######## block 1 ########
Figure 1. Metal 1 (block 1).
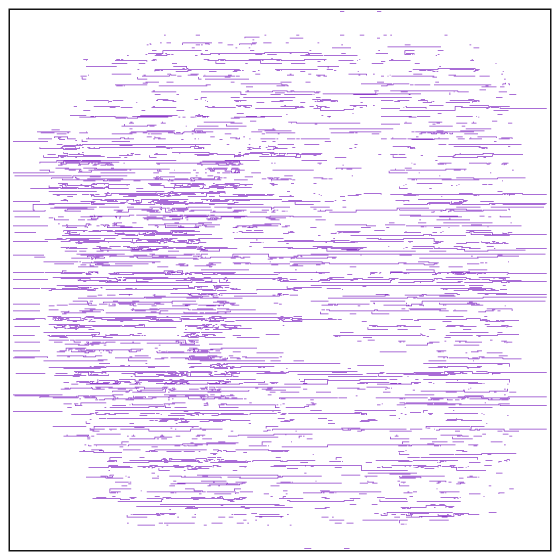

## config.mk

```make
export PLATFORM = sky130hd
export DESIGN_NAME = ifetch_queue
export DESIGN_NICKNAME = d
export VERILOG_FILES = /design/src/rtl/ifetch_queue.sv
export SDC_FILE = /design/constraint.sdc
export NUM_CORES = 1
export LEC_CHECK = 0
export CAP_MARGIN = 25
export CORE_MARGIN = 8
export CORE_UTILIZATION = 45
export CTS_CLUSTER_SIZE = 28
export DETAILED_ROUTE_END_ITERATION = 8
export PLACE_DENSITY = 0.65
export SYNTH_ARGS = -nofsm -noshare
export SYNTH_HDL_FRONTEND = slang
export SYNTH_SLANG_ARGS = --single-unit
```

## constraint.sdc

```tcl
create_clock -name clk -period 4.9 [get_ports clk]
set_clock_uncertainty 0.2 [all_clocks]
set_input_delay 0.98 -clock clk [delete_from_list [all_inputs] [get_ports clk]]
set_output_delay 0.98 -clock clk [all_outputs]
set_load 0.02 [all_outputs]
```

## src/rtl/ifetch_queue.sv

```systemverilog
// Instruction prefetch queue: issues sequential word reads on the instruction bus
// and buffers {pc, word} pairs in a small FIFO for the decode stage.
//
// Ports:
//   clk, rst                 clock, synchronous active-high reset
//   bus_bstart, bus_addr     transfer request / word address (held until bus_bdone)
//   bus_bdone, bus_rdata     completion pulse / returned word
//   inst_valid, inst, inst_pc, inst_ready   head entry handshake to decode
//   redirect, redirect_pc    flush and restart fetch at a new PC
//   stop_fetch               inhibit new requests (debug halt)
//   busy                     a bus transfer is outstanding
module ifetch_queue #(
  parameter logic [31:0] INITIAL_PC = 32'h0000_0000,
  parameter int          DEPTH      = 4
) (
  input  logic        clk,
  input  logic        rst,
  output logic        bus_bstart,
  output logic [31:0] bus_addr,
  input  logic        bus_bdone,
  input  logic [31:0] bus_rdata,
  output logic        inst_valid,
  output logic [31:0] inst,
  output logic [31:0] inst_pc,
  input  logic        inst_ready,
  input  logic        redirect,
  input  logic [31:0] redirect_pc,
  input  logic        stop_fetch,
  output logic        busy
);

  localparam int AW = (DEPTH > 1) ? $clog2(DEPTH) : 1;
  localparam int CW = AW + 1;

  typedef enum logic [1:0] {
    IDLE,
    REQ,
    DISCARD
  } state_t;

  state_t          state;
  logic [31:0]     fetch_pc;
  logic [31:0]     hold_addr;
  logic [31:0]     q_inst [DEPTH];
  logic [31:0]     q_pc   [DEPTH];
  logic [AW-1:0]   rd_ptr;
  logic [AW-1:0]   wr_ptr;
  logic [CW-1:0]   count;
  logic [CW-1:0]   count_next;
  logic            push;
  logic            pop;
  logic            go;
  logic [31:0]     target;

  assign target     = {redirect_pc[31:2], 2'b00};
  assign inst_valid = (count != '0);
  assign push       = (state == REQ) && bus_bdone && !redirect;
  assign pop        = inst_valid && inst_ready && !redirect;

  // Occupancy after this cycle's events; a redirect empties the queue.
  always_comb begin
    count_next = count;
    if (redirect)
      count_next = '0;
    else
      count_next = count + CW'(push) - CW'(pop);
  end

  // A new request may start only if its data is guaranteed a free slot.
  assign go = !stop_fetch && (count_next < CW'(DEPTH));

  assign bus_bstart = (state != IDLE);
  assign busy       = bus_bstart;
  // While discarding, the abandoned transfer keeps its original address.
  assign bus_addr   = (state == DISCARD) ? hold_addr : fetch_pc;
  assign inst       = inst_valid ? q_inst[rd_ptr] : '0;
  assign inst_pc    = inst_valid ? q_pc[rd_ptr] : '0;

  always_ff @(posedge clk) begin
    if (push) begin
      q_inst[wr_ptr] <= bus_rdata;
      q_pc[wr_ptr]   <= fetch_pc;
    end
  end

  always_ff @(posedge clk) begin
    if (rst) begin
      state     <= IDLE;
      fetch_pc  <= INITIAL_PC;
      hold_addr <= INITIAL_PC;
      rd_ptr    <= '0;
      wr_ptr    <= '0;
      count     <= '0;
    end else begin
      count <= count_next;
      if (redirect) begin
        rd_ptr <= '0;
        wr_ptr <= '0;
      end else begin
        if (push)
          wr_ptr <= wr_ptr + 1'b1;
        if (pop)
          rd_ptr <= rd_ptr + 1'b1;
      end

      unique case (state)
        IDLE: begin
          if (redirect)
            fetch_pc <= target;
          else if (go)
            state <= REQ;
        end
        REQ: begin
          if (redirect) begin
            fetch_pc <= target;
            if (bus_bdone) begin
              state <= go ? REQ : IDLE;
            end else begin
              hold_addr <= fetch_pc;
              state     <= DISCARD;
            end
          end else if (bus_bdone) begin
            fetch_pc <= fetch_pc + 32'd4;
            state    <= go ? REQ : IDLE;
          end
        end
        DISCARD: begin
          if (redirect)
            fetch_pc <= target;
          if (bus_bdone)
            state <= go ? REQ : IDLE;
        end
        default: state <= IDLE;
      endcase
    end
  end

endmodule

```

######## block 2 ########
===== config.mk =====
export PLATFORM = sky130hd
export DESIGN_NAME = rcv_bit_timer_flat
export DESIGN_NICKNAME = d
export VERILOG_FILES = /design/src/rtl/rcv_bit_timer_if.sv /design/src/rtl/rcv_bit_timer.sv /design/src/flat_wrapper.sv
export SDC_FILE = /design/constraint.sdc
export NUM_CORES = 1
export LEC_CHECK = 0
export CORE_MARGIN = 1.5
export CORE_UTILIZATION = 45
export CTS_BUF_LIST = sky130_fd_sc_hd__clkbuf_4 sky130_fd_sc_hd__clkbuf_8
export CTS_CLUSTER_SIZE = 14
export DETAILED_ROUTE_END_ITERATION = 8
export PLACE_DENSITY_LB_ADDON = 0.1
export SYNTH_ARGS = -nofsm -noshare
export SYNTH_HDL_FRONTEND = slang
export SYNTH_SLANG_ARGS = --single-unit

===== constraint.sdc =====
create_clock -name clk -period 2.5 [get_ports clk]
set_clock_uncertainty 0.2 [all_clocks]
set_input_delay 0.625 -clock clk [delete_from_list [all_inputs] [get_ports clk]]
set_output_delay 0.625 -clock clk [all_outputs]
set_load 0.02 [all_outputs]

===== src/rtl/rcv_bit_timer_if.sv =====
// rcv_bit_timer_if: control, config and status signals between the receiver front end and the bit timer
interface rcv_bit_timer_if #(
    parameter int CNT_WIDTH = 14,
    parameter int BITS_WIDTH = 4
);
    logic enable_timer;
    logic [CNT_WIDTH-1:0] bit_period;
    logic [BITS_WIDTH-1:0] bits_per_packet;
    logic shift_strobe;
    logic packet_done;
    logic busy;
    logic [BITS_WIDTH-1:0] bit_index;
    modport master (
        output enable_timer, bit_period, bits_per_packet,
        input shift_strobe, packet_done, busy, bit_index
    );
    modport slave (
        input enable_timer, bit_period, bits_per_packet,
        output shift_strobe, packet_done, busy, bit_index
    );
endinterface


===== src/rtl/rcv_bit_timer.sv =====
// rcv_bit_timer: programmable bit-sample strobe and end-of-packet timer with abort and re-arm interlock
// Define RCV_TIMER_MIDBIT_EN to stretch the first interval to 1.5 periods (mid-bit first sample)
module rcv_bit_timer #(
    parameter int CNT_WIDTH = 14,
    parameter int BITS_WIDTH = 4
) (
    input logic clk,
    input logic n_rst,
    rcv_bit_timer_if.slave bus
);
    typedef enum logic [1:0] {IDLE, RUN, HOLD} state_t;
    state_t state, state_n;
    logic [CNT_WIDTH:0] cnt, cnt_n, ivl, ivl_n;
    logic [CNT_WIDTH-1:0] pl, pl_n;
    logic [BITS_WIDTH-1:0] nl, nl_n, idx, idx_n;
    logic done_n;
    always_ff @(posedge clk or negedge n_rst)
        if (!n_rst) state <= IDLE;
        else state <= state_n;
    always_ff @(posedge clk or negedge n_rst)
        if (!n_rst) begin
            cnt <= '0;
            ivl <= '0;
            pl <= '0;
            nl <= '0;
            idx <= '0;
            bus.shift_strobe <= 1'b0;
            bus.packet_done <= 1'b0;
            bus.busy <= 1'b0;
        end else begin
            cnt <= cnt_n;
            ivl <= ivl_n;
            pl <= pl_n;
            nl <= nl_n;
            idx <= idx_n;
            bus.shift_strobe <= state_n == RUN && cnt_n == ivl_n;
            bus.packet_done <= done_n;
            bus.busy <= state_n == RUN;
        end
    assign bus.bit_index = idx;
    always_comb begin
        state_n = state;
        cnt_n = cnt;
        ivl_n = ivl;
        pl_n = pl;
        nl_n = nl;
        idx_n = idx;
        done_n = 1'b0;
        case (state)
            IDLE:
                if (bus.enable_timer) begin
                    pl_n = bus.bit_period < CNT_WIDTH'(2) ? CNT_WIDTH'(2) : bus.bit_period;
                    nl_n = bus.bits_per_packet == '0 ? BITS_WIDTH'(1) : bus.bits_per_packet;
`ifdef RCV_TIMER_MIDBIT_EN
                    ivl_n = {1'b0, pl_n} + {2'b0, pl_n[CNT_WIDTH-1:1]};
`else
                    ivl_n = {1'b0, pl_n};
`endif
                    cnt_n = (CNT_WIDTH+1)'(1);
                    idx_n = '0;
                    state_n = RUN;
                end
            RUN:
                if (!bus.enable_timer) begin
                    state_n = IDLE;
                    cnt_n = '0;
                    idx_n = '0;
                end else if (cnt == ivl) begin
                    idx_n = idx + BITS_WIDTH'(1);
                    cnt_n = (CNT_WIDTH+1)'(1);
                    ivl_n = {1'b0, pl};
                    if (idx_n == nl) begin
                        state_n = HOLD;
                        cnt_n = '0;
                        done_n = 1'b1;
                    end
                end else cnt_n = cnt + (CNT_WIDTH+1)'(1);
            HOLD:
                if (!bus.enable_timer) begin
                    state_n = IDLE;
                    idx_n = '0;
                end
            default: state_n = IDLE;
        endcase
    end
endmodule


===== src/flat_wrapper.sv =====
// flat-port wrapper written by rule: the top's interface ports become plain ports
module rcv_bit_timer_flat 
#(
    parameter int CNT_WIDTH = 14,
    parameter int BITS_WIDTH = 4
)
  (clk, n_rst, bus_enable_timer, bus_bit_period, bus_bits_per_packet, bus_shift_strobe, bus_packet_done, bus_busy, bus_bit_index);
  rcv_bit_timer_if #(.CNT_WIDTH(CNT_WIDTH), .BITS_WIDTH(BITS_WIDTH)) bus_i ();
  input logic clk;
  input logic n_rst;
  input wire logic [$bits(bus_i.enable_timer)-1:0] bus_enable_timer;
  input wire logic [$bits(bus_i.bit_period)-1:0] bus_bit_period;
  input wire logic [$bits(bus_i.bits_per_packet)-1:0] bus_bits_per_packet;
  output wire logic [$bits(bus_i.shift_strobe)-1:0] bus_shift_strobe;
  output wire logic [$bits(bus_i.packet_done)-1:0] bus_packet_done;
  output wire logic [$bits(bus_i.busy)-1:0] bus_busy;
  output wire logic [$bits(bus_i.bit_index)-1:0] bus_bit_index;
  assign bus_i.enable_timer = bus_enable_timer;
  assign bus_i.bit_period = bus_bit_period;
  assign bus_i.bits_per_packet = bus_bits_per_packet;
  assign bus_shift_strobe = bus_i.shift_strobe;
  assign bus_packet_done = bus_i.packet_done;
  assign bus_busy = bus_i.busy;
  assign bus_bit_index = bus_i.bit_index;
  rcv_bit_timer #(.CNT_WIDTH(CNT_WIDTH), .BITS_WIDTH(BITS_WIDTH)) u_core (.clk(clk), .n_rst(n_rst), .bus(bus_i));
endmodule

######## block 3 ########
==> config.mk <==
export PLATFORM = sky130hd
export DESIGN_NAME = enc_seg_display
export DESIGN_NICKNAME = d
export VERILOG_FILES = /design/src/rtl/enc_seg_pkg.sv /design/src/rtl/seg7_decode.sv /design/src/rtl/enc_seg_display.sv
export SDC_FILE = /design/constraint.sdc
export NUM_CORES = 1
export LEC_CHECK = 0
export CAP_MARGIN = 10
export CORE_ASPECT_RATIO = 1.5
export CORE_MARGIN = 5
export CORE_UTILIZATION = 30
export CTS_CLUSTER_SIZE = 24
export DETAILED_ROUTE_END_ITERATION = 16
export PLACE_DENSITY_LB_ADDON = 0.08
export RECOVER_POWER = 100
export SLEW_MARGIN = 20
export SYNTH_ARGS = -nofsm -noshare
export SYNTH_HDL_FRONTEND = slang
export SYNTH_SLANG_ARGS = --single-unit
==> constraint.sdc <==
create_clock -name clkin -period 2.27 [get_ports clkin]
set_input_delay 0.454 -clock clkin [delete_from_list [all_inputs] [get_ports clkin]]
set_output_delay 0.454 -clock clkin [all_outputs]
set_load 0.05 [all_outputs]
==> src/rtl/enc_seg_pkg.sv <==
// rtl/enc_seg_pkg.sv - glyph/direction types and active-low segment constants for enc_seg_display
package enc_seg_pkg;

    typedef enum logic [3:0] {
        DIG_0, DIG_1, DIG_2, DIG_3, DIG_4, DIG_5, DIG_6, DIG_7, DIG_8, DIG_9,
        GLY_U, GLY_D, GLY_DASH, GLY_E, GLY_BLANK
    } glyph_e;

    typedef enum logic [1:0] {
        DIR_NONE,
        DIR_UP,
        DIR_DOWN
    } dir_e;

    // Bit order {dp,g,f,e,d,c,b,a}, 0 = segment lit
    localparam logic [7:0] SEG_0     = 8'hC0;
    localparam logic [7:0] SEG_1     = 8'hF9;
    localparam logic [7:0] SEG_2     = 8'hA4;
    localparam logic [7:0] SEG_3     = 8'hB0;
    localparam logic [7:0] SEG_4     = 8'h99;
    localparam logic [7:0] SEG_5     = 8'h92;
    localparam logic [7:0] SEG_6     = 8'h82;
    localparam logic [7:0] SEG_7     = 8'hF8;
    localparam logic [7:0] SEG_8     = 8'h80;
    localparam logic [7:0] SEG_9     = 8'h90;
    localparam logic [7:0] SEG_U     = 8'hC1;
    localparam logic [7:0] SEG_D     = 8'hA1;
    localparam logic [7:0] SEG_DASH  = 8'hBF;
    localparam logic [7:0] SEG_E     = 8'h86;
    localparam logic [7:0] SEG_BLANK = 8'hFF;

    function automatic glyph_e digit_glyph(input logic [3:0] v);
        return (v > 4'd9) ? GLY_E : glyph_e'(v);
    endfunction

endpackage

==> src/rtl/seg7_decode.sv <==
// rtl/seg7_decode.sv - combinational glyph to active-low seven-segment map
module seg7_decode
    import enc_seg_pkg::*;
(
    input  logic [3:0] glyph_i,
    output logic [7:0] seg_o
);

    always_comb begin
        seg_o = SEG_BLANK;
        case (glyph_e'(glyph_i))
            DIG_0:    seg_o = SEG_0;
            DIG_1:    seg_o = SEG_1;
            DIG_2:    seg_o = SEG_2;
            DIG_3:    seg_o = SEG_3;
            DIG_4:    seg_o = SEG_4;
            DIG_5:    seg_o = SEG_5;
            DIG_6:    seg_o = SEG_6;
            DIG_7:    seg_o = SEG_7;
            DIG_8:    seg_o = SEG_8;
            DIG_9:    seg_o = SEG_9;
            GLY_U:    seg_o = SEG_U;
            GLY_D:    seg_o = SEG_D;
            GLY_DASH: seg_o = SEG_DASH;
            GLY_E:    seg_o = SEG_E;
            default:  seg_o = SEG_BLANK;
        endcase
    end

endmodule

==> src/rtl/enc_seg_display.sv <==
// rtl/enc_seg_display.sv - encoder position/direction/move-count scanner for a 4-digit common-anode display
// Optional limit blink on digit 0 when ENC_SEG_LIMIT_BLINK_EN is defined.
module enc_seg_display
    import enc_seg_pkg::*;
#(
    parameter logic [15:0] SCAN_DIV    = 16'd50000,
    parameter logic [8:0]  BLINK_TICKS = 9'd250
) (
    input  logic       clkin,
    input  logic       rst,
    input  logic [3:0] cnt,
    output logic [3:0] an,
    output logic [7:0] seg
);

    logic [3:0]  cnt_s1_q, cnt_s2_q, cnt_s3_q;
    logic [3:0]  pos_q, pos_d;
    dir_e        dir_q, dir_d;
    logic [3:0]  mv_lo_q, mv_lo_d, mv_hi_q, mv_hi_d;
    logic [15:0] scan_cnt_q, scan_cnt_d;
    logic [1:0]  dig_idx_q, dig_idx_d;
    logic [3:0]  an_q, an_d;
    logic [7:0]  seg_q, seg_d;
    logic        tick, accept, blank_dig0;
    glyph_e      glyph;
    logic [7:0]  dec_seg;

    assign tick   = (scan_cnt_q == SCAN_DIV - 16'd1);
    // Two equal consecutive samples filter both metastability and sub-two-clock bounces
    assign accept = (cnt_s2_q == cnt_s3_q) && (cnt_s2_q != pos_q);

`ifdef ENC_SEG_LIMIT_BLINK_EN
    logic [8:0] blink_cnt_q, blink_cnt_d;
    logic       blink_ph_q, blink_ph_d;

    always_comb begin
        blink_cnt_d = blink_cnt_q;
        blink_ph_d  = blink_ph_q;
        if (tick) begin
            if (blink_cnt_q == BLINK_TICKS - 9'd1) begin
                blink_cnt_d = '0;
                blink_ph_d  = ~blink_ph_q;
            end else begin
                blink_cnt_d = blink_cnt_q + 9'd1;
            end
        end
    end

    always_ff @(posedge clkin) begin
        if (rst) begin
            blink_cnt_q <= '0;
            blink_ph_q  <= 1'b1;
        end else begin
            blink_cnt_q <= blink_cnt_d;
            blink_ph_q  <= blink_ph_d;
        end
    end

    assign blank_dig0 = !blink_ph_q && ((pos_q == 4'd0) || (pos_q == 4'd9));
`else
    assign blank_dig0 = 1'b0;
`endif

    always_comb begin
        glyph = GLY_BLANK;
        case (dig_idx_q)
            2'd0:    glyph = blank_dig0 ? GLY_BLANK : digit_glyph(pos_q);
            2'd1:    glyph = (dir_q == DIR_UP)   ? GLY_U :
                             (dir_q == DIR_DOWN) ? GLY_D : GLY_DASH;
            2'd2:    glyph = digit_glyph(mv_lo_q);
            default: glyph = digit_glyph(mv_hi_q);
        endcase
    end

    seg7_decode u_decode (
        .glyph_i (glyph),
        .seg_o   (dec_seg)
    );

    always_comb begin
        pos_d      = pos_q;
        dir_d      = dir_q;
        mv_lo_d    = mv_lo_q;
        mv_hi_d    = mv_hi_q;
        scan_cnt_d = tick ? 16'd0 : scan_cnt_q + 16'd1;
        dig_idx_d  = tick ? dig_idx_q + 2'd1 : dig_idx_q;
        an_d       = ~(4'b0001 << dig_idx_q);
        seg_d      = dec_seg;
        if (accept) begin
            pos_d = cnt_s2_q;
            dir_d = (cnt_s2_q > pos_q) ? DIR_UP : DIR_DOWN;
            if (mv_lo_q == 4'd9) begin
                mv_lo_d = 4'd0;
                mv_hi_d = (mv_hi_q == 4'd9) ? 4'd0 : mv_hi_q + 4'd1;
            end else begin
                mv_lo_d = mv_lo_q + 4'd1;
            end
        end
    end

    always_ff @(posedge clkin) begin
        if (rst) begin
            cnt_s1_q   <= '0;
            cnt_s2_q   <= '0;
            cnt_s3_q   <= '0;
            pos_q      <= '0;
            dir_q      <= DIR_NONE;
            mv_lo_q    <= '0;
            mv_hi_q    <= '0;
            scan_cnt_q <= '0;
            dig_idx_q  <= '0;
            an_q       <= 4'b1111;
            seg_q      <= 8'hFF;
        end else begin
            cnt_s1_q   <= cnt;
            cnt_s2_q   <= cnt_s1_q;
            cnt_s3_q   <= cnt_s2_q;
            pos_q      <= pos_d;
            dir_q      <= dir_d;
            mv_lo_q    <= mv_lo_d;
            mv_hi_q    <= mv_hi_d;
            scan_cnt_q <= scan_cnt_d;
            dig_idx_q  <= dig_idx_d;
            an_q       <= an_d;
            seg_q      <= seg_d;
        end
    end

    assign an  = an_q;
    assign seg = seg_q;

endmodule

######## block 4 ########
## config.mk

```make
export PLATFORM = sky130hd
export DESIGN_NAME = branch_decide_unit
export DESIGN_NICKNAME = d
export VERILOG_FILES = /design/src/rtl/br_pkg.sv /design/src/rtl/br_cond_eval.sv /design/src/rtl/branch_decide_unit.sv
export SDC_FILE = /design/constraint.sdc
export NUM_CORES = 1
export LEC_CHECK = 0
export ABC_AREA = 0
export CORE_ASPECT_RATIO = 0.7
export CORE_MARGIN = 2
export CORE_UTILIZATION = 49
export CTS_CLUSTER_DIAMETER = 100
export DETAILED_ROUTE_END_ITERATION = 10
export GPL_ROUTABILITY_DRIVEN = 0
export PLACE_DENSITY = 0.72
export SETUP_SLACK_MARGIN = 0.3
export SLEW_MARGIN = 15
export SYNTH_ARGS = -nofsm -noshare
export SYNTH_HDL_FRONTEND = slang
export SYNTH_SLANG_ARGS = --single-unit
```

## constraint.sdc

```tcl
create_clock -name clk -period 7.8 [get_ports clk]
set_input_delay 1.56 -clock clk [delete_from_list [all_inputs] [get_ports clk]]
set_output_delay 1.56 -clock clk [all_outputs]
set_load 0.02 [all_outputs]
```

## src/rtl/br_pkg.sv

```systemverilog
// Shared definitions for the branch decide unit: branch-type encodings,
// 2-bit predictor constants and the saturating predictor update helper.
package br_pkg;

    localparam logic [2:0] BR_BEQ    = 3'd0;
    localparam logic [2:0] BR_BNE    = 3'd1;
    localparam logic [2:0] BR_BLTZ   = 3'd2;
    localparam logic [2:0] BR_BGEZ   = 3'd3;
    localparam logic [2:0] BR_BLEZ   = 3'd4;
    localparam logic [2:0] BR_BGTZ   = 3'd5;
    localparam logic [2:0] BR_ALWAYS = 3'd6;
    localparam logic [2:0] BR_NEVER  = 3'd7;

    localparam logic [1:0] PRED_RESET = 2'b01;  // weakly not-taken
    localparam logic [1:0] PRED_MAX   = 2'b11;
    localparam logic [1:0] PRED_MIN   = 2'b00;

    // Saturating 2-bit counter step: up on taken, down on not-taken.
    function automatic logic [1:0] pred_next(input logic [1:0] cur, input logic taken);
        if (taken)
            return (cur == PRED_MAX) ? PRED_MAX : cur + 2'd1;
        else
            return (cur == PRED_MIN) ? PRED_MIN : cur - 2'd1;
    endfunction

endpackage

```

## src/rtl/br_cond_eval.sv

```systemverilog
// Combinational branch-condition evaluator.
// Ports: br_type (condition select), zero/sign (ALU flags) -> cond.
module br_cond_eval
    import br_pkg::*;
(
    input  logic [2:0] br_type,
    input  logic       zero,
    input  logic       sign,
    output logic       cond
);

    always_comb begin
        cond = 1'b0;
        case (br_type)
            BR_BEQ:    cond = zero;
            BR_BNE:    cond = !zero;
            BR_BLTZ:   cond = sign;
            BR_BGEZ:   cond = !sign;
            BR_BLEZ:   cond = sign | zero;
            BR_BGTZ:   cond = !sign & !zero;
            BR_ALWAYS: cond = 1'b1;
            BR_NEVER:  cond = 1'b0;
            default:   cond = 1'b0;
        endcase
    end

endmodule

```

## src/rtl/branch_decide_unit.sv

```systemverilog
// Branch decision unit: evaluates the branch condition, registers the
// PC-source decision (1-cycle latency), maintains a direct-mapped table of
// 2-bit saturating predictors read by fetch, and flags mispredicts.
// Ports:
//   clk, rst                    clock, async active-high reset
//   in_valid, branch, br_type   resolving instruction and its condition
//   zero, sign                  ALU flags
//   pc_idx, pred_in             table index / fetch prediction of the branch
//   pred_idx -> pred_taken      combinational fetch-side table lookup
//   out_valid, pc_src, mispredict  registered decision
//   clr                         synchronous clear of statistics
//   br_cnt, taken_cnt, miss_cnt saturating statistics counters
module branch_decide_unit
    import br_pkg::*;
#(
    parameter int IDX_W = 4,
    parameter int CNT_W = 16
) (
    input  logic             clk,
    input  logic             rst,
    input  logic             in_valid,
    input  logic             branch,
    input  logic [2:0]       br_type,
    input  logic             zero,
    input  logic             sign,
    input  logic [IDX_W-1:0] pc_idx,
    input  logic             pred_in,
    input  logic [IDX_W-1:0] pred_idx,
    output logic             pred_taken,
    output logic             out_valid,
    output logic             pc_src,
    output logic             mispredict,
    input  logic             clr,
    output logic [CNT_W-1:0] br_cnt,
    output logic [CNT_W-1:0] taken_cnt,
    output logic [CNT_W-1:0] miss_cnt
);

    localparam int DEPTH = 2 ** IDX_W;
    localparam logic [CNT_W-1:0] CNT_ONE = CNT_W'(1);

    logic       cond;
    logic       br_act;
    logic       take;
    logic       miss;
    logic [1:0] pred_tbl [DEPTH];

    br_cond_eval u_cond (
        .br_type (br_type),
        .zero    (zero),
        .sign    (sign),
        .cond    (cond)
    );

    assign br_act = in_valid & branch;
    assign take   = br_act & cond;
    assign miss   = br_act & (cond != pred_in);

    // Fetch sees the pre-edge entry, so a same-cycle update is not forwarded.
    assign pred_taken = pred_tbl[pred_idx][1];

    always_ff @(posedge clk or posedge rst) begin
        if (rst) begin
            out_valid  <= 1'b0;
            pc_src     <= 1'b0;
            mispredict <= 1'b0;
        end else begin
            out_valid  <= in_valid;
            pc_src     <= take;
            mispredict <= miss;
        end
    end

    always_ff @(posedge clk or posedge rst) begin
        if (rst) begin
            for (int i = 0; i < DEPTH; i++)
                pred_tbl[i] <= PRED_RESET;
        end else if (br_act) begin
            pred_tbl[pc_idx] <= pred_next(pred_tbl[pc_idx], cond);
        end
    end

    // Counters stick at all-ones; clr has priority over any increment.
    always_ff @(posedge clk or posedge rst) begin
        if (rst) begin
            br_cnt    <= '0;
            taken_cnt <= '0;
            miss_cnt  <= '0;
        end else if (clr) begin
            br_cnt    <= '0;
            taken_cnt <= '0;
            miss_cnt  <= '0;
        end else if (br_act) begin
            if (br_cnt != '1)
                br_cnt <= br_cnt + CNT_ONE;
            if (cond && taken_cnt != '1)
                taken_cnt <= taken_cnt + CNT_ONE;
            if (miss && miss_cnt != '1)
                miss_cnt <= miss_cnt + CNT_ONE;
        end
    end

endmodule

```


==> screenshots <==
Placement view.
(a)
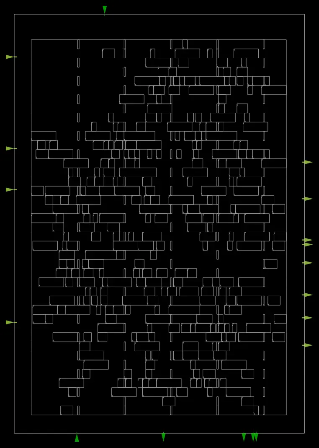
(b)
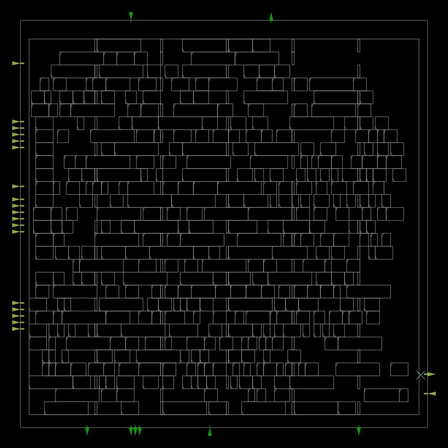
(c)
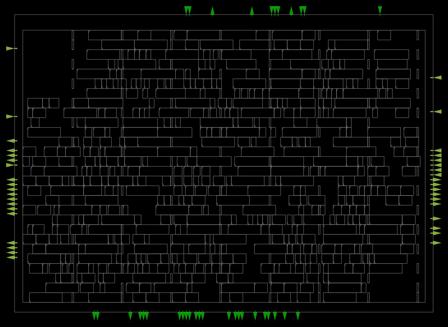
(d)
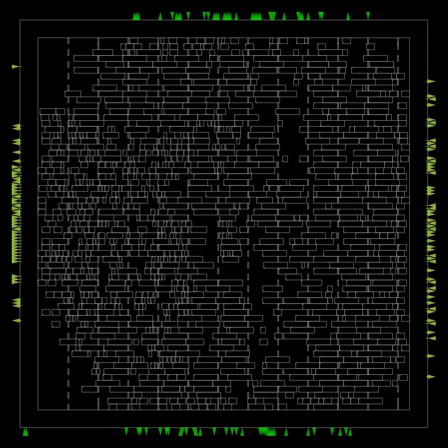
Block 2 is (b).
Block 4 is (c).
Block 3 is (a).
Block 1 is (d).
Of these, fewest cells: (a)
Of these, lowest utilization: (a)

Figure 2. Sequential cells coloured by netlist name (block 1).
Other sequential cells in the stronger grey, the rest of the logic in the fainter grey.
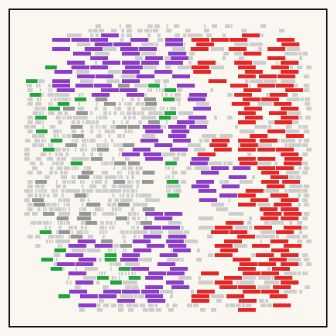
Purple is q_pc, placed flops 120. Green is hold_addr, placed flops 30. Red is q_inst, placed flops 128, where a vertical strip on the right.
Another 41 sequential cells are not coloured.
sequential cell area share: 0.541
P_seq: 3.01 mW
storage element area: 8880 um2
Final Util: 0.560

## Picture notes: Figure 1
1038 nets have wire on it. The layer carries 13900 um of wire.
via count: 7942
Routed WL: 30300 um

==> ci_impl_report.md, block 1 <==
### Flow metrics

| Metric | Value |
|---|---|
| Mux cell area share | 0.133 |
| Worst setup margin | 862 ps |
| DR iter-0 viols | 508 |
| Final-layout fill cell count | 2387 |
| CP Class | flop to output pin |
| Max reg flops | 128 |
| Fmax | 248 MHz |
| Pre-CTS setup slack | 947 ps |
| And+or+nand+nor area frac | 0.104 |
| Most frequent logic cell in the layout | edfxtp_1 |
| Tool warnings | 31 |
| Postcts setup bufs | 0 |
| Crit path max-delay cell type | nor2b_2 |
| Adders+Majority by Area | 0.00811 |
| Die Footprint | 35200 um2 |
| TritonCTS clock tree | yes |
| Dominant Register Cell | edfxtp_1 |
| Ys cells | 880 |
| Largest delay contributor family on the critical path | buffers and inverters |
| CP bufs+invs | 2 |
| Global-route wire length before repair | 47200 um |
| GRT Overall Usage | 0.170 |
| Worst-Skew Late Latency | 500 ps |
| Top cells by area | edfxtp_1 56%, dfxtp_1 11%, mux4_2 11% |
| Chip Area, Yosys | 13300 um2 |
| Outcome | completed |
| Slowest stage delay, CP | 700 ps |
| Hold slack | 252 ps |
| Netlist Area Pre-Place | 13300 um2 |
| Final worst-path cycle share | 0.824 |
| Hold Crit Depth | 2 |
| DP HPWL | 18800 um |
| Leading power group | registers |
| Rel. slew slack | 0.341 |
| Critical Path AT | 2860 ps |
| Top Layout Cells | 248 x edfxtp_1, 161 x clkdlybuf4s50_1, 90 x nand2_1, 69 x dfxtp_1, 64 x nor2b_1 |
| Layout cells sized above 1 | 0.177 |
| RR Startpoint | count[1] |
| Top cell area share | 0.561 |
| DRT Pass-1 Iters | 4 |
## block 1: cell type report
type | count | area (um2) | share of cell area
Timing Repair Buffer | 188 | 1870 | 0.114
Multi-Input combinational cell | 491 | 4070 | 0.248
Clock buffer | 48 | 987 | 0.0601
Inverter | 11 | 41.3 | 0.00252
Sequential cell | 319 | 8880 | 0.541
Tap cell | 390 | 488 | 0.0297
Clock inverter | 13 | 81.3 | 0.00495
## block 1: worst reg2reg max path, delay by kind of cell, from the launching register on
kind / cells / cell delay [ps]
compound gates: 1 / 70
xor+xnor: 2 / 430
fa+ha+maj: 3 / 880
buf+inv: 2 / 530
flops: 1 / 340
simple gates: 4 / 600
## block 1: through the flow
step | total power [mW] | instances
final | 5.75 | 1460
after global routing | 5.95 | 1460
after CTS | 5.82 | 1460
after detailed placement | 3.38 | 1399
after global placement | 3.38 | 1399
after floorplan | 3.21 | 883
## block 1: routing by layer
metal | GRT usage | routed length (um) | up-vias
li1 | - | - | 3692
met1 | 0.235 | 13900 | 3972
met2 | 0.270 | 14100 | 238
met3 | 0.0388 | 1720 | 40
met4 | 0.0403 | 567 | 0
met5 | 0 | 0 | -
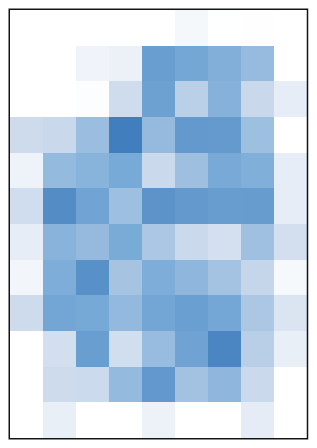
Figure 3: block 3, placement density heat map.
The die is cut into 9 by 12 equal tiles; white is low, dark blue is high, 0 to 100% covered.
The emptiest ninth of the die: top left. The mean over all tiles is 28%. The densest ninth of the die: middle. The fullest tile reaches 68%. 22% of the tiles are nearly empty.

==> ci_impl_report.md, block 3 <==
### Flow metrics

| Metric | Value |
|---|---|
| Outcome | completed |
| Ys Warns | 0 |
| Count leader, synth | dfxtp_1 |
| Critical Path AT | 2300 ps |
| Hold Crit Endpoint | cnt_s2_q[2] |
| Clock skew | 6.50 ps |
| Sequential cell area share | 0.351 |
| Top cell area share | 0.420 |
| Sequential share of the synthesized area | 0.420 |
| Most frequent logic cell in the layout | dfxtp_1 |
| Final Util | 0.370 |
| Syn Nets | 312 |
| DRC Markers | 0 |
| Sw power | 513 uW |
| Rel. slew slack | 0.411 |
| N_taps | 107 |
| Vias per cell | 4.66 |
block 3: per-layer routing:
| layer | global-route usage | up-vias | share of wire |
|---|---|---|---|
| met5 | 0 | - | 0 |
| met2 | 0.183 | 19 | 0.51 |
| met3 | 0.0238 | 6 | 0.032 |
| met4 | 0.0385 | 0 | 0.019 |
| met1 | 0.124 | 915 | 0.44 |
| li1 | - | 1016 | - |
block 3: state kept, by name, summed over array words and instances (netlist names):
signal / count
an: 4
cnt_s1_q: 4
cnt_s2_q: 4
cnt_s3_q: 4
dig_idx_q: 2
dir_q: 2
mv_hi_q: 4
mv_lo_q: 4
pos_q: 4
scan_cnt_q: 16
seg: 7
block 3: worst max-delay path by stage:
| stage | end | slack, ps | depth (start not counted) |
|---|---|---|---|
| 6_report | seg[6] | 150 | 7 |
| 4_1_cts | seg[6] | 80 | 9 |
| 2_1_floorplan | seg[6] | 160 | 9 |
| 3_5_place_dp | seg[6] | 110 | 9 |
| 5_1_grt | seg[4] | -0.8 | 10 |
| 3_3_place_gp | seg[6] | 140 | 9 |
block 3: critical path, cell delays in order, from the launching register on:
cell and delay, ps:
dfxtp_1 400, inv_1 110, ha_1 270, a221o_1 410, mux2_4 330, nand2_1 80, mux2i_1 60, a2111o_1 340
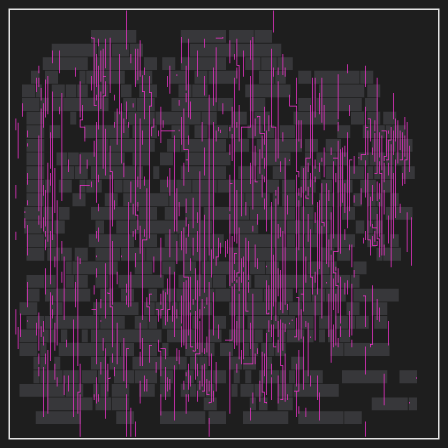
Figure 4: block 2, metal 2.
The wires run mostly vertical. 361 nets have wire on it. The layer carries 3390 um of wire. The layer holds 45% of the routed length. The longest straight run is 34.3 um.

Figure 5. Sequential cells coloured by netlist name (block 2).
Other sequential cells in the stronger grey, the rest of the logic in the fainter grey.
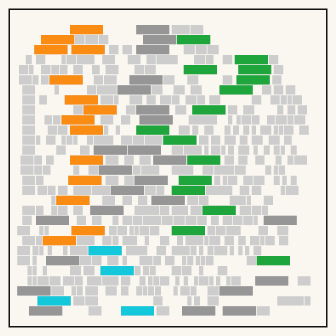
Green is u_core.cnt, placed flops 15. Orange is u_core.pl, placed flops 14. Cyan is u_core.bus.bit_index, placed flops 4.
Another 24 sequential cells are not coloured.

==> ci_impl_report.md, block 2 <==
### Flow metrics

| Metric | Value |
|---|---|
| Ys Warns | 0 |
| Outcome | finished, violations left |
| Slowest stage delay, CP | 420 ps |
| Final worst-path cycle share | 1.15 |
| Worst-Margin Slew | 422 ps |
| Critical Path RT | 2530 ps |
| Fraction of registers with async set/reset | 1.00 |
| Final Net Count | 429 |
| CP Cell Sequence | xnor2_2 -> nand4_1 -> nor4_4 -> buf_4 -> buf_6 -> nor2_1 -> a221o_1 -> xnor2_2 -> nand4_1 -> nor4_2 |
| Chip Area, Yosys | 3060 um2 |
| Switch share | 0.264 |
| Setup Viol. Count Final | 1 |
| WL/cell | 15.6 um |
| Fmax | 347 MHz |
| Worst setup margin | -381 ps |
| GRT Overall Usage | 0.232 |
| Vias per cell | 5.44 |
| Top cells by area | dfrtp_1 47%, xnor2_1 10%, nand2_1 4.3% |
| DRC Markers | 1 |
| Comb pwr share | 0.185 |
| Crit path max-delay cell type | dfrtp_1 |
| Failing checks | DRC, setup timing |
| Syn Nets | 333 |
| And+or+nand+nor area frac | 0.185 |
| Adders+Majority by Area | 0.00817 |
[block 2: power groups by stage]
stage                     clock [mW]  sequential, mW  combinational [mW]
after CTS                      0.797            1.05               0.412
after global placement             0            1.06               0.397
after global routing           0.843            1.06               0.458
final                          0.783            1.05               0.415
after detailed placement           0            1.06               0.402
after floorplan                    0            1.05               0.218
[block 2: cell type report]
cell class	instances	share of cell area
Multi-Input combinational cell	228	0.378
Sequential cell	57	0.344
Timing Repair Buffer	98	0.201
Clock buffer	12	0.0398
Tap cell	77	0.0232
Inverter	12	0.0109
Clock inverter	3	0.00362
[block 2: layer usage]
layer	vias up	part of all wire	routed length, um
met2	60	0.45	3390
met5	-	0	0
met4	0	0.016	120
met1	1256	0.50	3820
met3	10	0.033	250
li1	1323	-	-
[block 2: cell families (layout without fill, tap and decap cells)]
family                     Yosys count  in the layout
muxes                                1              1
DFF                                 57             57
AOI/OAI and AO/OA                   77             77
adders and majority gates            2              2
buffers and inverters               25            125
and+or+nand+nor                    109            109
xor gates and xnor gates            39             39
[block 2: state kept, by name, summed over array words and instances, names as in the netlist, 2 cells and up]
signal	count
u_core.state	2
u_core.pl	14
u_core.cnt	15
u_core.bus.bit_index	4
u_core.ivl	15
u_core.nl	4
Figure 6. Metal 1 (block 4).
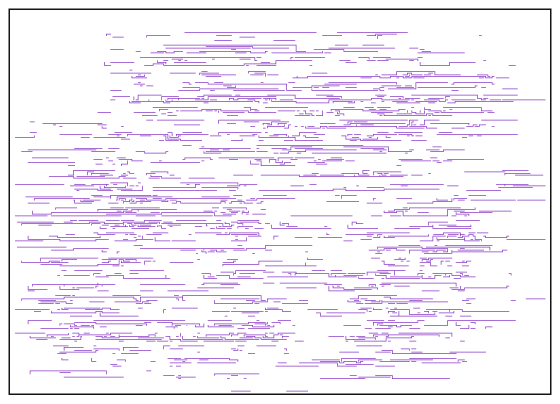
473 nets have wire on it. The wires run mostly horizontal. The layer holds 51% of the routed length. The longest straight run is 28.8 um. The layer carries 4950 um of wire.
met1 Usage GRT: 0.335
via count: 3547
Routed WL: 9800 um

Figure 7. Metal 2 (block 4).
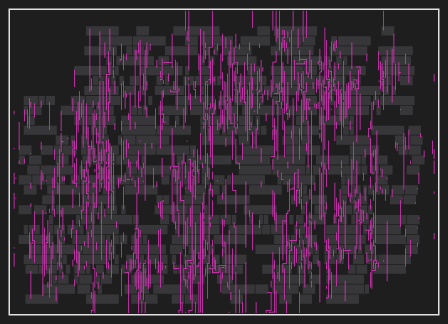
The longest straight run is 35.0 um. The wires run mostly vertical.

==> ci_impl_report.md, block 4 <==
### Flow metrics

| Metric | Value |
|---|---|
| Logic area | 2190 um2 |
| Synth top cells by count | 76 x nor2_1, 67 x dfrtp_1, 50 x nand2_1 |
| Multi-In Gates | 337 |
| RR Endpoint | miss_cnt[7] |
| Hold slack | 467 ps |
| Clk buf depth | 2 |
| Post-CTS Hold Buffers | 0 |
| Vias in the first global route | 3358 |
| Max reg flops | 32 |
| DR iter-0 viols | 262 |
| Non-clock buffering overhead | 0.129 |
| Final hold vios | 0 |
| Mean Syn Cell Area | 9.92 um2 |
| Met2 Wirelength | 4160 um |
| Hold Crit Endpoint | pred_tbl[12] |
| Netlist Area Pre-Place | 4400 um2 |
| Minimum clock period | 5330 ps |
| Setup Viol. Count Final | 0 |
| Tool warnings | 26 |
| Core region area | 8580 um2 |
| Ys cells | 443 |
| Dominant Register Cell | dfrtp_1 |
| Rel. slew slack | 0.317 |
| Outcome | completed |
| RSZ-0062 raised after global routing | no |
| Cells after Synth | 443 |
| Clock network area share | 0.0532 |
| Placed standard-cell area | 5170 um2 |
| Pre-CTS setup slack | 2450 ps |
| Worst-Skew Late Latency | 340 ps |
| Congestion Overflow GR | 0 |
| Clock skew | 10.0 ps |
-- block 4: logic make-up (layout without fill, tap and decap cells) --
group                      after synthesis  in the layout  share of synthesized area
DFF                                     83             83                      0.477
and+or+nand+nor                        216            216                      0.237
AOI/OAI and AO/OA                       55             55                     0.0748
adders and majority gates                6              6                     0.0159
buffers and inverters                   23             95                     0.0250
xor gates and xnor gates                31             31                     0.0649
muxes                                   29             29                      0.105
-- block 4: critical path: stages --
cell and delay (ps):
clkdlybuf4s50_1 630, mux4_2 560, mux4_2 470, clkdlybuf4s50_1 550
-- block 4: report_power, final --
part           total (mW)  internal [mW]  switching, mW
clock network       0.415          0.256          0.159
registers           0.520          0.489         0.0317
logic               0.168         0.0791         0.0888
-- block 4: placed cells by master (no fill, tap or decap), drive strengths merged, types with 13 or more instances in the layout --
| cell type | instances |
|---|---|
| nand4 | 17 |
| clkbuf | 13 |
| mux4 | 13 |
| xor2 | 16 |
| nand2 | 50 |
| nor2 | 76 |
| dfrtp | 67 |
| nand3 | 15 |
| a21oi | 25 |
| clkdlybuf4s50 | 69 |
| xnor2 | 14 |
| o21ai | 20 |
| dfstp | 16 |

######## block 5 ########
Figure 8. Metal 1 (block 5).
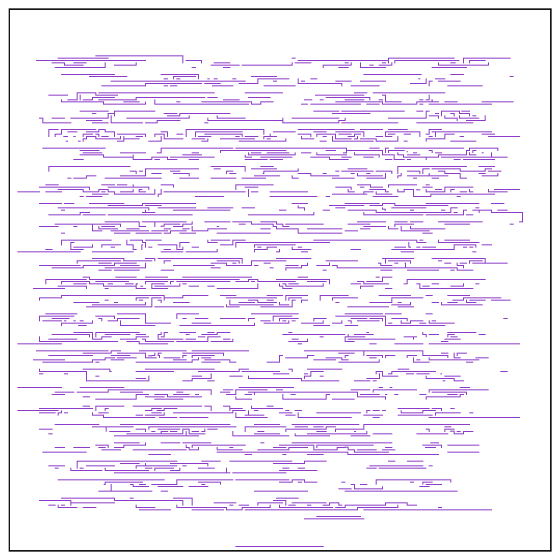

## config.mk

```make
export PLATFORM = sky130hd
export DESIGN_NAME = controle_senha_teclado
export DESIGN_NICKNAME = d
export VERILOG_FILES = /design/src/rtl/controle_senha_teclado.sv
export SDC_FILE = /design/constraint.sdc
export NUM_CORES = 1
export LEC_CHECK = 0
export ABC_AREA = 1
export CORE_MARGIN = 4
export CORE_UTILIZATION = 50
export CTS_BUF_LIST = sky130_fd_sc_hd__clkbuf_4 sky130_fd_sc_hd__clkbuf_8 sky130_fd_sc_hd__clkbuf_16
export DETAILED_ROUTE_END_ITERATION = 16
export GPL_ROUTABILITY_DRIVEN = 0
export PLACE_DENSITY = 0.82
export SYNTH_ARGS = -nofsm -noshare
export SYNTH_HDL_FRONTEND = slang
export SYNTH_SLANG_ARGS = --single-unit
```

## constraint.sdc

```tcl
create_clock -name clk -period 1.45 [get_ports clk]
set_input_delay 0.435 -clock clk [delete_from_list [all_inputs] [get_ports clk]]
set_output_delay 0.435 -clock clk [all_outputs]
set_load 0.005 [all_outputs]
```

## src/rtl/controle_senha_teclado.sv

```systemverilog
// Keypad PIN-lock controller: collects up to four BCD digits, checks them against
// SENHA on '#', and drives unlock / error / lockout indications and the buzzer.
module controle_senha_teclado #(
    parameter logic [15:0] SENHA    = 16'h1234,
    parameter int unsigned T_ABERTO = 2000,
    parameter int unsigned T_BIP    = 200,
    parameter int unsigned T_ERRO   = 1000,
    parameter int unsigned T_BLOQ   = 10000,
    parameter int unsigned MAX_TENT = 3
) (
    input  logic                              clk,
    input  logic                              rst,
    input  logic                              tecla_valid,
    input  logic [3:0]                        tecla_value,
    output logic [15:0]                       digitos,
    output logic [3:0]                        dig_vis,
    output logic                              aberto,
    output logic                              erro,
    output logic                              bloqueado,
    output logic                              buzzer,
    output logic [$clog2(MAX_TENT+1)-1:0]     falhas
);

    localparam int unsigned FW    = $clog2(MAX_TENT + 1);
    localparam int unsigned T_M1  = (T_ABERTO > T_ERRO) ? T_ABERTO : T_ERRO;
    localparam int unsigned T_MAX = (T_M1 > T_BLOQ) ? T_M1 : T_BLOQ;
    localparam int unsigned TW    = (T_MAX > 1) ? $clog2(T_MAX) : 1;

    localparam logic [3:0] TECLA_LIMPA    = 4'hE;
    localparam logic [3:0] TECLA_CONFIRMA = 4'hF;

    typedef enum logic [2:0] {
        ENTRADA,
        VERIFICA,
        ABERTO,
        ERRO,
        BLOQUEIO
    } estado_t;

    estado_t         estado, estado_nxt;
    logic [TW-1:0]   timer, timer_nxt;
    logic [2:0]      cnt, cnt_nxt;
    logic            tv_d;
    logic [15:0]     digitos_nxt;
    logic [3:0]      dig_vis_nxt;
    logic            aberto_nxt, erro_nxt, bloqueado_nxt, buzzer_nxt;
    logic [FW-1:0]   falhas_nxt;
    logic            evento_c;

    assign evento_c = tecla_valid & ~tv_d;

    // State and all registered outputs
    always_ff @(posedge clk or negedge rst) begin
        if (!rst) begin
            estado    <= ENTRADA;
            timer     <= '0;
            cnt       <= '0;
            tv_d      <= 1'b1;
            digitos   <= '0;
            dig_vis   <= '0;
            aberto    <= 1'b0;
            erro      <= 1'b0;
            bloqueado <= 1'b0;
            buzzer    <= 1'b0;
            falhas    <= '0;
        end else begin
            estado    <= estado_nxt;
            timer     <= timer_nxt;
            cnt       <= cnt_nxt;
            tv_d      <= tecla_valid;
            digitos   <= digitos_nxt;
            dig_vis   <= dig_vis_nxt;
            aberto    <= aberto_nxt;
            erro      <= erro_nxt;
            bloqueado <= bloqueado_nxt;
            buzzer    <= buzzer_nxt;
            falhas    <= falhas_nxt;
        end
    end

    // Next-state and next-output logic
    always_comb begin
        estado_nxt    = estado;
        timer_nxt     = timer;
        cnt_nxt       = cnt;
        digitos_nxt   = digitos;
        dig_vis_nxt   = dig_vis;
        aberto_nxt    = aberto;
        erro_nxt      = erro;
        bloqueado_nxt = bloqueado;
        buzzer_nxt    = buzzer;
        falhas_nxt    = falhas;

        case (estado)
            ENTRADA: begin
                if (evento_c) begin
                    if (tecla_value <= 4'd9) begin
                        if (cnt != 3'd4) begin
                            digitos_nxt = {digitos[11:0], tecla_value};
                            dig_vis_nxt = {dig_vis[2:0], 1'b1};
                            cnt_nxt     = cnt + 3'd1;
                        end
                    end else if (tecla_value == TECLA_LIMPA) begin
                        digitos_nxt = '0;
                        dig_vis_nxt = '0;
                        cnt_nxt     = '0;
                    end else if (tecla_value == TECLA_CONFIRMA && cnt == 3'd4) begin
                        estado_nxt = VERIFICA;
                    end
                end
            end

            VERIFICA: begin
                if (digitos == SENHA) begin
                    estado_nxt = ABERTO;
                    timer_nxt  = TW'(T_ABERTO - 1);
                    aberto_nxt = 1'b1;
                    buzzer_nxt = 1'b1;
                    falhas_nxt = '0;
                end else if (32'(falhas) + 32'd1 == MAX_TENT) begin
                    estado_nxt    = BLOQUEIO;
                    timer_nxt     = TW'(T_BLOQ - 1);
                    bloqueado_nxt = 1'b1;
                    falhas_nxt    = FW'(MAX_TENT);
                end else begin
                    estado_nxt = ERRO;
                    timer_nxt  = TW'(T_ERRO - 1);
                    erro_nxt   = 1'b1;
                    buzzer_nxt = 1'b1;
                    falhas_nxt = falhas + FW'(1);
                end
            end

            ABERTO, ERRO, BLOQUEIO: begin
                if (timer == '0) begin
                    estado_nxt    = ENTRADA;
                    digitos_nxt   = '0;
                    dig_vis_nxt   = '0;
                    cnt_nxt       = '0;
                    aberto_nxt    = 1'b0;
                    erro_nxt      = 1'b0;
                    bloqueado_nxt = 1'b0;
                    buzzer_nxt    = 1'b0;
                    if (estado == BLOQUEIO) begin
                        falhas_nxt = '0;
                    end
                end else begin
                    timer_nxt = timer - TW'(1);
                    // Unlock beep covers only the first T_BIP cycles of the state
                    if (estado == ABERTO) begin
                        buzzer_nxt = (32'(timer) - 32'd1 >= T_ABERTO - T_BIP);
                    end
                end
            end

            default: begin
                estado_nxt = ENTRADA;
            end
        endcase
    end

endmodule

```

######## block 6 ########
`config.mk`:
```
export PLATFORM = sky130hd
export DESIGN_NAME = grf_scoreboard_flat
export DESIGN_NICKNAME = d
export VERILOG_FILES = /design/src/rtl/grf_scoreboard_if.sv /design/src/rtl/grf_scoreboard.sv /design/src/flat_wrapper.sv
export SDC_FILE = /design/constraint.sdc
export NUM_CORES = 1
export LEC_CHECK = 0
export ABC_CLOCK_PERIOD_IN_PS = 12450
export CORE_MARGIN = 2
export CORE_UTILIZATION = 50
export DETAILED_ROUTE_END_ITERATION = 10
export GPL_TIMING_DRIVEN = 0
export PLACE_DENSITY = 0.74
export SETUP_SLACK_MARGIN = 0.05
export SYNTH_ARGS = -nofsm -noshare
export SYNTH_HDL_FRONTEND = slang
export SYNTH_SLANG_ARGS = --single-unit
```
`constraint.sdc`:
```
create_clock -name clk -period 12.45 [get_ports clk]
set_input_delay 2.49 -clock clk [delete_from_list [all_inputs] [get_ports clk]]
set_output_delay 2.49 -clock clk [all_outputs]
set_load 0.01 [all_outputs]
```
`src/rtl/grf_scoreboard_if.sv`:
```
`timescale 1ns/1ps
`default_nettype none
// ============================================================================
// Module      : grf_scoreboard_if
// Description : D-stage <-> GRF scoreboard bundle. Carries the destination
//               issue of the D-stage instruction, the two source-operand
//               reads, the external stall request, and the scoreboard's
//               stall / forward-select / busy answers.
//               master : pipeline D-stage (drives issue/read, receives stall)
//               slave  : scoreboard
// Revision    : 1.0  initial release
// ============================================================================
interface grf_scoreboard_if #(
  parameter int AW = 5,   // register address width
  parameter int TW = 2,   // Tnew/Tuse width
  parameter int SW = 2    // forward-select (stage) width
) ();
  logic          issue_valid;
  logic [AW-1:0] issue_a3;
  logic [TW-1:0] issue_tnew;
  logic          rd_en1;
  logic [AW-1:0] rd_a1;
  logic [TW-1:0] rd_tuse1;
  logic          rd_en2;
  logic [AW-1:0] rd_a2;
  logic [TW-1:0] rd_tuse2;
  logic          ext_stall;
  logic          stall;
  logic [SW-1:0] fwd_sel1;
  logic [SW-1:0] fwd_sel2;
  logic          busy;

  modport master (
    output issue_valid, issue_a3, issue_tnew,
    output rd_en1, rd_a1, rd_tuse1,
    output rd_en2, rd_a2, rd_tuse2,
    output ext_stall,
    input  stall, fwd_sel1, fwd_sel2, busy
  );

  modport slave (
    input  issue_valid, issue_a3, issue_tnew,
    input  rd_en1, rd_a1, rd_tuse1,
    input  rd_en2, rd_a2, rd_tuse2,
    input  ext_stall,
    output stall, fwd_sel1, fwd_sel2, busy
  );
endinterface
`default_nettype wire

```
`src/rtl/grf_scoreboard.sv`:
```
`timescale 1ns/1ps
`default_nettype none
// ============================================================================
// Module      : grf_scoreboard
// Description : Tracks in-flight GRF writes of the E/M/W stages. For each
//               architectural register it keeps the stage of the youngest
//               pending writer (age) and the cycles until its result becomes
//               forwardable (tnew). D-stage reads are checked against that
//               state to produce the D-stage stall and forward selects.
// Ports       : clk    - clock
//               reset  - synchronous, active-high reset
//               sb     - scoreboard bundle (slave side): issue_*, rd_*,
//                        ext_stall in; stall, fwd_sel1/2, busy out
// Revision    : 1.0  initial release
// ============================================================================
module grf_scoreboard #(
  parameter int NREG  = 32,  // architectural registers, $0 is hard-wired zero
  parameter int DEPTH = 3,   // cycles from E entry to GRF write
  parameter int TW    = 2    // Tnew/Tuse width
) (
  input  logic             clk,
  input  logic             reset,
  grf_scoreboard_if.slave  sb
);

  localparam int AW = $clog2(NREG);
  localparam int GW = $clog2(DEPTH + 1);
  localparam logic [GW-1:0] c_age_last = GW'(DEPTH);

  // Flattened per-register view; entry 0 is constant zero so reads of $0
  // never hazard and never forward.
  logic [GW-1:0] w_age  [NREG];
  logic [TW-1:0] w_tnew [NREG];

  logic w_haz1;
  logic w_haz2;
  logic w_stall;
  logic w_iss;
  logic w_busy;

  assign w_age[0]  = '0;
  assign w_tnew[0] = '0;

  // Hazards only look at registered state, never at the instruction issuing
  // this cycle, so stall has no combinational path from issue_*.
  always_comb begin
    w_haz1 = sb.rd_en1 && (sb.rd_a1 != '0) && (w_age[sb.rd_a1] != '0)
             && (w_tnew[sb.rd_a1] > sb.rd_tuse1);
    w_haz2 = sb.rd_en2 && (sb.rd_a2 != '0) && (w_age[sb.rd_a2] != '0)
             && (w_tnew[sb.rd_a2] > sb.rd_tuse2);
    w_stall = !reset && (w_haz1 || w_haz2 || sb.ext_stall);
    // A stalled D-stage turns into a bubble in E: nothing is issued.
    w_iss   = sb.issue_valid && !w_stall && (sb.issue_a3 != '0);
  end

  for (genvar r = 1; r < NREG; r++) begin : g_reg
    logic [GW-1:0] r_age;
    logic [TW-1:0] r_tnew;

    always_ff @(posedge clk) begin
      if (reset) begin
        r_age  <= '0;
        r_tnew <= '0;
      end else if (w_iss && (sb.issue_a3 == AW'(r))) begin
        // Youngest writer takes over the entry; the older one still reaches
        // the GRF first, so dropping its tracking loses nothing.
        r_age  <= GW'(1);
        r_tnew <= sb.issue_tnew;
      end else if (r_age != '0) begin
        r_age  <= (r_age == c_age_last) ? '0 : r_age + GW'(1);
        r_tnew <= (r_tnew == '0) ? '0 : r_tnew - TW'(1);
      end
    end

    assign w_age[r]  = r_age;
    assign w_tnew[r] = r_tnew;
  end

  always_comb begin
    w_busy = 1'b0;
    for (int r = 1; r < NREG; r++) begin
      w_busy = w_busy | (w_age[r] != '0);
    end
  end

  // age doubles as the forward source: 1=E, 2=M, 3=W, 0=GRF.
  assign sb.stall    = w_stall;
  assign sb.fwd_sel1 = reset ? '0 : w_age[sb.rd_a1];
  assign sb.fwd_sel2 = reset ? '0 : w_age[sb.rd_a2];
  assign sb.busy     = !reset && w_busy;

endmodule
`default_nettype wire

```
`src/flat_wrapper.sv`:
```
// flat-port wrapper written by rule: the top's interface ports become plain ports
module grf_scoreboard_flat 
#(
  parameter int NREG  = 32,                                                   
  parameter int DEPTH = 3,                                      
  parameter int TW    = 2                      
)
  (clk, reset, sb_issue_valid, sb_issue_a3, sb_issue_tnew, sb_rd_en1, sb_rd_a1, sb_rd_tuse1, sb_rd_en2, sb_rd_a2, sb_rd_tuse2, sb_ext_stall, sb_stall, sb_fwd_sel1, sb_fwd_sel2, sb_busy);
  grf_scoreboard_if #(.AW(5), .TW(TW), .SW(2)) sb_i ();
  input  logic clk;
  input  logic reset;
  input wire logic [$bits(sb_i.issue_valid)-1:0] sb_issue_valid;
  input wire logic [$bits(sb_i.issue_a3)-1:0] sb_issue_a3;
  input wire logic [$bits(sb_i.issue_tnew)-1:0] sb_issue_tnew;
  input wire logic [$bits(sb_i.rd_en1)-1:0] sb_rd_en1;
  input wire logic [$bits(sb_i.rd_a1)-1:0] sb_rd_a1;
  input wire logic [$bits(sb_i.rd_tuse1)-1:0] sb_rd_tuse1;
  input wire logic [$bits(sb_i.rd_en2)-1:0] sb_rd_en2;
  input wire logic [$bits(sb_i.rd_a2)-1:0] sb_rd_a2;
  input wire logic [$bits(sb_i.rd_tuse2)-1:0] sb_rd_tuse2;
  input wire logic [$bits(sb_i.ext_stall)-1:0] sb_ext_stall;
  output wire logic [$bits(sb_i.stall)-1:0] sb_stall;
  output wire logic [$bits(sb_i.fwd_sel1)-1:0] sb_fwd_sel1;
  output wire logic [$bits(sb_i.fwd_sel2)-1:0] sb_fwd_sel2;
  output wire logic [$bits(sb_i.busy)-1:0] sb_busy;
  assign sb_i.issue_valid = sb_issue_valid;
  assign sb_i.issue_a3 = sb_issue_a3;
  assign sb_i.issue_tnew = sb_issue_tnew;
  assign sb_i.rd_en1 = sb_rd_en1;
  assign sb_i.rd_a1 = sb_rd_a1;
  assign sb_i.rd_tuse1 = sb_rd_tuse1;
  assign sb_i.rd_en2 = sb_rd_en2;
  assign sb_i.rd_a2 = sb_rd_a2;
  assign sb_i.rd_tuse2 = sb_rd_tuse2;
  assign sb_i.ext_stall = sb_ext_stall;
  assign sb_stall = sb_i.stall;
  assign sb_fwd_sel1 = sb_i.fwd_sel1;
  assign sb_fwd_sel2 = sb_i.fwd_sel2;
  assign sb_busy = sb_i.busy;
  grf_scoreboard #(.NREG(NREG), .DEPTH(DEPTH), .TW(TW)) u_core (.clk(clk), .reset(reset), .sb(sb_i));
endmodule
```
######## block 7 ########
--- config.mk ---
export PLATFORM = sky130hd
export DESIGN_NAME = io_stream_buffer
export DESIGN_NICKNAME = d
export VERILOG_FILES = /design/src/rtl/io_stream_buffer.sv
export SDC_FILE = /design/constraint.sdc
export NUM_CORES = 1
export LEC_CHECK = 0
export CAP_MARGIN = 25
export CORE_MARGIN = 1.5
export CORE_UTILIZATION = 65
export DETAILED_ROUTE_END_ITERATION = 12
export GPL_ROUTABILITY_DRIVEN = 0
export PLACE_DENSITY = 0.83
export SLEW_MARGIN = 20
export SYNTH_ARGS = -nofsm -noshare
export SYNTH_HDL_FRONTEND = slang
export SYNTH_SLANG_ARGS = --single-unit
--- constraint.sdc ---
create_clock -name clk -period 8.7 [get_ports clk]
set_clock_uncertainty 0.15 [all_clocks]
set_input_delay 1.305 -clock clk [delete_from_list [all_inputs] [get_ports clk]]
set_output_delay 1.305 -clock clk [all_outputs]
set_load 0.01 [all_outputs]
--- src/rtl/io_stream_buffer.sv ---
// rtl/io_stream_buffer.sv - word/byte bridge between core I/O port and a byte-wide UART pair
//
// Purpose:
//   Out words from the core are queued in a TX word FIFO and serialised
//   LSB byte first to the UART transmitter. Bytes from the UART receiver are
//   packed LSB first into 32-bit words and queued in an RX word FIFO for the
//   core. Stall outputs hold a blocked I/O instruction in the pipeline.
//
// Ports:
//   clk, rst              system clock; asynchronous active-high reset
//   out_issued, out_data  core out-word request and its data
//   out_stall             core must hold its out instruction
//   in_issued             core in-word request
//   in_data, in_stall     RX FIFO head word (0 when empty); core must hold its in
//   tx_data, tx_valid     byte stream to UART TX
//   tx_ready              UART TX accepts a byte
//   rx_data, rx_valid     byte strobe from UART RX
//   rx_overflow           sticky: a completed RX word was dropped on a full FIFO
module io_stream_buffer #(
   parameter int TX_DEPTH_LOG2 = 4,
   parameter int RX_DEPTH_LOG2 = 4
) (
   input  logic        clk,
   input  logic        rst,
   input  logic        out_issued,
   input  logic [31:0] out_data,
   output logic        out_stall,
   input  logic        in_issued,
   output logic [31:0] in_data,
   output logic        in_stall,
   output logic [7:0]  tx_data,
   output logic        tx_valid,
   input  logic        tx_ready,
   input  logic [7:0]  rx_data,
   input  logic        rx_valid,
   output logic        rx_overflow
);

   localparam int TX_DEPTH = 1 << TX_DEPTH_LOG2;
   localparam int RX_DEPTH = 1 << RX_DEPTH_LOG2;
   localparam logic [TX_DEPTH_LOG2:0] TX_ONE = 1;

   // ---------------- TX word FIFO ----------------
   logic [31:0]              tx_mem [TX_DEPTH];
   logic [TX_DEPTH_LOG2:0]   tx_wptr, tx_rptr, tx_count;
   logic                     tx_full, tx_empty, tx_push, tx_pop;
   logic [31:0]              tx_head;

   assign tx_count = tx_wptr - tx_rptr;
   assign tx_empty = (tx_wptr == tx_rptr);
   // Extra pointer MSB distinguishes full from empty when the indices match.
   assign tx_full  = (tx_wptr[TX_DEPTH_LOG2] != tx_rptr[TX_DEPTH_LOG2]) &&
                     (tx_wptr[TX_DEPTH_LOG2-1:0] == tx_rptr[TX_DEPTH_LOG2-1:0]);
   assign tx_push  = out_issued & ~tx_full;
   assign out_stall = out_issued & tx_full;
   assign tx_head  = tx_mem[tx_rptr[TX_DEPTH_LOG2-1:0]];

   always_ff @(posedge clk) begin
      if (tx_push) tx_mem[tx_wptr[TX_DEPTH_LOG2-1:0]] <= out_data;
   end

   always_ff @(posedge clk or posedge rst) begin
      if (rst) begin
         tx_wptr <= '0;
         tx_rptr <= '0;
      end else begin
         if (tx_push) tx_wptr <= tx_wptr + TX_ONE;
         if (tx_pop)  tx_rptr <= tx_rptr + TX_ONE;
      end
   end

   // ---------------- Serializer FSM ----------------
   typedef enum logic {S_IDLE, S_SEND} ser_state_t;
   ser_state_t state, state_next;
   logic [1:0] byte_idx, byte_idx_next;

   always_ff @(posedge clk or posedge rst) begin
      if (rst) begin
         state    <= S_IDLE;
         byte_idx <= 2'd0;
      end else begin
         state    <= state_next;
         byte_idx <= byte_idx_next;
      end
   end

   always_comb begin
      state_next    = state;
      byte_idx_next = byte_idx;
      tx_valid      = 1'b0;
      tx_pop        = 1'b0;
      case (state)
         S_IDLE: begin
            if (!tx_empty) state_next = S_SEND;
         end
         S_SEND: begin
            tx_valid = 1'b1;
            if (tx_ready) begin
               if (byte_idx == 2'd3) begin
                  tx_pop        = 1'b1;
                  byte_idx_next = 2'd0;
                  // A word pushed this same cycle is not counted here; it
                  // is picked up from IDLE one cycle later.
                  if (tx_count <= TX_ONE) state_next = S_IDLE;
               end else begin
                  byte_idx_next = byte_idx + 2'd1;
               end
            end
         end
         default: state_next = S_IDLE;
      endcase
   end

   // Head word and byte index are frozen while a byte waits for tx_ready,
   // so tx_data stays stable without a separate output register.
   assign tx_data = tx_valid ? tx_head[{byte_idx, 3'b000} +: 8] : 8'h00;

   // ---------------- RX assembler + word FIFO ----------------
   localparam logic [RX_DEPTH_LOG2:0] RX_ONE = 1;
   logic [31:0]              rx_mem [RX_DEPTH];
   logic [RX_DEPTH_LOG2:0]   rx_wptr, rx_rptr;
   logic                     rx_full, rx_empty, rx_push, rx_pop, rx_complete;
   logic [1:0]               rx_slot;
   logic [23:0]              rx_partial;
   logic [31:0]              rx_word;

   assign rx_empty    = (rx_wptr == rx_rptr);
   assign rx_full     = (rx_wptr[RX_DEPTH_LOG2] != rx_rptr[RX_DEPTH_LOG2]) &&
                        (rx_wptr[RX_DEPTH_LOG2-1:0] == rx_rptr[RX_DEPTH_LOG2-1:0]);
   assign rx_complete = rx_valid & (rx_slot == 2'd3);
   assign rx_push     = rx_complete & ~rx_full;
   assign rx_pop      = in_issued & ~rx_empty;
   assign in_stall    = in_issued & rx_empty;
   assign rx_word     = {rx_data, rx_partial};
   assign in_data     = rx_empty ? 32'h0 : rx_mem[rx_rptr[RX_DEPTH_LOG2-1:0]];

   always_ff @(posedge clk) begin
      if (rx_push) rx_mem[rx_wptr[RX_DEPTH_LOG2-1:0]] <= rx_word;
   end

   always_ff @(posedge clk or posedge rst) begin
      if (rst) begin
         rx_wptr     <= '0;
         rx_rptr     <= '0;
         rx_slot     <= 2'd0;
         rx_partial  <= 24'h0;
         rx_overflow <= 1'b0;
      end else begin
         if (rx_push) rx_wptr <= rx_wptr + RX_ONE;
         if (rx_pop)  rx_rptr <= rx_rptr + RX_ONE;
         if (rx_valid) begin
            rx_slot <= rx_slot + 2'd1;
            case (rx_slot)
               2'd0:    rx_partial[7:0]   <= rx_data;
               2'd1:    rx_partial[15:8]  <= rx_data;
               2'd2:    rx_partial[23:16] <= rx_data;
               default: ;
            endcase
         end
         if (rx_complete & rx_full) rx_overflow <= 1'b1;
      end
   end

endmodule

######## block 8 ########
===== src/rtl/ahb_master.sv =====
// ahb_master: single-transfer AHB master. Turns one-cycle local write/read
// request pulses into NONSEQ SINGLE word transfers, one outstanding at a time.
// Ports:
//   HCLK, HRESETn                  clock, async active-low reset
//   HREADY, HRESP, HRDATA          slave response
//   request_write/request_read     one-cycle local request pulses
//   write_addr/write_data/read_addr request payload, sampled with the pulse
//   HADDR, HWDATA, HWRITE, HTRANS  AHB transfer signals (registered)
//   HSIZE, HBURST, HPROT           fixed word / SINGLE / privileged data
//   read_data, xfer_done, xfer_error  local completion status (registered)
module ahb_master (
   input  logic        HCLK,
   input  logic        HRESETn,
   input  logic        HREADY,
   input  logic [1:0]  HRESP,
   input  logic [31:0] HRDATA,
   input  logic        request_write,
   input  logic        request_read,
   input  logic [31:0] write_data,
   input  logic [31:0] read_addr,
   input  logic [31:0] write_addr,
   output logic [31:0] HADDR,
   output logic [31:0] HWDATA,
   output logic        HWRITE,
   output logic [2:0]  HSIZE,
   output logic [2:0]  HBURST,
   output logic [3:0]  HPROT,
   output logic [1:0]  HTRANS,
   output logic [31:0] read_data,
   output logic        xfer_done,
   output logic        xfer_error
);

   localparam int unsigned ADDR_W = 32;
   localparam int unsigned DATA_W = 32;

   localparam logic [1:0] TRANS_IDLE   = 2'b00;
   localparam logic [1:0] TRANS_NONSEQ = 2'b10;
   localparam logic [1:0] RESP_OKAY    = 2'b00;
   localparam logic [1:0] RESP_ERROR   = 2'b01;

   typedef enum logic [1:0] {
      ST_IDLE = 2'd0,
      ST_ADDR = 2'd1,
      ST_DATA = 2'd2
   } state_t;

   state_t              r_state, w_state_nxt;
   logic [ADDR_W-1:0]   r_haddr, w_haddr_nxt;
   logic [DATA_W-1:0]   r_hwdata, w_hwdata_nxt;
   logic [DATA_W-1:0]   r_wdata, w_wdata_nxt;
   logic                r_hwrite, w_hwrite_nxt;
   logic [1:0]          r_htrans, w_htrans_nxt;
   logic [DATA_W-1:0]   r_read_data, w_read_data_nxt;
   logic                r_done, w_done_nxt;
   logic                r_error, w_error_nxt;

   // State and all bus/local outputs are registered together.
   always_ff @(posedge HCLK or negedge HRESETn) begin
      if (!HRESETn) begin
         r_state     <= ST_IDLE;
         r_haddr     <= '0;
         r_hwdata    <= '0;
         r_wdata     <= '0;
         r_hwrite    <= 1'b0;
         r_htrans    <= TRANS_IDLE;
         r_read_data <= '0;
         r_done      <= 1'b0;
         r_error     <= 1'b0;
      end else begin
         r_state     <= w_state_nxt;
         r_haddr     <= w_haddr_nxt;
         r_hwdata    <= w_hwdata_nxt;
         r_wdata     <= w_wdata_nxt;
         r_hwrite    <= w_hwrite_nxt;
         r_htrans    <= w_htrans_nxt;
         r_read_data <= w_read_data_nxt;
         r_done      <= w_done_nxt;
         r_error     <= w_error_nxt;
      end
   end

   // Next-state and next-output logic; everything holds unless changed below.
   always_comb begin
      w_state_nxt     = r_state;
      w_haddr_nxt     = r_haddr;
      w_hwdata_nxt    = r_hwdata;
      w_wdata_nxt     = r_wdata;
      w_hwrite_nxt    = r_hwrite;
      w_htrans_nxt    = r_htrans;
      w_read_data_nxt = r_read_data;
      w_done_nxt      = 1'b0;
      w_error_nxt     = 1'b0;
      case (r_state)
         ST_IDLE: begin
            // Write has priority; a simultaneous read is dropped.
            if (request_write) begin
               w_haddr_nxt  = write_addr;
               w_wdata_nxt  = write_data;
               w_hwrite_nxt = 1'b1;
               w_htrans_nxt = TRANS_NONSEQ;
               w_state_nxt  = ST_ADDR;
            end else if (request_read) begin
               w_haddr_nxt  = read_addr;
               w_hwrite_nxt = 1'b0;
               w_htrans_nxt = TRANS_NONSEQ;
               w_state_nxt  = ST_ADDR;
            end
         end
         ST_ADDR: begin
            if (HREADY) begin
               w_htrans_nxt = TRANS_IDLE;
               if (r_hwrite) begin
                  w_hwdata_nxt = r_wdata;
               end
               w_state_nxt = ST_DATA;
            end
         end
         ST_DATA: begin
            if (HREADY) begin
               if (HRESP == RESP_OKAY) begin
                  w_done_nxt = 1'b1;
                  if (!r_hwrite) begin
                     w_read_data_nxt = HRDATA;
                  end
                  w_state_nxt = ST_IDLE;
               end else if (HRESP == RESP_ERROR) begin
                  w_done_nxt  = 1'b1;
                  w_error_nxt = 1'b1;
                  w_state_nxt = ST_IDLE;
               end else begin
                  // RETRY/SPLIT: reissue the held address, direction and data.
                  w_htrans_nxt = TRANS_NONSEQ;
                  w_state_nxt  = ST_ADDR;
               end
            end
         end
         default: begin
            w_htrans_nxt = TRANS_IDLE;
            w_state_nxt  = ST_IDLE;
         end
      endcase
   end

   assign HADDR      = r_haddr;
   assign HWDATA     = r_hwdata;
   assign HWRITE     = r_hwrite;
   assign HTRANS     = r_htrans;
   assign HSIZE      = 3'b010;
   assign HBURST     = 3'b000;
   assign HPROT      = 4'b0011;
   assign read_data  = r_read_data;
   assign xfer_done  = r_done;
   assign xfer_error = r_error;

endmodule


===== config.mk =====
export PLATFORM = sky130hd
export DESIGN_NAME = ahb_master
export DESIGN_NICKNAME = d
export VERILOG_FILES = /design/src/rtl/ahb_master.sv
export SDC_FILE = /design/constraint.sdc
export NUM_CORES = 1
export LEC_CHECK = 0
export ABC_CLOCK_PERIOD_IN_PS = 1780
export CORE_MARGIN = 5
export CORE_UTILIZATION = 30
export CTS_CLUSTER_DIAMETER = 150
export DETAILED_ROUTE_END_ITERATION = 10
export SETUP_SLACK_MARGIN = 0.2
export SLEW_MARGIN = 30
export SYNTH_ARGS = -nofsm -noshare
export SYNTH_HDL_FRONTEND = slang
export SYNTH_SLANG_ARGS = --single-unit

===== constraint.sdc =====
create_clock -name HCLK -period 1.78 [get_ports HCLK]
set_clock_uncertainty 0.1 [all_clocks]
set_input_delay 0.356 -clock HCLK [delete_from_list [all_inputs] [get_ports HCLK]]
set_output_delay 0.356 -clock HCLK [all_outputs]
set_load 0.01 [all_outputs]

Figure 9. Metal 1 (block 7).
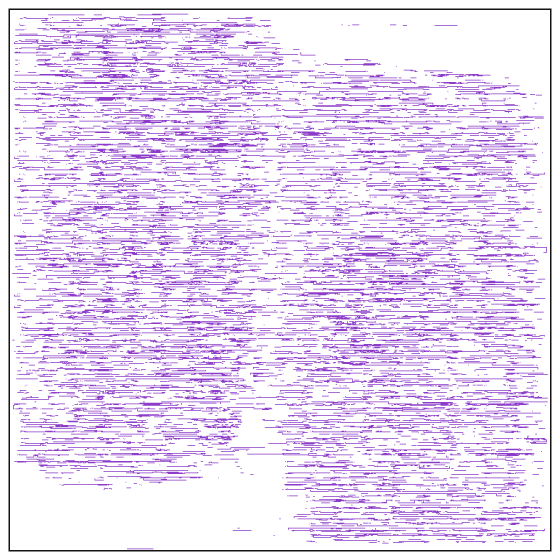
The layer carries 33.1 mm of wire. 2020 nets have wire on it. The longest straight run is 61.6 um. The layer holds 34% of the routed length.

==> ci_impl_report.md, block 7 <==
### Flow metrics

| Metric | Value |
|---|---|
| Syn Nets | 1970 |
| CP Cell Sequence | buf_12 -> mux4_2 -> mux2i_1 -> o21ai_0 -> a31oi_1 -> o32ai_1 -> clkdlybuf4s50_1 |
| Non-clock buffering overhead | 0.0294 |
| Crit path max-delay cell type | dfrtp_4 |
| Critical Path AT | 4550 ps |
| Layout cells sized above 1 | 0.234 |
| Metal-1 WL | 33100 um |
| Crit path max fanout | 143 |
| LEAKAGE | 15.4 nW |
| Fraction of registers with async set/reset | 0.0466 |
| Post-CTS Hold Buffers | 0 |
| N_taps | 846 |
| Congestion Overflow GR | 0 |
| Sequential share of the synthesized area | 0.771 |
| DRT Pass-1 Iters | 5 |
| RR Endpoint | tx_mem[7][25] |
| And+or+nand+nor area frac | 0.0166 |
| Final Instance Count excl. Fillers | 2983 |
| Final worst-path cycle share | 0.690 |
| Vert. Die Dim | 256 um |
| Outcome | completed |
| Htree depth | 3 |
| Hold Crit Endpoint | tx_wptr[4] |
| Met3 usage | 0.0548 |
| Largest area class, layout | sequential cells |
| Sequential cell area share | 0.681 |
| CP startpoint | tx_rptr[0] |
| Antenna-violating nets left | 0 |
| Area delta synth->final | 13.2% |
| Worst Hold Class | flop to flop |
| EDFF count, synth | 1024 |
| Vias per cell | 7.00 |
| Yosys xor share | 0.00527 |
| Pin count of the biggest net entering global routing | 144 |
| Core region area | 63100 um2 |
| Tool warnings | 38 |
| RSZ-0062 raised after global routing | no |
| Seq cells | 1074 |
| Reg2reg path depth | 9 |
| Dpl cells | 2791 |
| Met2 GRT Util | 0.529 |
[block 7: per-stage QoR]
stage,hold WS (ps),setup slack [ps],cell area [um2],util
after global routing,388,2270,47000,0.745
final,342,2690,47000,0.745
after CTS,345,2510,47000,0.745
after floorplan,316,3710,41500,-
after global placement,329,3310,43500,0.690
after detailed placement,332,3240,43600,0.691
[block 7: sequential cells by signal, indices dropped and copies added (netlist names)]
register,flops
state,1
rx_partial,24
rx_slot,2
rx_rptr,5
byte_idx,2
tx_wptr,5
rx_mem,512
rx_overflow,1
tx_rptr,5
tx_mem,512
rx_wptr,5
[block 7: cells in the mapped netlist, drive strengths merged, types with 4 or more instances]
cell type,n
nand3,4
nand4,6
buf,53
o21ai,28
o221ai,27
a221oi,17
a21oi,44
nand2,33
and3,16
xnor2,18
mux4,232
and2,4
inv,14
edfxtp,1024
dfrtp,50
ha,19
xor2,7
nor2b,38
a22oi,8
clkbuf,50
mux2i,125
a22o,6
nor2,19
mux2,26
o22ai,5
a21o,5
nor3,7
[block 7: report_power, final]
part | internal, mW | switching, mW | leakage (nW)
Combinational | 2.18 | 2.32 | 3.89
Sequential | 6.38 | 0.574 | 9.83
Clock | 2.58 | 1.90 | 1.64
Total | 11.1 | 4.80 | 15.4
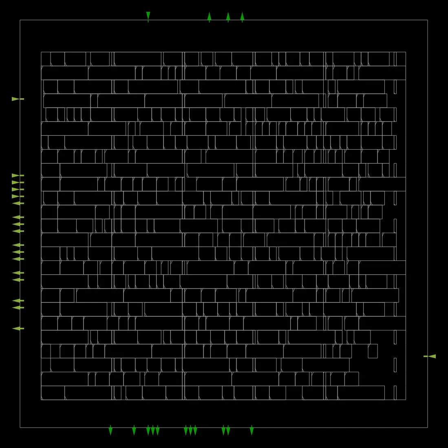
Figure 10: block 5, placement view.
core region area: 4850 um2
n_taps: 67
Seq cells: 47

Notes on Figure 8 above:
The layer carries 4060 um of wire. The layer holds 33% of the routed length.
met1 Usage GRT: 0.341
via count: 3259
Routed WL: 12100 um

==> ci_impl_report.md, block 5 <==
### Flow metrics

| Metric | Value |
|---|---|
| Adders+Majority by Area | 0.0195 |
| Syn Nets | 320 |
| CTS sink count | 47 |
| CP startpoint | cnt[1] |
| Worst setup margin | -336 ps |
| Yosys reg bits | 47 |
| CP Class | flop to flop |
| Num CTS Buffers | 5 |
| Unique cell types | 32 |
| Mean Syn Cell Area | 8.32 um2 |
| Final hold vios | 0 |
| Crit path depth | 9 |
| Chip Area, Yosys | 2570 um2 |
| Ys cells | 309 |
| Total Neg Setup Slack | -9420 ps |
| Layout cells sized above 1 | 0.537 |
| Crit path max fanout | 9 |
| Synth top cells by count | 69 x nand2_1, 49 x inv_1, 46 x dfrtp_1 |
| Top cells by area | dfrtp_1 45%, nand2_1 10%, inv_1 7.2% |
| PwrDens | 1990 nW/um2 |
| Max cap viols | 0 |
| Htree depth | 2 |
| Ports | 33 |
| Antenna-violating nets left | 0 |
| DR iter-0 viols | 321 |
| Fin area | 4410 um2 |
| Setup Viol. Count Final | 51 |
| Outcome | finished, violations left |
| Worst-Skew Late Latency | 330 ps |
| Failing checks | setup timing |
| Input/output buffers | 32 |
| Met2 GRT Util | 0.568 |
[block 5: layer usage]
| metal | part of all wire | wire [um] |
|---|---|---|
| met1 | 0.33 | 4060 |
| met2 | 0.49 | 5910 |
| met3 | 0.088 | 1070 |
| met4 | 0.091 | 1110 |
| met5 | 0 | 0 |
[block 5: area by class of cell]
class | instances | area (um2)
flip-flops and latches | 47 | 1180
clock buffers | 5 | 68.8
repair inverters | 2 | 10.0
well taps | 67 | 83.8
clock inverters | 3 | 26.3
multi-input cells | 206 | 1660
fillers | 164 | 440
repair buffers | 130 | 1140
inverters | 56 | 248
[block 5: state kept, by name (all words and copies together), names as in the netlist, 2 cells and up]
signal   cells
digitos     16
timer       14
dig_vis      4
cnt          3
estado       3
falhas       2
[block 5: repair_timing]
item,in CTS,in global routing
resized,118,74
setup buffers,41,17
cloned,6,0
endpoints found under the setup margin,72,63
pin swaps,16,16
[block 5: power by group]
| group | leakage [nW] | switching, mW | internal (mW) |
|---|---|---|---|
| sequential | 0.588 | 0.400 | 1.73 |
| clock | 0.0495 | 0.573 | 0.361 |
| combinational | 1.53 | 3.16 | 2.54 |
| total | 2.16 | 4.13 | 4.64 |
Figure 11. Metal 1 (block 8).
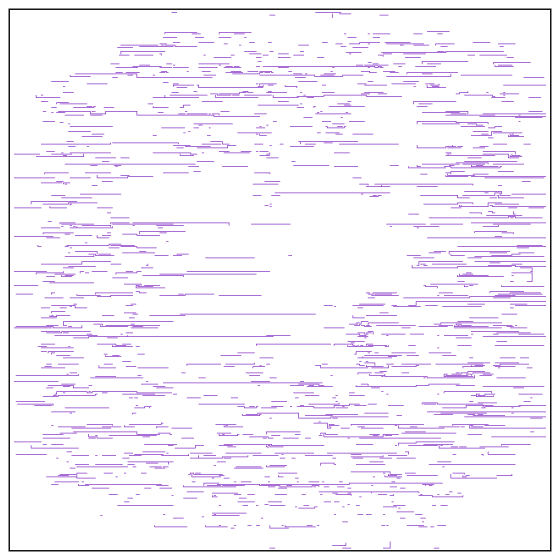
The layer holds 42% of the routed length. The longest straight run is 50.1 um. 659 nets have wire on it.

Figure 12. Sequential cells coloured by netlist name (block 8).
Other sequential cells in the stronger grey, the rest of the logic in the fainter grey.
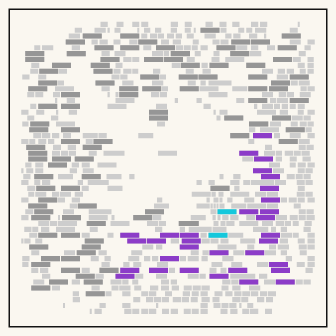
Purple is HADDR, placed flops 32. Cyan is r_state, placed flops 2.
Another 100 sequential cells are not coloured.

==> ci_impl_report.md, block 8 <==
### Flow metrics

| Metric | Value |
|---|---|
| EDFF count, synth | 0 |
| Final Instance Count excl. Fillers | 863 |
| Seq pwr share | 0.353 |
| Reg2reg path depth | 6 |
| Outcome | completed |
| Adders+Majority by Area | 0 |
| Clock buffer count | 22 |
| Global-route wire length before repair | 23700 um |
| Clk buf depth | 2 |
| Worst setup margin | 107 ps |
| Ys cells | 347 |
| Final worst-path cycle share | 0.940 |
| Via count | 3778 |
| Netlist Area Pre-Place | 5610 um2 |
| Power after layout | 14.8 mW |
| Cell-internal power | 10.6 mW |
| Vert. Die Dim | 147 um |
| Top Layout Cells | 133 x dfrtp_1, 130 x clkdlybuf4s50_1, 93 x mux2_2, 79 x dlygate4sd2_1, 61 x mux2_4 |
| Slowest stage delay, CP | 410 ps |
| Comb area leader | multiplexers |
| Final-layout fill cell count | 1595 |
| Signal buffers | 272 |
| R2r setup slk | 110 ps |
| Total Neg Setup Slack | 0 ps |
| Fin area | 9310 um2 |
| Layout cells sized above 1 | 0.362 |
| GRT Overall Usage | 0.138 |
| Sequential cell area share | 0.360 |
| P_seq | 5.21 mW |
==> block 8: routing by layer <==
layer / track usage / part of all wire / vias up
met5: 0 / 0.00085 / -
met4: 0.0329 / 0.0075 / 2
met3: 0.0558 / 0.072 / 11
met2: 0.236 / 0.50 / 134
li1: - / - / 1752
met1: 0.164 / 0.42 / 1879
==> block 8: worst max-delay path: cells and delay by family (launching register included) <==
| kind | cells | cell delay [ps] |
|---|---|---|
| buffers and inverters | 4 | 560 |
| flip-flops | 1 | 410 |
| multiplexers | 1 | 300 |
| AND/OR/NAND/NOR | 1 | 190 |
==> block 8: logic make-up (layout without fill, tap and decap cells) <==
kind of cell,after synthesis,count (layout)
flip-flops,134,134
AND/OR/NAND/NOR,12,12
multiplexers,160,160
AND-OR/OR-AND,8,8
other,2,11
buffers and inverters,31,304
==> block 8: timing repair <==
action / 4_1_cts / 5_1_grt
resized: 124 / 50
gates cloned: 4 / 5
endpoints found under the setup margin: 229 / 150
buffers inserted: 6 / 4
pin swaps: 0 / 1
hold buffers: 1 / 0
endpoints found under the hold margin: 35 / 0
Figure 13. Placement view (block 6).
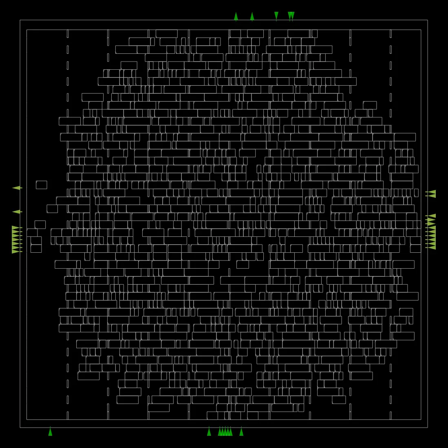
Final Instance Count excl. Fillers: 1271
Final Util: 0.571
sequential cell area share: 0.242

==> ci_impl_report.md, block 6 <==
### Flow metrics

| Metric | Value |
|---|---|
| Critical Path RT | 9960 ps |
| DR iter-0 viols | 735 |
| Number of gates resized after cts | 0 |
| DRT Pass-1 Iters | 6 |
| Vias per cell | 6.32 |
| Met1 Usage GRT | 0.369 |
| CTS root buf | clkbuf_16 |
| Largest area class, layout | multi-input combinational cells |
| CP bufs+invs | 6 |
| Outcome | completed |
| Logic area | 6120 um2 |
| Netlist Area Pre-Place | 9160 um2 |
| Met3 usage | 0.0643 |
| WL met3 | 2790 um |
| Clock buffer count | 23 |
| Die Footprint | 19400 um2 |
| Final Net Count | 1123 |
| Yosys reg bits | 124 |
| Slew Viols, Final | 0 |
| Ys cells | 986 |
| Layout cells sized above 1 | 0.191 |
| Tool warnings | 57 |
| Hold slack | 594 ps |
| Top cell type by total area after synthesis | dfxtp_1 |
| CP Capture Type | output pin |
| LEAKAGE | 5.10 nW |
| Critical Path AT | 7740 ps |
| Chip Area, Yosys | 9160 um2 |
| Startpoint types | primary input |
| RSZ-0062 raised after global routing | no |
| Met2 GRT Util | 0.416 |
| Core region area | 18000 um2 |
| Fin area | 10300 um2 |
| Clk buf depth | 2 |
| Pin count of the biggest net entering global routing | 17 |
| Top cell area share | 0.271 |
| Postcts setup bufs | 0 |
==> block 6: where the power goes <==
part / internal (mW) / total (mW) / switching [mW] / leakage (nW)
Combinational: 0.242 / 0.557 / 0.315 / 3.82
Clock: 0.302 / 0.485 / 0.183 / 0.277
Sequential: 0.452 / 0.539 / 0.0871 / 1.00
Total: 0.996 / 1.58 / 0.586 / 5.10
==> block 6: worst paths after layout <==
check / start / to / cells after the start
worst max-delay path: sb_rd_a2[1] / sb_stall / 16
worst min-delay path: u_core.g_reg[9].r_age[0] / u_core.g_reg[9].r_age[0] / 2
worst max register to register: u_core.g_reg[11].r_tnew[0] / u_core.g_reg[3].r_tnew[1] / 12
worst min register to register: u_core.g_reg[9].r_age[0] / u_core.g_reg[9].r_age[0] / 2
==> block 6: kinds of logic after synthesis <==
logic type	Yosys count	synth area share
buffers and inverters	122	0.0604
AND-OR/OR-AND	135	0.0873
flip-flops	124	0.271
multiplexers	176	0.284
AND/OR/NAND/NOR	363	0.207
adder cells (fa/ha/maj)	66	0.0902
==> block 6: state kept, by name, summed over array words and instances, names as in the netlist <==
register and cells:
u_core.g.r_age 62, u_core.g.r_tnew 62

==> layout pictures side by side <==
Metal 2.
picture 1
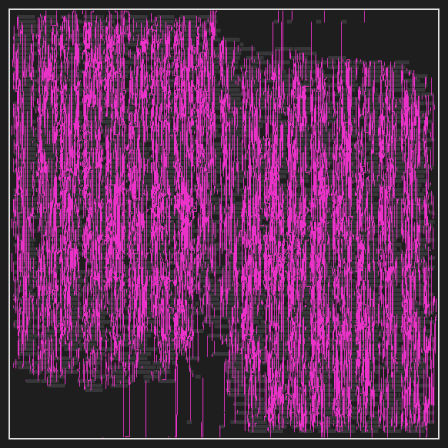
picture 2
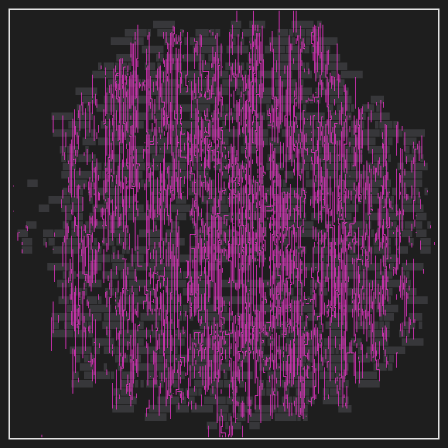
picture 3
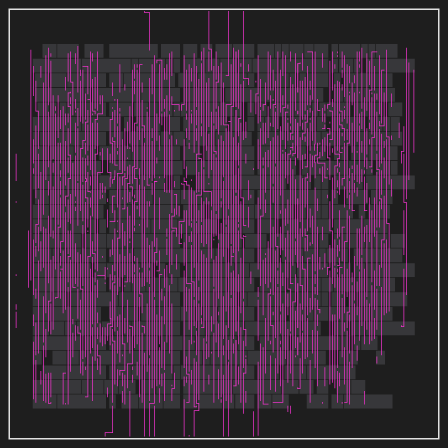
picture 4
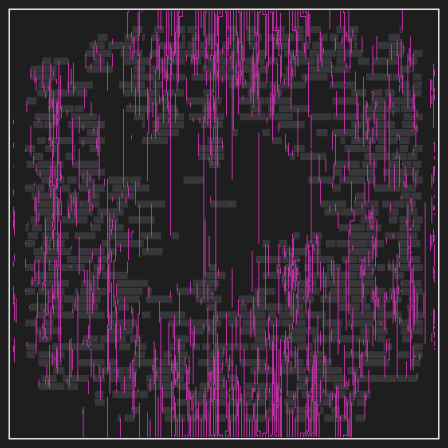
| picture | from |
|---|---|
| picture 4 | block 8 |
| picture 1 | block 7 |
| picture 3 | block 5 |
| picture 2 | block 6 |


######## block 9 ########
Figure 14. Sequential cells coloured by netlist name (block 9).
Other sequential cells in the stronger grey, the rest of the logic in the fainter grey.
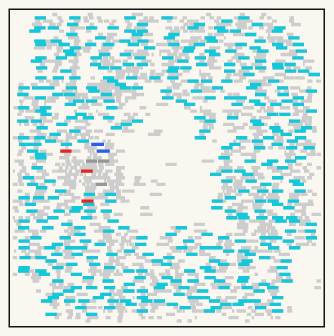

==> src/rtl/fetch_entry_queue.sv <==
// Elastic FIFO of fetch entries in front of the ID stage; halts after a faulting fetch until flush.
// Optional combinational empty-queue bypass enabled by defining FETCH_QUEUE_BYPASS_EN.

package config_pkg;
    typedef struct packed {
        int unsigned xlen;
        int unsigned vlen;
    } cva6_cfg_t;

    localparam cva6_cfg_t cva6_cfg_empty = '0;
endpackage

package ariane_pkg;
    typedef struct packed {
        logic [31:0] tval;
        logic [3:0]  cause;
        logic        valid;
    } exception_t;

    typedef struct packed {
        logic [31:0] address;
        logic [31:0] instruction;
        exception_t  ex;
    } fetch_entry_t;
endpackage

// state  | meaning
// ACCEPT | taking new entries while not full
// HALTED | faulting fetch queued; refuse input, keep draining until flush
module fetch_entry_queue #(
    parameter config_pkg::cva6_cfg_t CVA6Cfg = config_pkg::cva6_cfg_empty,
    parameter int unsigned           DEPTH   = 4
) (
    input  logic                     clk_i,
    input  logic                     rst_ni,
    input  logic                     flush_i,
    input  ariane_pkg::fetch_entry_t fetch_entry_i,
    input  logic                     fetch_entry_valid_i,
    output logic                     fetch_entry_ready_o,
    output ariane_pkg::fetch_entry_t fetch_entry_o,
    output logic                     fetch_entry_valid_o,
    input  logic                     fetch_entry_ready_i,
    output logic [$clog2(DEPTH):0]   count_o
);

    localparam int unsigned PtrW = $clog2(DEPTH);
    localparam int unsigned CntW = PtrW + 1;

    typedef enum logic {
        ACCEPT = 1'b0,
        HALTED = 1'b1
    } state_e;

    state_e                   state_q;
    logic [CntW-1:0]          cnt_q;
    logic [PtrW-1:0]          rptr_q;
    logic [PtrW-1:0]          wptr_q;
    ariane_pkg::fetch_entry_t mem_q [DEPTH];

    logic push;
    logic push_store;
    logic pop_store;
    logic bypass_take;
    logic unused_cfg;

    assign unused_cfg = ^CVA6Cfg;

    // Readiness depends only on registered state and flush, never on the downstream ready.
    assign fetch_entry_ready_o = (cnt_q != CntW'(DEPTH)) && (state_q == ACCEPT) && !flush_i;
    assign push                = fetch_entry_valid_i && fetch_entry_ready_o;
    assign count_o             = cnt_q;

`ifdef FETCH_QUEUE_BYPASS_EN
    logic bypass_sel;
    assign bypass_sel          = (cnt_q == '0) && (state_q == ACCEPT);
    assign fetch_entry_valid_o = bypass_sel ? (fetch_entry_valid_i && !flush_i) : (cnt_q != '0);
    assign fetch_entry_o       = bypass_sel ? fetch_entry_i : mem_q[rptr_q];
    assign bypass_take         = bypass_sel && push && fetch_entry_ready_i;
`else
    assign fetch_entry_valid_o = (cnt_q != '0);
    assign fetch_entry_o       = mem_q[rptr_q];
    assign bypass_take         = 1'b0;
`endif

    // An entry consumed through the bypass is never written into storage.
    assign push_store = push && !bypass_take;
    assign pop_store  = (cnt_q != '0) && fetch_entry_ready_i;

    always_ff @(posedge clk_i or negedge rst_ni) begin
        if (!rst_ni) begin
            state_q <= ACCEPT;
            cnt_q   <= '0;
            rptr_q  <= '0;
            wptr_q  <= '0;
            for (int unsigned i = 0; i < DEPTH; i++) begin
                mem_q[i] <= '0;
            end
        end else if (flush_i) begin
            state_q <= ACCEPT;
            cnt_q   <= '0;
            rptr_q  <= '0;
            wptr_q  <= '0;
        end else begin
            if (push_store) begin
                mem_q[wptr_q] <= fetch_entry_i;
                wptr_q        <= wptr_q + PtrW'(1);
            end
            if (pop_store) begin
                rptr_q <= rptr_q + PtrW'(1);
            end
            unique case ({push_store, pop_store})
                2'b10:   cnt_q <= cnt_q + CntW'(1);
                2'b01:   cnt_q <= cnt_q - CntW'(1);
                default: cnt_q <= cnt_q;
            endcase
            if (push && fetch_entry_i.ex.valid) begin
                state_q <= HALTED;
            end
        end
    end

endmodule

==> config.mk <==
export PLATFORM = sky130hd
export DESIGN_NAME = fetch_entry_queue
export DESIGN_NICKNAME = d
export VERILOG_FILES = /design/src/rtl/fetch_entry_queue.sv
export SDC_FILE = /design/constraint.sdc
export NUM_CORES = 1
export LEC_CHECK = 0
export CORE_AREA = 2 2 254 256
export CTS_CLUSTER_DIAMETER = 100
export DETAILED_ROUTE_END_ITERATION = 10
export DIE_AREA = 0 0 256 258
export GPL_TIMING_DRIVEN = 1
export PLACE_DENSITY_LB_ADDON = 0.12
export SETUP_SLACK_MARGIN = 0.4
export SLEW_MARGIN = 40
export SYNTH_ARGS = -nofsm -noshare
export SYNTH_HDL_FRONTEND = slang
export SYNTH_SLANG_ARGS = --single-unit
==> constraint.sdc <==
create_clock -name clk_i -period 2.11 [get_ports clk_i]
set_input_delay 0.422 -clock clk_i [delete_from_list [all_inputs] [get_ports clk_i]]
set_output_delay 0.422 -clock clk_i [all_outputs]
set_load 0.01 [all_outputs]
######## block 10 ########
<file path="src/rtl/mat_mult_seq.sv">
// Sequential N x N integer matrix multiplier C = A*B over valid/ready streams.
// Operands load row-major, N MAC lanes compute one row of C per N cycles, results drain row-major.
module mat_mult_seq #(
  parameter int N      = 4,
  parameter int W      = 4,
  parameter int SIGNED = 0,
  localparam int OW    = 2*W + $clog2(N)
) (
  input  logic          clk,
  input  logic          reset,
  input  logic          in_valid,
  output logic          in_ready,
  input  logic [W-1:0]  a_in,
  input  logic [W-1:0]  b_in,
  output logic          out_valid,
  input  logic          out_ready,
  output logic [OW-1:0] out_data,
  output logic          out_last,
  output logic          busy
);
  localparam int NN  = N*N;
  localparam int IW  = $clog2(NN);
  localparam int CW  = $clog2(N);
  localparam bit SGN = (SIGNED != 0);

  typedef enum logic [1:0] {LOAD, COMPUTE, DRAIN} state_t;
  state_t state, state_next;

  logic [IW-1:0]        idx, oidx;
  logic [CW-1:0]        i_cnt, k_cnt;
  logic [W-1:0]         a_mem [NN];
  logic [W-1:0]         b_mem [NN];
  logic signed [OW-1:0] c_mem [NN];
  logic signed [OW-1:0] acc   [N];
  logic signed [OW-1:0] prod  [N];
  logic [IW-1:0]        a_idx, b_base, c_base;
  logic                 accept, fire, k_last, load_done, compute_done, drain_done;

  // Widen an operand to result width so the product and sums never overflow.
  function automatic logic signed [OW-1:0] ext_op(input logic [W-1:0] v);
    return {{(OW-W){SGN & v[W-1]}}, v};
  endfunction

  assign accept       = in_valid & in_ready & (state == LOAD);
  assign fire         = out_valid & out_ready & (state == DRAIN);
  assign k_last       = (k_cnt == CW'(N-1));
  assign load_done    = accept && (idx == IW'(NN-1));
  assign compute_done = (state == COMPUTE) && k_last && (i_cnt == CW'(N-1));
  assign drain_done   = fire && (oidx == IW'(NN-1));
  assign a_idx        = IW'(i_cnt) * IW'(N) + IW'(k_cnt);
  assign b_base       = IW'(k_cnt) * IW'(N);
  assign c_base       = IW'(i_cnt) * IW'(N);
  assign busy         = (state != LOAD);

  always_comb begin
    for (int j = 0; j < N; j++) begin
      prod[j] = ext_op(a_mem[a_idx]) * ext_op(b_mem[b_base + IW'(j)]);
    end
  end

  always_ff @(posedge clk or negedge reset) begin
    if (!reset) state <= LOAD;
    else        state <= state_next;
  end

  always_comb begin
    state_next = state;
    case (state)
      LOAD:    if (load_done)    state_next = COMPUTE;
      COMPUTE: if (compute_done) state_next = DRAIN;
      DRAIN:   if (drain_done)   state_next = LOAD;
      default:                   state_next = LOAD;
    endcase
  end

  // Control, counters, accumulators and output registers.
  always_ff @(posedge clk or negedge reset) begin
    if (!reset) begin
      in_ready  <= 1'b0;
      out_valid <= 1'b0;
      out_last  <= 1'b0;
      out_data  <= '0;
      idx       <= '0;
      oidx      <= '0;
      i_cnt     <= '0;
      k_cnt     <= '0;
      for (int j = 0; j < N; j++) acc[j] <= '0;
    end else begin
      in_ready  <= (state_next == LOAD);
      out_valid <= (state_next == DRAIN);
      if (accept) idx <= load_done ? '0 : idx + IW'(1);
      if (state == COMPUTE) begin
        k_cnt <= k_last ? '0 : k_cnt + CW'(1);
        if (k_last) i_cnt <= (i_cnt == CW'(N-1)) ? '0 : i_cnt + CW'(1);
        for (int j = 0; j < N; j++) acc[j] <= k_last ? '0 : acc[j] + prod[j];
      end
      // Row 0 of C is complete long before the last row, so it can be presented at once.
      if (compute_done) begin
        out_data <= c_mem[0];
        out_last <= 1'b0;
      end else if (fire) begin
        oidx     <= drain_done ? '0 : oidx + IW'(1);
        out_data <= drain_done ? '0 : c_mem[oidx + IW'(1)];
        out_last <= (oidx == IW'(NN-2));
      end
    end
  end

  // Operand and result storage carries no reset.
  always_ff @(posedge clk) begin
    if (accept) begin
      a_mem[idx] <= a_in;
      b_mem[idx] <= b_in;
    end
    if ((state == COMPUTE) && k_last) begin
      for (int j = 0; j < N; j++) c_mem[c_base + IW'(j)] <= acc[j] + prod[j];
    end
  end

endmodule

</file>
<file path="config.mk">
export PLATFORM = sky130hd
export DESIGN_NAME = mat_mult_seq
export DESIGN_NICKNAME = d
export VERILOG_FILES = /design/src/rtl/mat_mult_seq.sv
export SDC_FILE = /design/constraint.sdc
export NUM_CORES = 1
export LEC_CHECK = 0
export CAP_MARGIN = 10
export CORE_UTILIZATION = 57
export DETAILED_ROUTE_END_ITERATION = 12
export GPL_ROUTABILITY_DRIVEN = 0
export PLACE_DENSITY = 0.82
export SYNTH_ARGS = -nofsm -noshare
export SYNTH_HDL_FRONTEND = slang
export SYNTH_SLANG_ARGS = --single-unit
</file>
<file path="constraint.sdc">
create_clock -name clk -period 4.96 [get_ports clk]
set_input_delay 0.992 -clock clk [delete_from_list [all_inputs] [get_ports clk]]
set_output_delay 0.992 -clock clk [all_outputs]
set_load 0.02 [all_outputs]
</file>
######## block 11 ########
$ cat src/rtl/piso.sv
// piso: 4-bit parallel-to-serial transmitter for the scl/sda nibble link.
// Frame: start, four data bits LSB first, stop-phase pulse, stop condition.
module piso #(
  parameter int HALF = 4
) (
  input  logic       clk,
  input  logic       rst,
  input  logic [3:0] data,
  input  logic       load,
  output logic       ready,
  output logic       scl,
  output logic       sda,
  output logic       done
);

  localparam int CW = (HALF > 1) ? $clog2(HALF) : 1;
  localparam logic [CW-1:0] CMAX = CW'(HALF - 1);

  typedef enum logic [2:0] {
    IDLE,
    START,
    LOW,
    HIGH,
    STOP
  } state_t;

  state_t          state;
  state_t          state_n;
  logic [3:0]      sh;
  logic [3:0]      sh_n;
  logic [2:0]      idx;
  logic [2:0]      idx_n;
  logic [CW-1:0]   cnt;
  logic [CW-1:0]   cnt_n;
  logic            last;
  logic            scl_n;
  logic            sda_n;
  logic            ready_n;
  logic            done_n;

  assign last = (cnt == CMAX);

  // FSM, latched word, pulse index and half-period counter
  always_ff @(posedge clk or posedge rst) begin
    if (rst) begin
      state <= IDLE;
      sh    <= '0;
      idx   <= '0;
      cnt   <= '0;
    end else begin
      state <= state_n;
      sh    <= sh_n;
      idx   <= idx_n;
      cnt   <= cnt_n;
    end
  end

  // next state: each phase lasts HALF cycles, STOP lasts one
  always_comb begin
    state_n = state;
    sh_n    = sh;
    idx_n   = idx;
    cnt_n   = cnt + CW'(1);
    unique case (state)
      IDLE: begin
        cnt_n = '0;
        if (load) begin
          sh_n    = data;
          idx_n   = '0;
          state_n = START;
        end
      end
      START: begin
        if (last) begin
          cnt_n   = '0;
          state_n = LOW;
        end
      end
      LOW: begin
        if (last) begin
          cnt_n   = '0;
          state_n = HIGH;
        end
      end
      HIGH: begin
        if (last) begin
          cnt_n = '0;
          if (idx == 3'd4) begin
            state_n = STOP;
          end else begin
            idx_n   = idx + 3'd1;
            state_n = LOW;
          end
        end
      end
      STOP: begin
        cnt_n   = '0;
        state_n = IDLE;
      end
      default: begin
        cnt_n   = '0;
        state_n = IDLE;
      end
    endcase
  end

  // output values for the coming cycle, decoded from the next state
  always_comb begin
    scl_n   = 1'b1;
    sda_n   = sda;
    ready_n = 1'b0;
    done_n  = 1'b0;
    unique case (state_n)
      IDLE: begin
        sda_n   = 1'b1;
        ready_n = 1'b1;
      end
      START: begin
        sda_n = 1'b0;
      end
      LOW: begin
        scl_n = 1'b0;
        if (cnt_n != '0) begin
          if (idx_n < 3'd4) begin
            sda_n = sh_n[idx_n[1:0]];
          end else begin
            sda_n = 1'b0;
          end
        end
      end
      HIGH: begin
        sda_n = sda;
      end
      STOP: begin
        sda_n  = 1'b1;
        done_n = 1'b1;
      end
      default: begin
        sda_n   = 1'b1;
        ready_n = 1'b1;
      end
    endcase
  end

  // registered bus outputs; reset parks the bus idle
  always_ff @(posedge clk or posedge rst) begin
    if (rst) begin
      scl   <= 1'b1;
      sda   <= 1'b1;
      ready <= 1'b1;
      done  <= 1'b0;
    end else begin
      scl   <= scl_n;
      sda   <= sda_n;
      ready <= ready_n;
      done  <= done_n;
    end
  end

endmodule

$ cat config.mk
export PLATFORM = sky130hd
export DESIGN_NAME = piso
export DESIGN_NICKNAME = d
export VERILOG_FILES = /design/src/rtl/piso.sv
export SDC_FILE = /design/constraint.sdc
export NUM_CORES = 1
export LEC_CHECK = 0
export CORE_UTILIZATION = 45
export CTS_BUF_LIST = sky130_fd_sc_hd__clkbuf_4
export DETAILED_ROUTE_END_ITERATION = 10
export HOLD_SLACK_MARGIN = 0.08
export PLACE_DENSITY = 0.74
export SLEW_MARGIN = 20
export SYNTH_ARGS = -nofsm -noshare
export SYNTH_HDL_FRONTEND = slang
export SYNTH_SLANG_ARGS = --single-unit
$ cat constraint.sdc
create_clock -name clk -period 2.87 [get_ports clk]
set_input_delay 0.4305 -clock clk [delete_from_list [all_inputs] [get_ports clk]]
set_output_delay 0.4305 -clock clk [all_outputs]
set_load 0.005 [all_outputs]
######## block 12 ########
--- config.mk ---
export PLATFORM = sky130hd
export DESIGN_NAME = rand_pkt_gen
export DESIGN_NICKNAME = d
export VERILOG_FILES = /design/src/rtl/rand_pkt_gen.sv
export SDC_FILE = /design/constraint.sdc
export NUM_CORES = 1
export LEC_CHECK = 0
export CAP_MARGIN = 20
export CORE_UTILIZATION = 60
export DETAILED_ROUTE_END_ITERATION = 7
export PLACE_DENSITY = 0.88
export REMOVE_ABC_BUFFERS = 1
export SKIP_CTS_REPAIR_TIMING = 1
export SLEW_MARGIN = 20
export SYNTH_ARGS = -nofsm -noshare
export SYNTH_HDL_FRONTEND = slang
export SYNTH_SLANG_ARGS = --single-unit
--- constraint.sdc ---
create_clock -name clk -period 6 [get_ports clk]
set_input_delay 1.8 -clock clk [delete_from_list [all_inputs] [get_ports clk]]
set_output_delay 1.8 -clock clk [all_outputs]
set_load 0.02 [all_outputs]
--- src/rtl/rand_pkt_gen.sv ---
// rand_pkt_gen -- random-length packet generator.
//
// Builds packets from an upstream pseudo-random byte stream. Each packet is
// one header word {dest[3:0], seq[11:0], len[15:0]} followed by len payload
// words taken from a 32-bit shift register fed with i_rand_byte every cycle.
// Runs are started with i_start and last i_pkt_num packets (0 = continuous,
// ended by i_stop after the packet in flight).
//
// Optional feature: define RAND_PKT_GEN_CHKSUM_EN to append one trailer word
// (XOR of all payload words) that carries o_eop instead of the last payload.
//
// Ports:
//   clk, rst_n          clock (rising edge), asynchronous active-low reset
//   i_rand_byte[7:0]    random byte, new value every cycle
//   i_start, i_stop     run start pulse / stop-after-current-packet pulse
//   i_pkt_num[15:0]     packets per run, 0 = continuous (latched at start)
//   i_gap[7:0]          idle cycles between packets (latched at start)
//   i_ready             downstream accepts the presented word
//   o_valid, o_data     output word and its qualifier
//   o_sop, o_eop        header word / last word markers
//   o_busy, o_done      run active / one-cycle end-of-run pulse
//   o_pkt_cnt[15:0]     packets completed in the current (or last) run
module rand_pkt_gen #(
    parameter int unsigned MIN_WORDS = 16,
    parameter int unsigned LEN_BITS  = 6
) (
    input  logic        clk,
    input  logic        rst_n,
    input  logic [7:0]  i_rand_byte,
    input  logic        i_start,
    input  logic        i_stop,
    input  logic [15:0] i_pkt_num,
    input  logic [7:0]  i_gap,
    input  logic        i_ready,
    output logic        o_valid,
    output logic [31:0] o_data,
    output logic        o_sop,
    output logic        o_eop,
    output logic        o_busy,
    output logic        o_done,
    output logic [15:0] o_pkt_cnt
);

`ifdef RAND_PKT_GEN_CHKSUM_EN
    localparam logic [16:0] TRAILER_WORDS = 17'd1;
`else
    localparam logic [16:0] TRAILER_WORDS = 17'd0;
`endif

    typedef enum logic [2:0] {IDLE, LOAD, HDR, DATA, GAP, DONE} state_t;

    state_t      state_q, state_d;
    logic [31:0] sr_q, sr_d;
    logic [31:0] data_q, data_d;
    logic        sop_q, sop_d;
    logic        eop_q, eop_d;
    logic [15:0] cnt_q, cnt_d;
    logic [15:0] pkt_num_q, pkt_num_d;
    logic [7:0]  gap_q, gap_d;
    logic [7:0]  gap_cnt_q, gap_cnt_d;
    logic [16:0] total_q, total_d;     // words after the header (payload + trailer)
    logic [16:0] loaded_q, loaded_d;   // words after the header loaded so far
    logic [31:0] chk_q, chk_d;
    logic        stop_q, stop_d;

    logic [15:0] len_w;
    logic [16:0] next_idx;
    logic        next_is_trailer;
    logic        last_pkt;
    logic        xfer;

    assign o_valid   = (state_q == HDR) || (state_q == DATA);
    assign o_data    = data_q;
    assign o_sop     = sop_q;
    assign o_eop     = eop_q;
    assign o_busy    = (state_q != IDLE);
    assign o_done    = (state_q == DONE);
    assign o_pkt_cnt = cnt_q;

    always_comb begin
        state_d   = state_q;
        sr_d      = {sr_q[23:0], i_rand_byte};
        data_d    = data_q;
        sop_d     = sop_q;
        eop_d     = eop_q;
        cnt_d     = cnt_q;
        pkt_num_d = pkt_num_q;
        gap_d     = gap_q;
        gap_cnt_d = gap_cnt_q;
        total_d   = total_q;
        loaded_d  = loaded_q;
        chk_d     = chk_q;
        stop_d    = stop_q;

        xfer            = o_valid && i_ready;
        len_w           = 16'(MIN_WORDS) + 16'(i_rand_byte[LEN_BITS-1:0]);
        next_idx        = loaded_q + 17'd1;
        next_is_trailer = (TRAILER_WORDS != '0) && (next_idx == total_q);
        // i_stop arriving on the eop edge itself still ends the run.
        last_pkt        = ((pkt_num_q != '0) && ((cnt_q + 16'd1) == pkt_num_q))
                          || stop_q || i_stop;

        if ((state_q != IDLE) && i_stop) begin
            stop_d = 1'b1;
        end

        case (state_q)
            IDLE: begin
                if (i_start) begin
                    state_d   = LOAD;
                    pkt_num_d = i_pkt_num;
                    gap_d     = i_gap;
                    cnt_d     = '0;
                    stop_d    = 1'b0;
                end
            end
            LOAD: begin
                data_d   = {i_rand_byte[7:4], cnt_q[11:0], len_w};
                sop_d    = 1'b1;
                eop_d    = 1'b0;
                total_d  = {1'b0, len_w} + TRAILER_WORDS;
                loaded_d = '0;
                chk_d    = '0;
                state_d  = HDR;
            end
            HDR, DATA: begin
                if (xfer) begin
                    sop_d = 1'b0;
                    if (eop_q) begin
                        eop_d = 1'b0;
                        cnt_d = cnt_q + 16'd1;
                        if (last_pkt) begin
                            state_d = DONE;
                        end else if (gap_q != '0) begin
                            state_d   = GAP;
                            gap_cnt_d = gap_q;
                        end else begin
                            state_d = LOAD;
                        end
                    end else begin
                        // The output register is the only word buffer, so the
                        // next word is captured on the edge that consumes this one.
                        state_d  = DATA;
                        data_d   = next_is_trailer ? chk_q : sr_q;
                        chk_d    = chk_q ^ sr_q;
                        eop_d    = (next_idx == total_q);
                        loaded_d = next_idx;
                    end
                end
            end
            GAP: begin
                if (gap_cnt_q == 8'd1) begin
                    state_d = LOAD;
                end else begin
                    gap_cnt_d = gap_cnt_q - 8'd1;
                end
            end
            DONE: begin
                stop_d  = 1'b0;
                state_d = IDLE;
            end
            default: state_d = IDLE;
        endcase
    end

    always_ff @(posedge clk or negedge rst_n) begin
        if (!rst_n) begin
            state_q   <= IDLE;
            sr_q      <= '0;
            data_q    <= '0;
            sop_q     <= 1'b0;
            eop_q     <= 1'b0;
            cnt_q     <= '0;
            pkt_num_q <= '0;
            gap_q     <= '0;
            gap_cnt_q <= '0;
            total_q   <= '0;
            loaded_q  <= '0;
            chk_q     <= '0;
            stop_q    <= 1'b0;
        end else begin
            state_q   <= state_d;
            sr_q      <= sr_d;
            data_q    <= data_d;
            sop_q     <= sop_d;
            eop_q     <= eop_d;
            cnt_q     <= cnt_d;
            pkt_num_q <= pkt_num_d;
            gap_q     <= gap_d;
            gap_cnt_q <= gap_cnt_d;
            total_q   <= total_d;
            loaded_q  <= loaded_d;
            chk_q     <= chk_d;
            stop_q    <= stop_d;
        end
    end

endmodule

Figure 15. Sequential cells coloured by netlist name (block 12).
Other sequential cells in the stronger grey, the rest of the logic in the fainter grey.
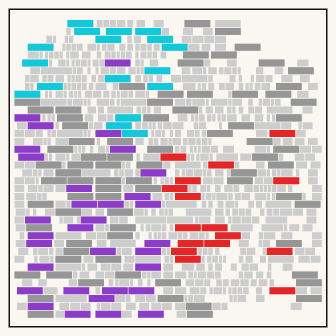
Cyan is loaded_q, placed flops 17. Purple is o_data, placed flops 32. Red is o_pkt_cnt, placed flops 16.
sequential cell area share: 0.417
P_seq: 1.52 mW

Figure 16. Placement view (block 12).
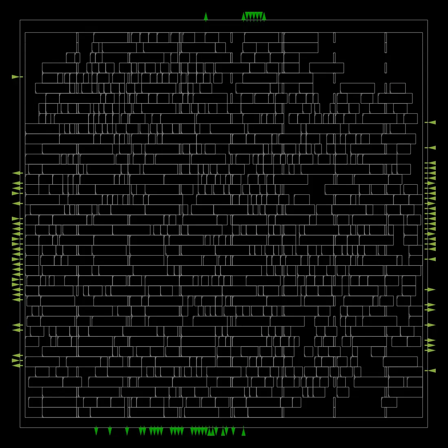
final-layout fill cell count: 694
Final Instance Count excl. Fillers: 916
Final Util: 0.772

==> ci_impl_report.md, block 12 <==
### Flow metrics

| Metric | Value |
|---|---|
| Met2 GRT Util | 0.518 |
| Ys cells | 691 |
| GP Congestion | 0.846 |
| TritonCTS clock tree | yes |
| Worst Setup EP | o_valid |
| Yosys reg bits | 142 |
| Min-delay src | sr_q[7] |
| Outcome | completed |
| Synth top cells by count | 142 x dfrtp_1, 97 x nand2_1, 80 x o21ai_0 |
| Logic area | 3140 um2 |
| Startpoint types | flop |
| Seq cells | 142 |
| Top cell type by total area after synthesis | dfrtp_1 |
| Clock network area share | 0.0752 |
| Pin count of the biggest net entering global routing | 106 |
| Ys Warns | 0 |
| Comb area share | 0.368 |
| CTS root buf | clkbuf_16 |
| Num CTS Buffers | 17 |
| Highest routed layer | met4 |
| Layout cells sized above 1 | 0.106 |
| Critical Path AT | 2880 ps |
[block 12: power by group through the flow]
stage / sequential, mW / clock, mW / combinational [mW]
6_report: 1.52 / 1.16 / 1.43
5_1_grt: 1.55 / 1.21 / 1.55
2_1_floorplan: 1.57 / 0 / 0.749
4_1_cts: 1.51 / 1.16 / 1.39
3_5_place_dp: 1.50 / 0 / 1.36
3_3_place_gp: 1.50 / 0 / 1.31
[block 12: cells by family after synthesis]
logic type,count (synthesis),share of synthesized area
AOI/OAI and AO/OA,169,0.153
xor gates and xnor gates,29,0.0367
adders and majority gates,5,0.00903
buffers and inverters,58,0.0359
DFF,142,0.513
muxes,46,0.0706
and+or+nand+nor,242,0.181
[block 12: worst max-delay path: cells and delay by family (launching register included)]
family | cells | cell delay (ps)
and+or+nand+nor | 1 | 630
DFF | 1 | 450
buffers and inverters | 2 | 1370
[block 12: sequential cells by signal (all words and copies together) (netlist names)]
| signal | cells |
|---|---|
| o_data | 32 |
| sr_q | 32 |
| loaded_q | 17 |
| o_pkt_cnt | 16 |
| pkt_num_q | 16 |
| gap_cnt_q | 8 |
| gap_q | 8 |
| total_q | 7 |
| state_q | 3 |
| o_eop | 1 |
| o_sop | 1 |
| stop_q | 1 |
Figure 17. Metal 2 (block 9).
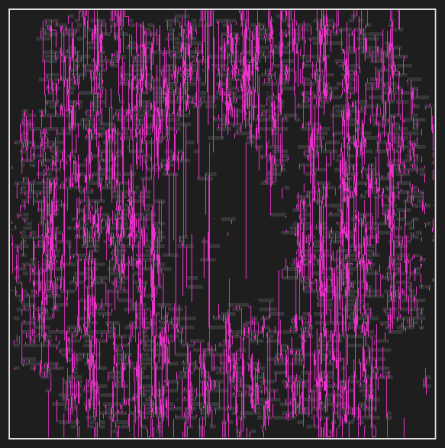
The wires run mostly vertical. The layer carries 25.9 mm of wire. The layer holds 47% of the routed length. 1500 nets have wire on it.

Figure 18. Metal 1 (block 9).
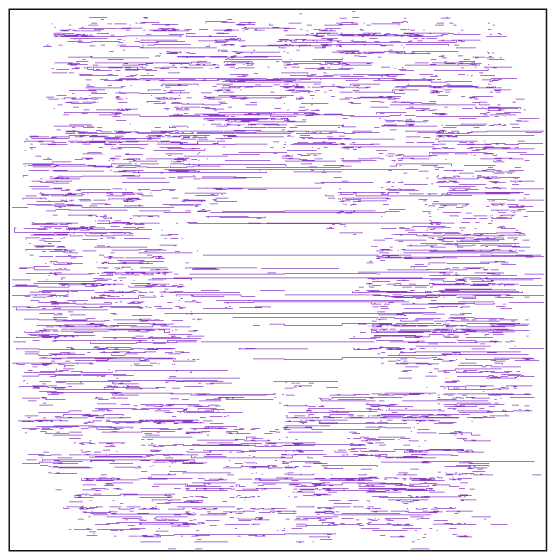
The wires run mostly horizontal. The layer carries 25.9 mm of wire. The layer holds 47% of the routed length. 1481 nets have wire on it. The longest straight run is 123 um.

About Figure 14:
Red is count_o, placed flops 3. Cyan is mem_q, placed flops 404, where all over the die. Blue is rptr_q, placed flops 2.

==> ci_impl_report.md, block 9 <==
### Flow metrics

| Metric | Value |
|---|---|
| DRC Markers | 0 |
| Ports | 212 |
| Clk buf depth | 3 |
| Setup Viol. Count Final | 480 |
| Die span in x | 256 um |
| Slowest stage delay, CP | 510 ps |
| Worst setup margin | -589 ps |
| Cell-internal power | 27.1 mW |
| Clock skew | 12.9 ps |
| Antenna-violating nets left | 0 |
| Mean Syn Cell Area | 18.3 um2 |
| Netlist Area Pre-Place | 18800 um2 |
| Number of gates resized after cts | 501 |
| Final Instance Count excl. Fillers | 2354 |
| Final hold vios | 0 |
| Slew Viols, Final | 0 |
| Outcome | finished, violations left |
| Final worst-path cycle share | 1.28 |
| Failing checks | setup timing |
| Comb area share | 0.299 |
| Hold slack | 431 ps |
| Num CTS Buffers | 52 |
| Worst-Skew Late Latency | 580 ps |
| Worst Setup EP | fetch_entry_o[25] |
| Chip Area, Yosys | 18800 um2 |
| Vias in the first global route | 11700 |
| Multi-In Gates | 552 |
| Critical Path RT | 1690 ps |
| TritonCTS clock tree | yes |
block 9: worst reg2reg max path: stages (launching register included):
cell       delay (ps)
dfrtp_2           380
buf_6             110
buf_12             90
nor3b_4            40
buf_4             140
nor4b_4           300
buf_4             170
nor2_4             30
fa_2              360
nand2_2            70
nor4_2             40
a2bb2oi_2         150
mux2_2            340
block 9: layer usage:
layer  track usage  vias to the layer above  part of all wire
li1              -                     4744                 -
met1         0.212                     5733              0.47
met2         0.244                      180              0.47
met3        0.0307                       63             0.041
met4        0.0367                        6             0.016
met5             0                        -           0.00067
block 9: Yosys cell counts, types with 2 or more instances:
| library cell | n |
|---|---|
| ha_1 | 4 |
| nor3_1 | 2 |
| nand2b_1 | 2 |
| mux2_2 | 226 |
| mux2_4 | 180 |
| inv_1 | 3 |
| buf_1 | 2 |
| dfrtp_1 | 412 |
| nand2_1 | 6 |
| buf_12 | 20 |
| nand2_4 | 2 |
| clkbuf_1 | 11 |
| nor2b_1 | 2 |
| buf_2 | 35 |
| mux4_2 | 101 |
| nor2_1 | 5 |
| xor2_1 | 3 |
block 9: flip-flops by register name, indices dropped and copies added, names as in the netlist:
name     flops
mem_q      404
count_o      3
wptr_q       2
state_q      1
rptr_q       2
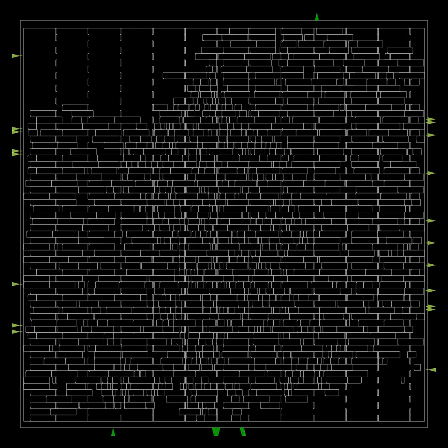
Figure 19: block 10, placement view.
core region area: 29000 um2
final-layout fill cell count: 1656
row count: 62

==> ci_impl_report.md, block 10 <==
### Flow metrics

| Metric | Value |
|---|---|
| Worst-Margin Slew | 1080 ps |
| R2r setup slk | -310 ps |
| Crit path max-delay cell type | mux4_2 |
| RSZ-0062 raised after global routing | yes |
| Worst Setup EP | c_mem[11][9] |
| Most frequent logic cell in the layout | edfxtp_1 |
| P_seq | 3.41 mW |
| CP bufs+invs | 3 |
| Hold Crit Depth | 2 |
| Postcts setup bufs | 29 |
| Setup Viol. Count Final | 75 |
| Clock network area share | 0.0599 |
| Htree depth | 2 |
| Failing checks | setup timing |
| CTS root buf | clkbuf_16 |
| TritonCTS clock tree | yes |
| Cells after Synth | 1095 |
| CP Cell Sequence | buf_6 -> mux4_2 -> mux4_2 -> buf_12 -> nand2_4 -> fa_1 -> inv_2 -> fa_1 -> ha_1 -> a21o_1 -> a21oi_2 -> o21bai_1 -> a21oi_2 -> xnor2_2 -> ha_4 -> and3_4 -> and3_4 -> o21ai_4 -> xnor2_4 |
| Clock transition at path regs | 60 ps |
| Final Net Count | 1351 |
| Pin count of the biggest net entering global routing | 68 |
| Worst setup margin | -312 ps |
| Syn Nets | 1218 |
| DRT Pass-1 Iters | 6 |
| Adders+Majority by Area | 0.0905 |
| Switch share | 0.273 |
| Outcome | finished, violations left |
| Largest area class, layout | sequential cells |
[block 10: stage by stage]
step	area [um2]	worst slack [ps]	instances	setup TNS [ps]	hold WS, ps
after global routing	20800	-433	1639	-21200	516
after CTS	20100	-152	1625	-3350	492
final	20800	-312	1639	-10350	499
after detailed placement	18000	-443	1530	-14800	477
after floorplan	17000	23.6	1095	0	450
after global placement	18000	-115	1530	-3690	465
[block 10: registers in the layout, summed over array words and instances, names as in the netlist]
register	flops
state	2
out_last	1
c_mem	160
b_mem	64
oidx	4
a_mem	64
k_cnt	2
idx	4
out_data	10
out_valid	1
acc	40
i_cnt	2
in_ready	1
[block 10: Yosys cell counts, drive strengths merged (18+ instances only)]
master	n	share of area
a21o	19	0.0084
a21oi	47	0.014
a22o	18	0.0093
and2	73	0.027
and3	18	0.0066
buf	22	0.0091
clkbuf	21	0.0052
dfrtp	67	0.099
edfxtp	288	0.51
fa	20	0.024
ha	91	0.067
inv	53	0.012
mux2i	22	0.013
mux4	76	0.10
nand2	60	0.013
o21ai	35	0.010
xnor2	43	0.022
[block 10: worst min-delay path, stage by stage, from the launching register on]
cell and delay [ps]:
dfrtp_1 340, nand3_1 60, o21ai_0 60
Figure 20. Placement view (block 11).
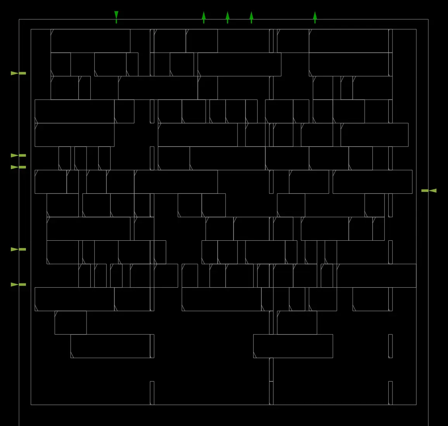
Seq cells: 16
Final Instance Count excl. Fillers: 127
row count: 16
final-layout fill cell count: 186

==> ci_impl_report.md, block 11 <==
### Flow metrics

| Metric | Value |
|---|---|
| Max cap viols | 0 |
| Seq pwr share | 0.415 |
| Die Footprint | 2250 um2 |
| Comb pwr share | 0.464 |
| Core region area | 1940 um2 |
| Ys cells | 88 |
| Sequential cell area share | 0.375 |
| Chip Area, Yosys | 927 um2 |
| EDFF count, synth | 0 |
| CP Capture Type | flop |
| Final hold vios | 0 |
| Pin count of the biggest net entering global routing | 17 |
| WL/cell | 14.1 um |
| Synth top cells by count | 13 x dfrtp_1, 12 x nand2_1, 6 x and2_1 |
| Slew Viols, Final | 0 |
| Clock net power | 124 uW |
| Count leader, synth | dfrtp_1 |
| Mean Syn Cell Area | 10.5 um2 |
| Sequential share of the synthesized area | 0.436 |
| Vias per cell | 5.52 |
| Cells after Synth | 88 |
| Clock transition at path regs | 100 ps |
| Cell-internal power | 620 uW |
| Global-route wire length before repair | 2700 um |
| Worst-Margin Slew | 622 ps |
| Yosys xor share | 0.0189 |
| Met3 usage | 0.0231 |
| Storage element area | 404 um2 |
| Highest routed layer | met4 |
| Final Net Count | 112 |
| Syn Nets | 99 |
| DRT Pass-1 Iters | 4 |
| Top cell area share | 0.351 |
| Area delta synth->final | 16.2% |
| Worst vdd ir | 0.504 mV |
| TritonCTS clock tree | yes |
| Top Layout Cells | 13 x dfrtp_1, 12 x nand2_1, 10 x clkdlybuf4s50_1, 6 x and2_1, 5 x inv_1 |
| P_seq | 426 uW |
| Ant diodes | 0 |
| Htree depth | 1 |
| Final worst-path cycle share | 0.674 |
| Mux cell area share | 0.0121 |
| Top cell type by total area after synthesis | dfrtp_1 |
| Outcome | completed |
| Top cells by area | dfrtp_1 35%, dfstp_2 8.5%, ha_1 5.4% |
| Comb pwr | 476 uW |
## block 11: flip-flops by register name (all words and copies together), names as in the netlist
register and count:
sh 4, idx 3, state 3, cnt 2
done 1, ready 1, scl 1, sda 1
## block 11: critical path, stage by stage (launching register included)
cell	delay [ps]
dfrtp_1	540
or4b_4	650
o211ai_1	170
nor4b_1	290
nand4_1	130
nand3_1	100
## block 11: final timing paths
check	start	end	slack (ps)	cells past startpoint
max	state[2]	sda	930	5
min	sh[2]	sh[2]	480	2
max reg2reg	state[2]	sda	930	5
min reg2reg	sh[2]	sh[2]	480	2
max in group asynchronous	rst	idx[0]	1960	2
min in group asynchronous	rst	done	510	2
## block 11: logic make-up after synthesis
family	after synthesis
simple gates	40
compound gates	18
flops	16
buf+inv	7
fa+ha+maj	4
xor+xnor	2
mux	1
## block 11: through the flow
stage | cell area (um2) | utilization | hold WS, ps | power, mW | setup WS, ps
floorplan | 927 | - | 342 | 0.781 | 1130
global placement | 1050 | 0.541 | 454 | 0.891 | 675
detailed placement | 1050 | 0.541 | 459 | 0.906 | 644
CTS | 1080 | 0.555 | 483 | 1.03 | 938
global route | 1080 | 0.555 | 503 | 1.10 | 794
finish | 1080 | 0.555 | 479 | 1.03 | 935

==> gallery <==
Placement density heat map.
shot_01.png
The die is cut into 17 by 17 equal tiles; white is low, dark blue is high, 0 to 100% covered.
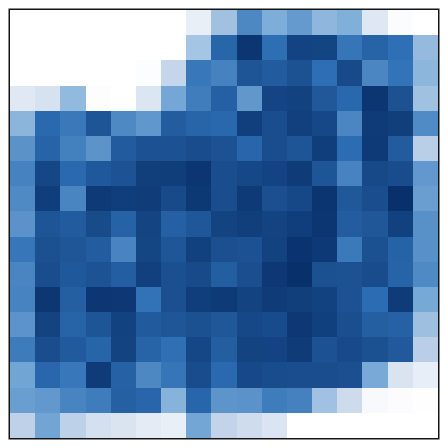
shot_02.png
The die is cut into 11 by 11 equal tiles; white is low, dark blue is high, 0 to 100% covered.
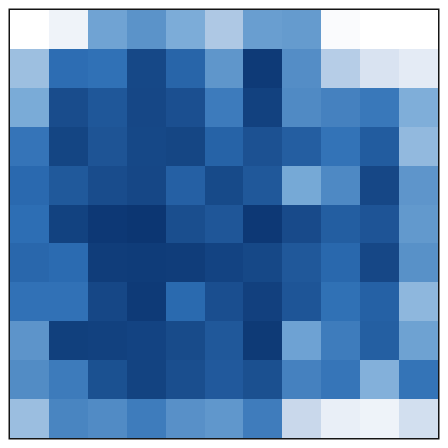
shot_03.png
The die is cut into 9 by 9 equal tiles; white is low, dark blue is high, 0 to 100% covered.
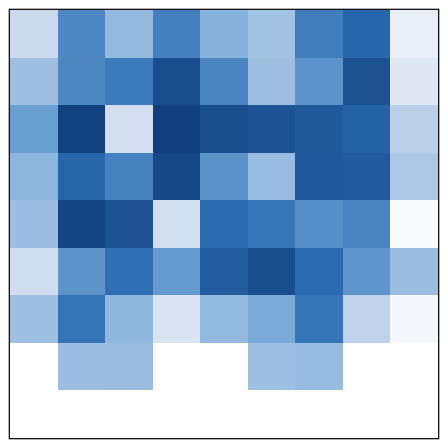
shot_04.png
The die is cut into 26 by 26 equal tiles; white is low, dark blue is high, 0 to 100% covered.
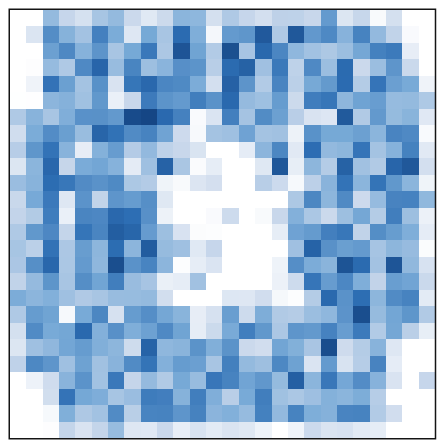
block 12: shot_02.png
block 11: shot_03.png
block 9: shot_04.png
block 10: shot_01.png
- lowest utilization: shot_04.png

Key to shot_01.png:
58% of the tiles are over 75% full. The fullest tile reaches 100%. The mean over all tiles is 67%. 11% of the tiles are nearly empty. The densest ninth of the die: middle.



==> gallery <==
Metal 1.
Plate I
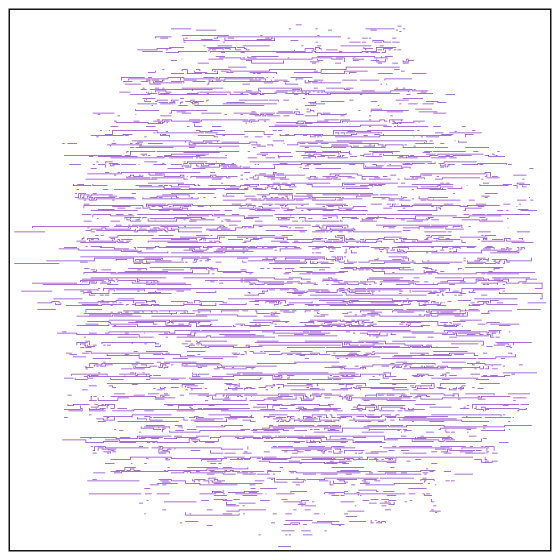
Plate II
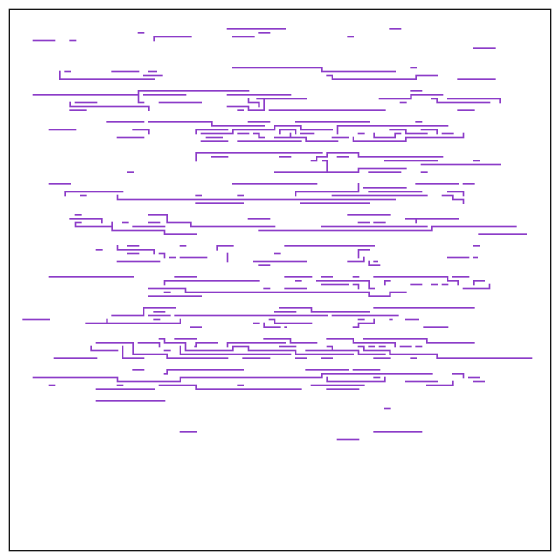
Plate III
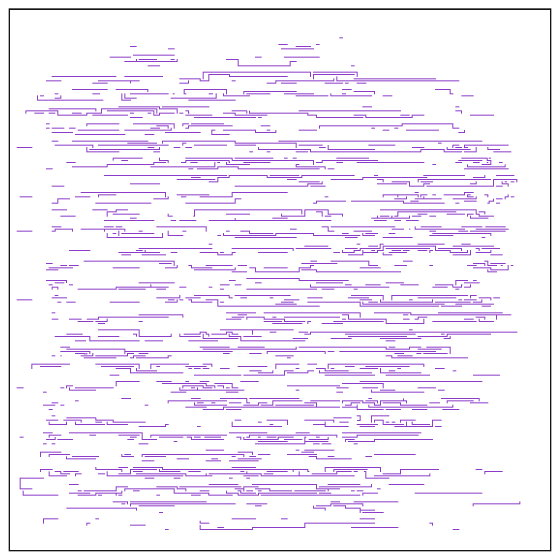
Plate IV
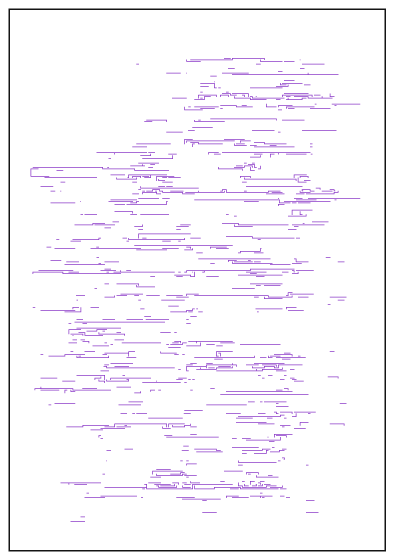
Plate V
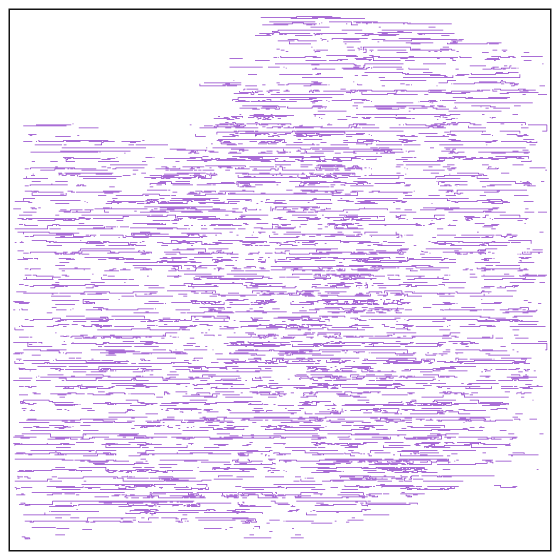
Plate VI
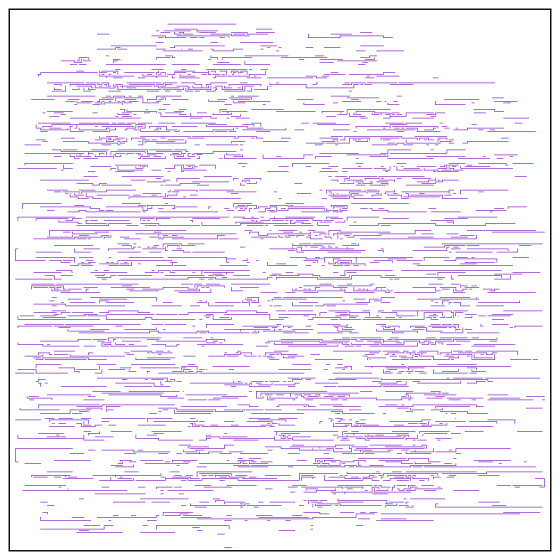
Plate V is block 10.
Plate IV is block 3.
Plate III is block 2.
Plate VI is block 12.
Plate I is block 6.
Plate II is block 11.


==> layout pictures side by side <==
Metal 2.
image #1
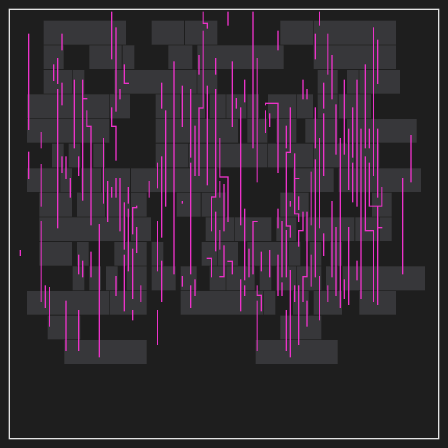
image #2
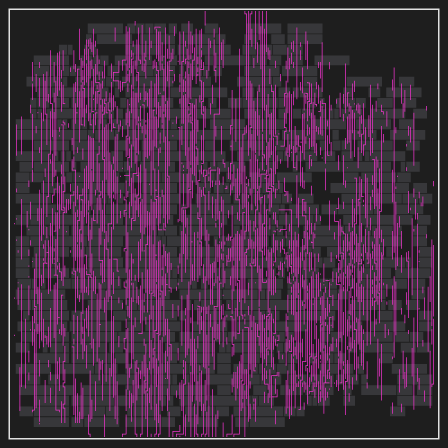
image #3
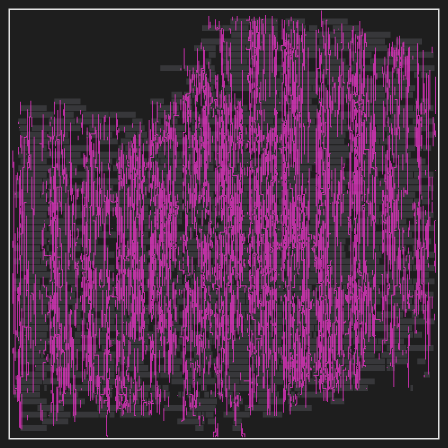
image #4
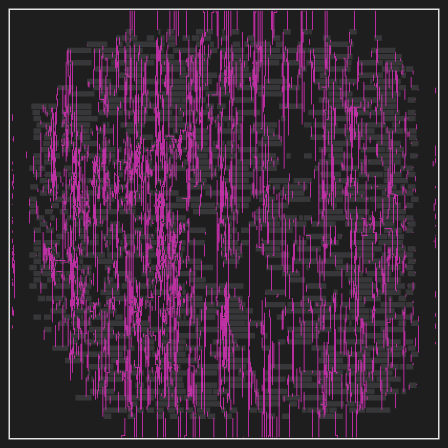
image #5
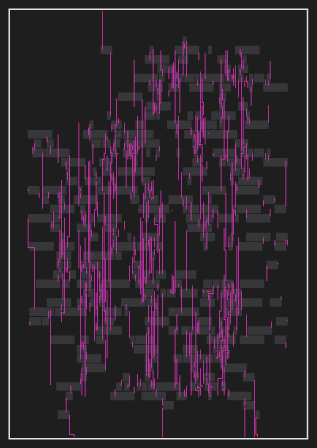
For block 1, see image #4.
For block 10, see image #3.
For block 12, see image #2.
For block 3, see image #5.
For block 11, see image #1.

Key to image #3:
The wires run mostly vertical. 1228 nets have wire on it.

Power and IR drop assume default switching activity.
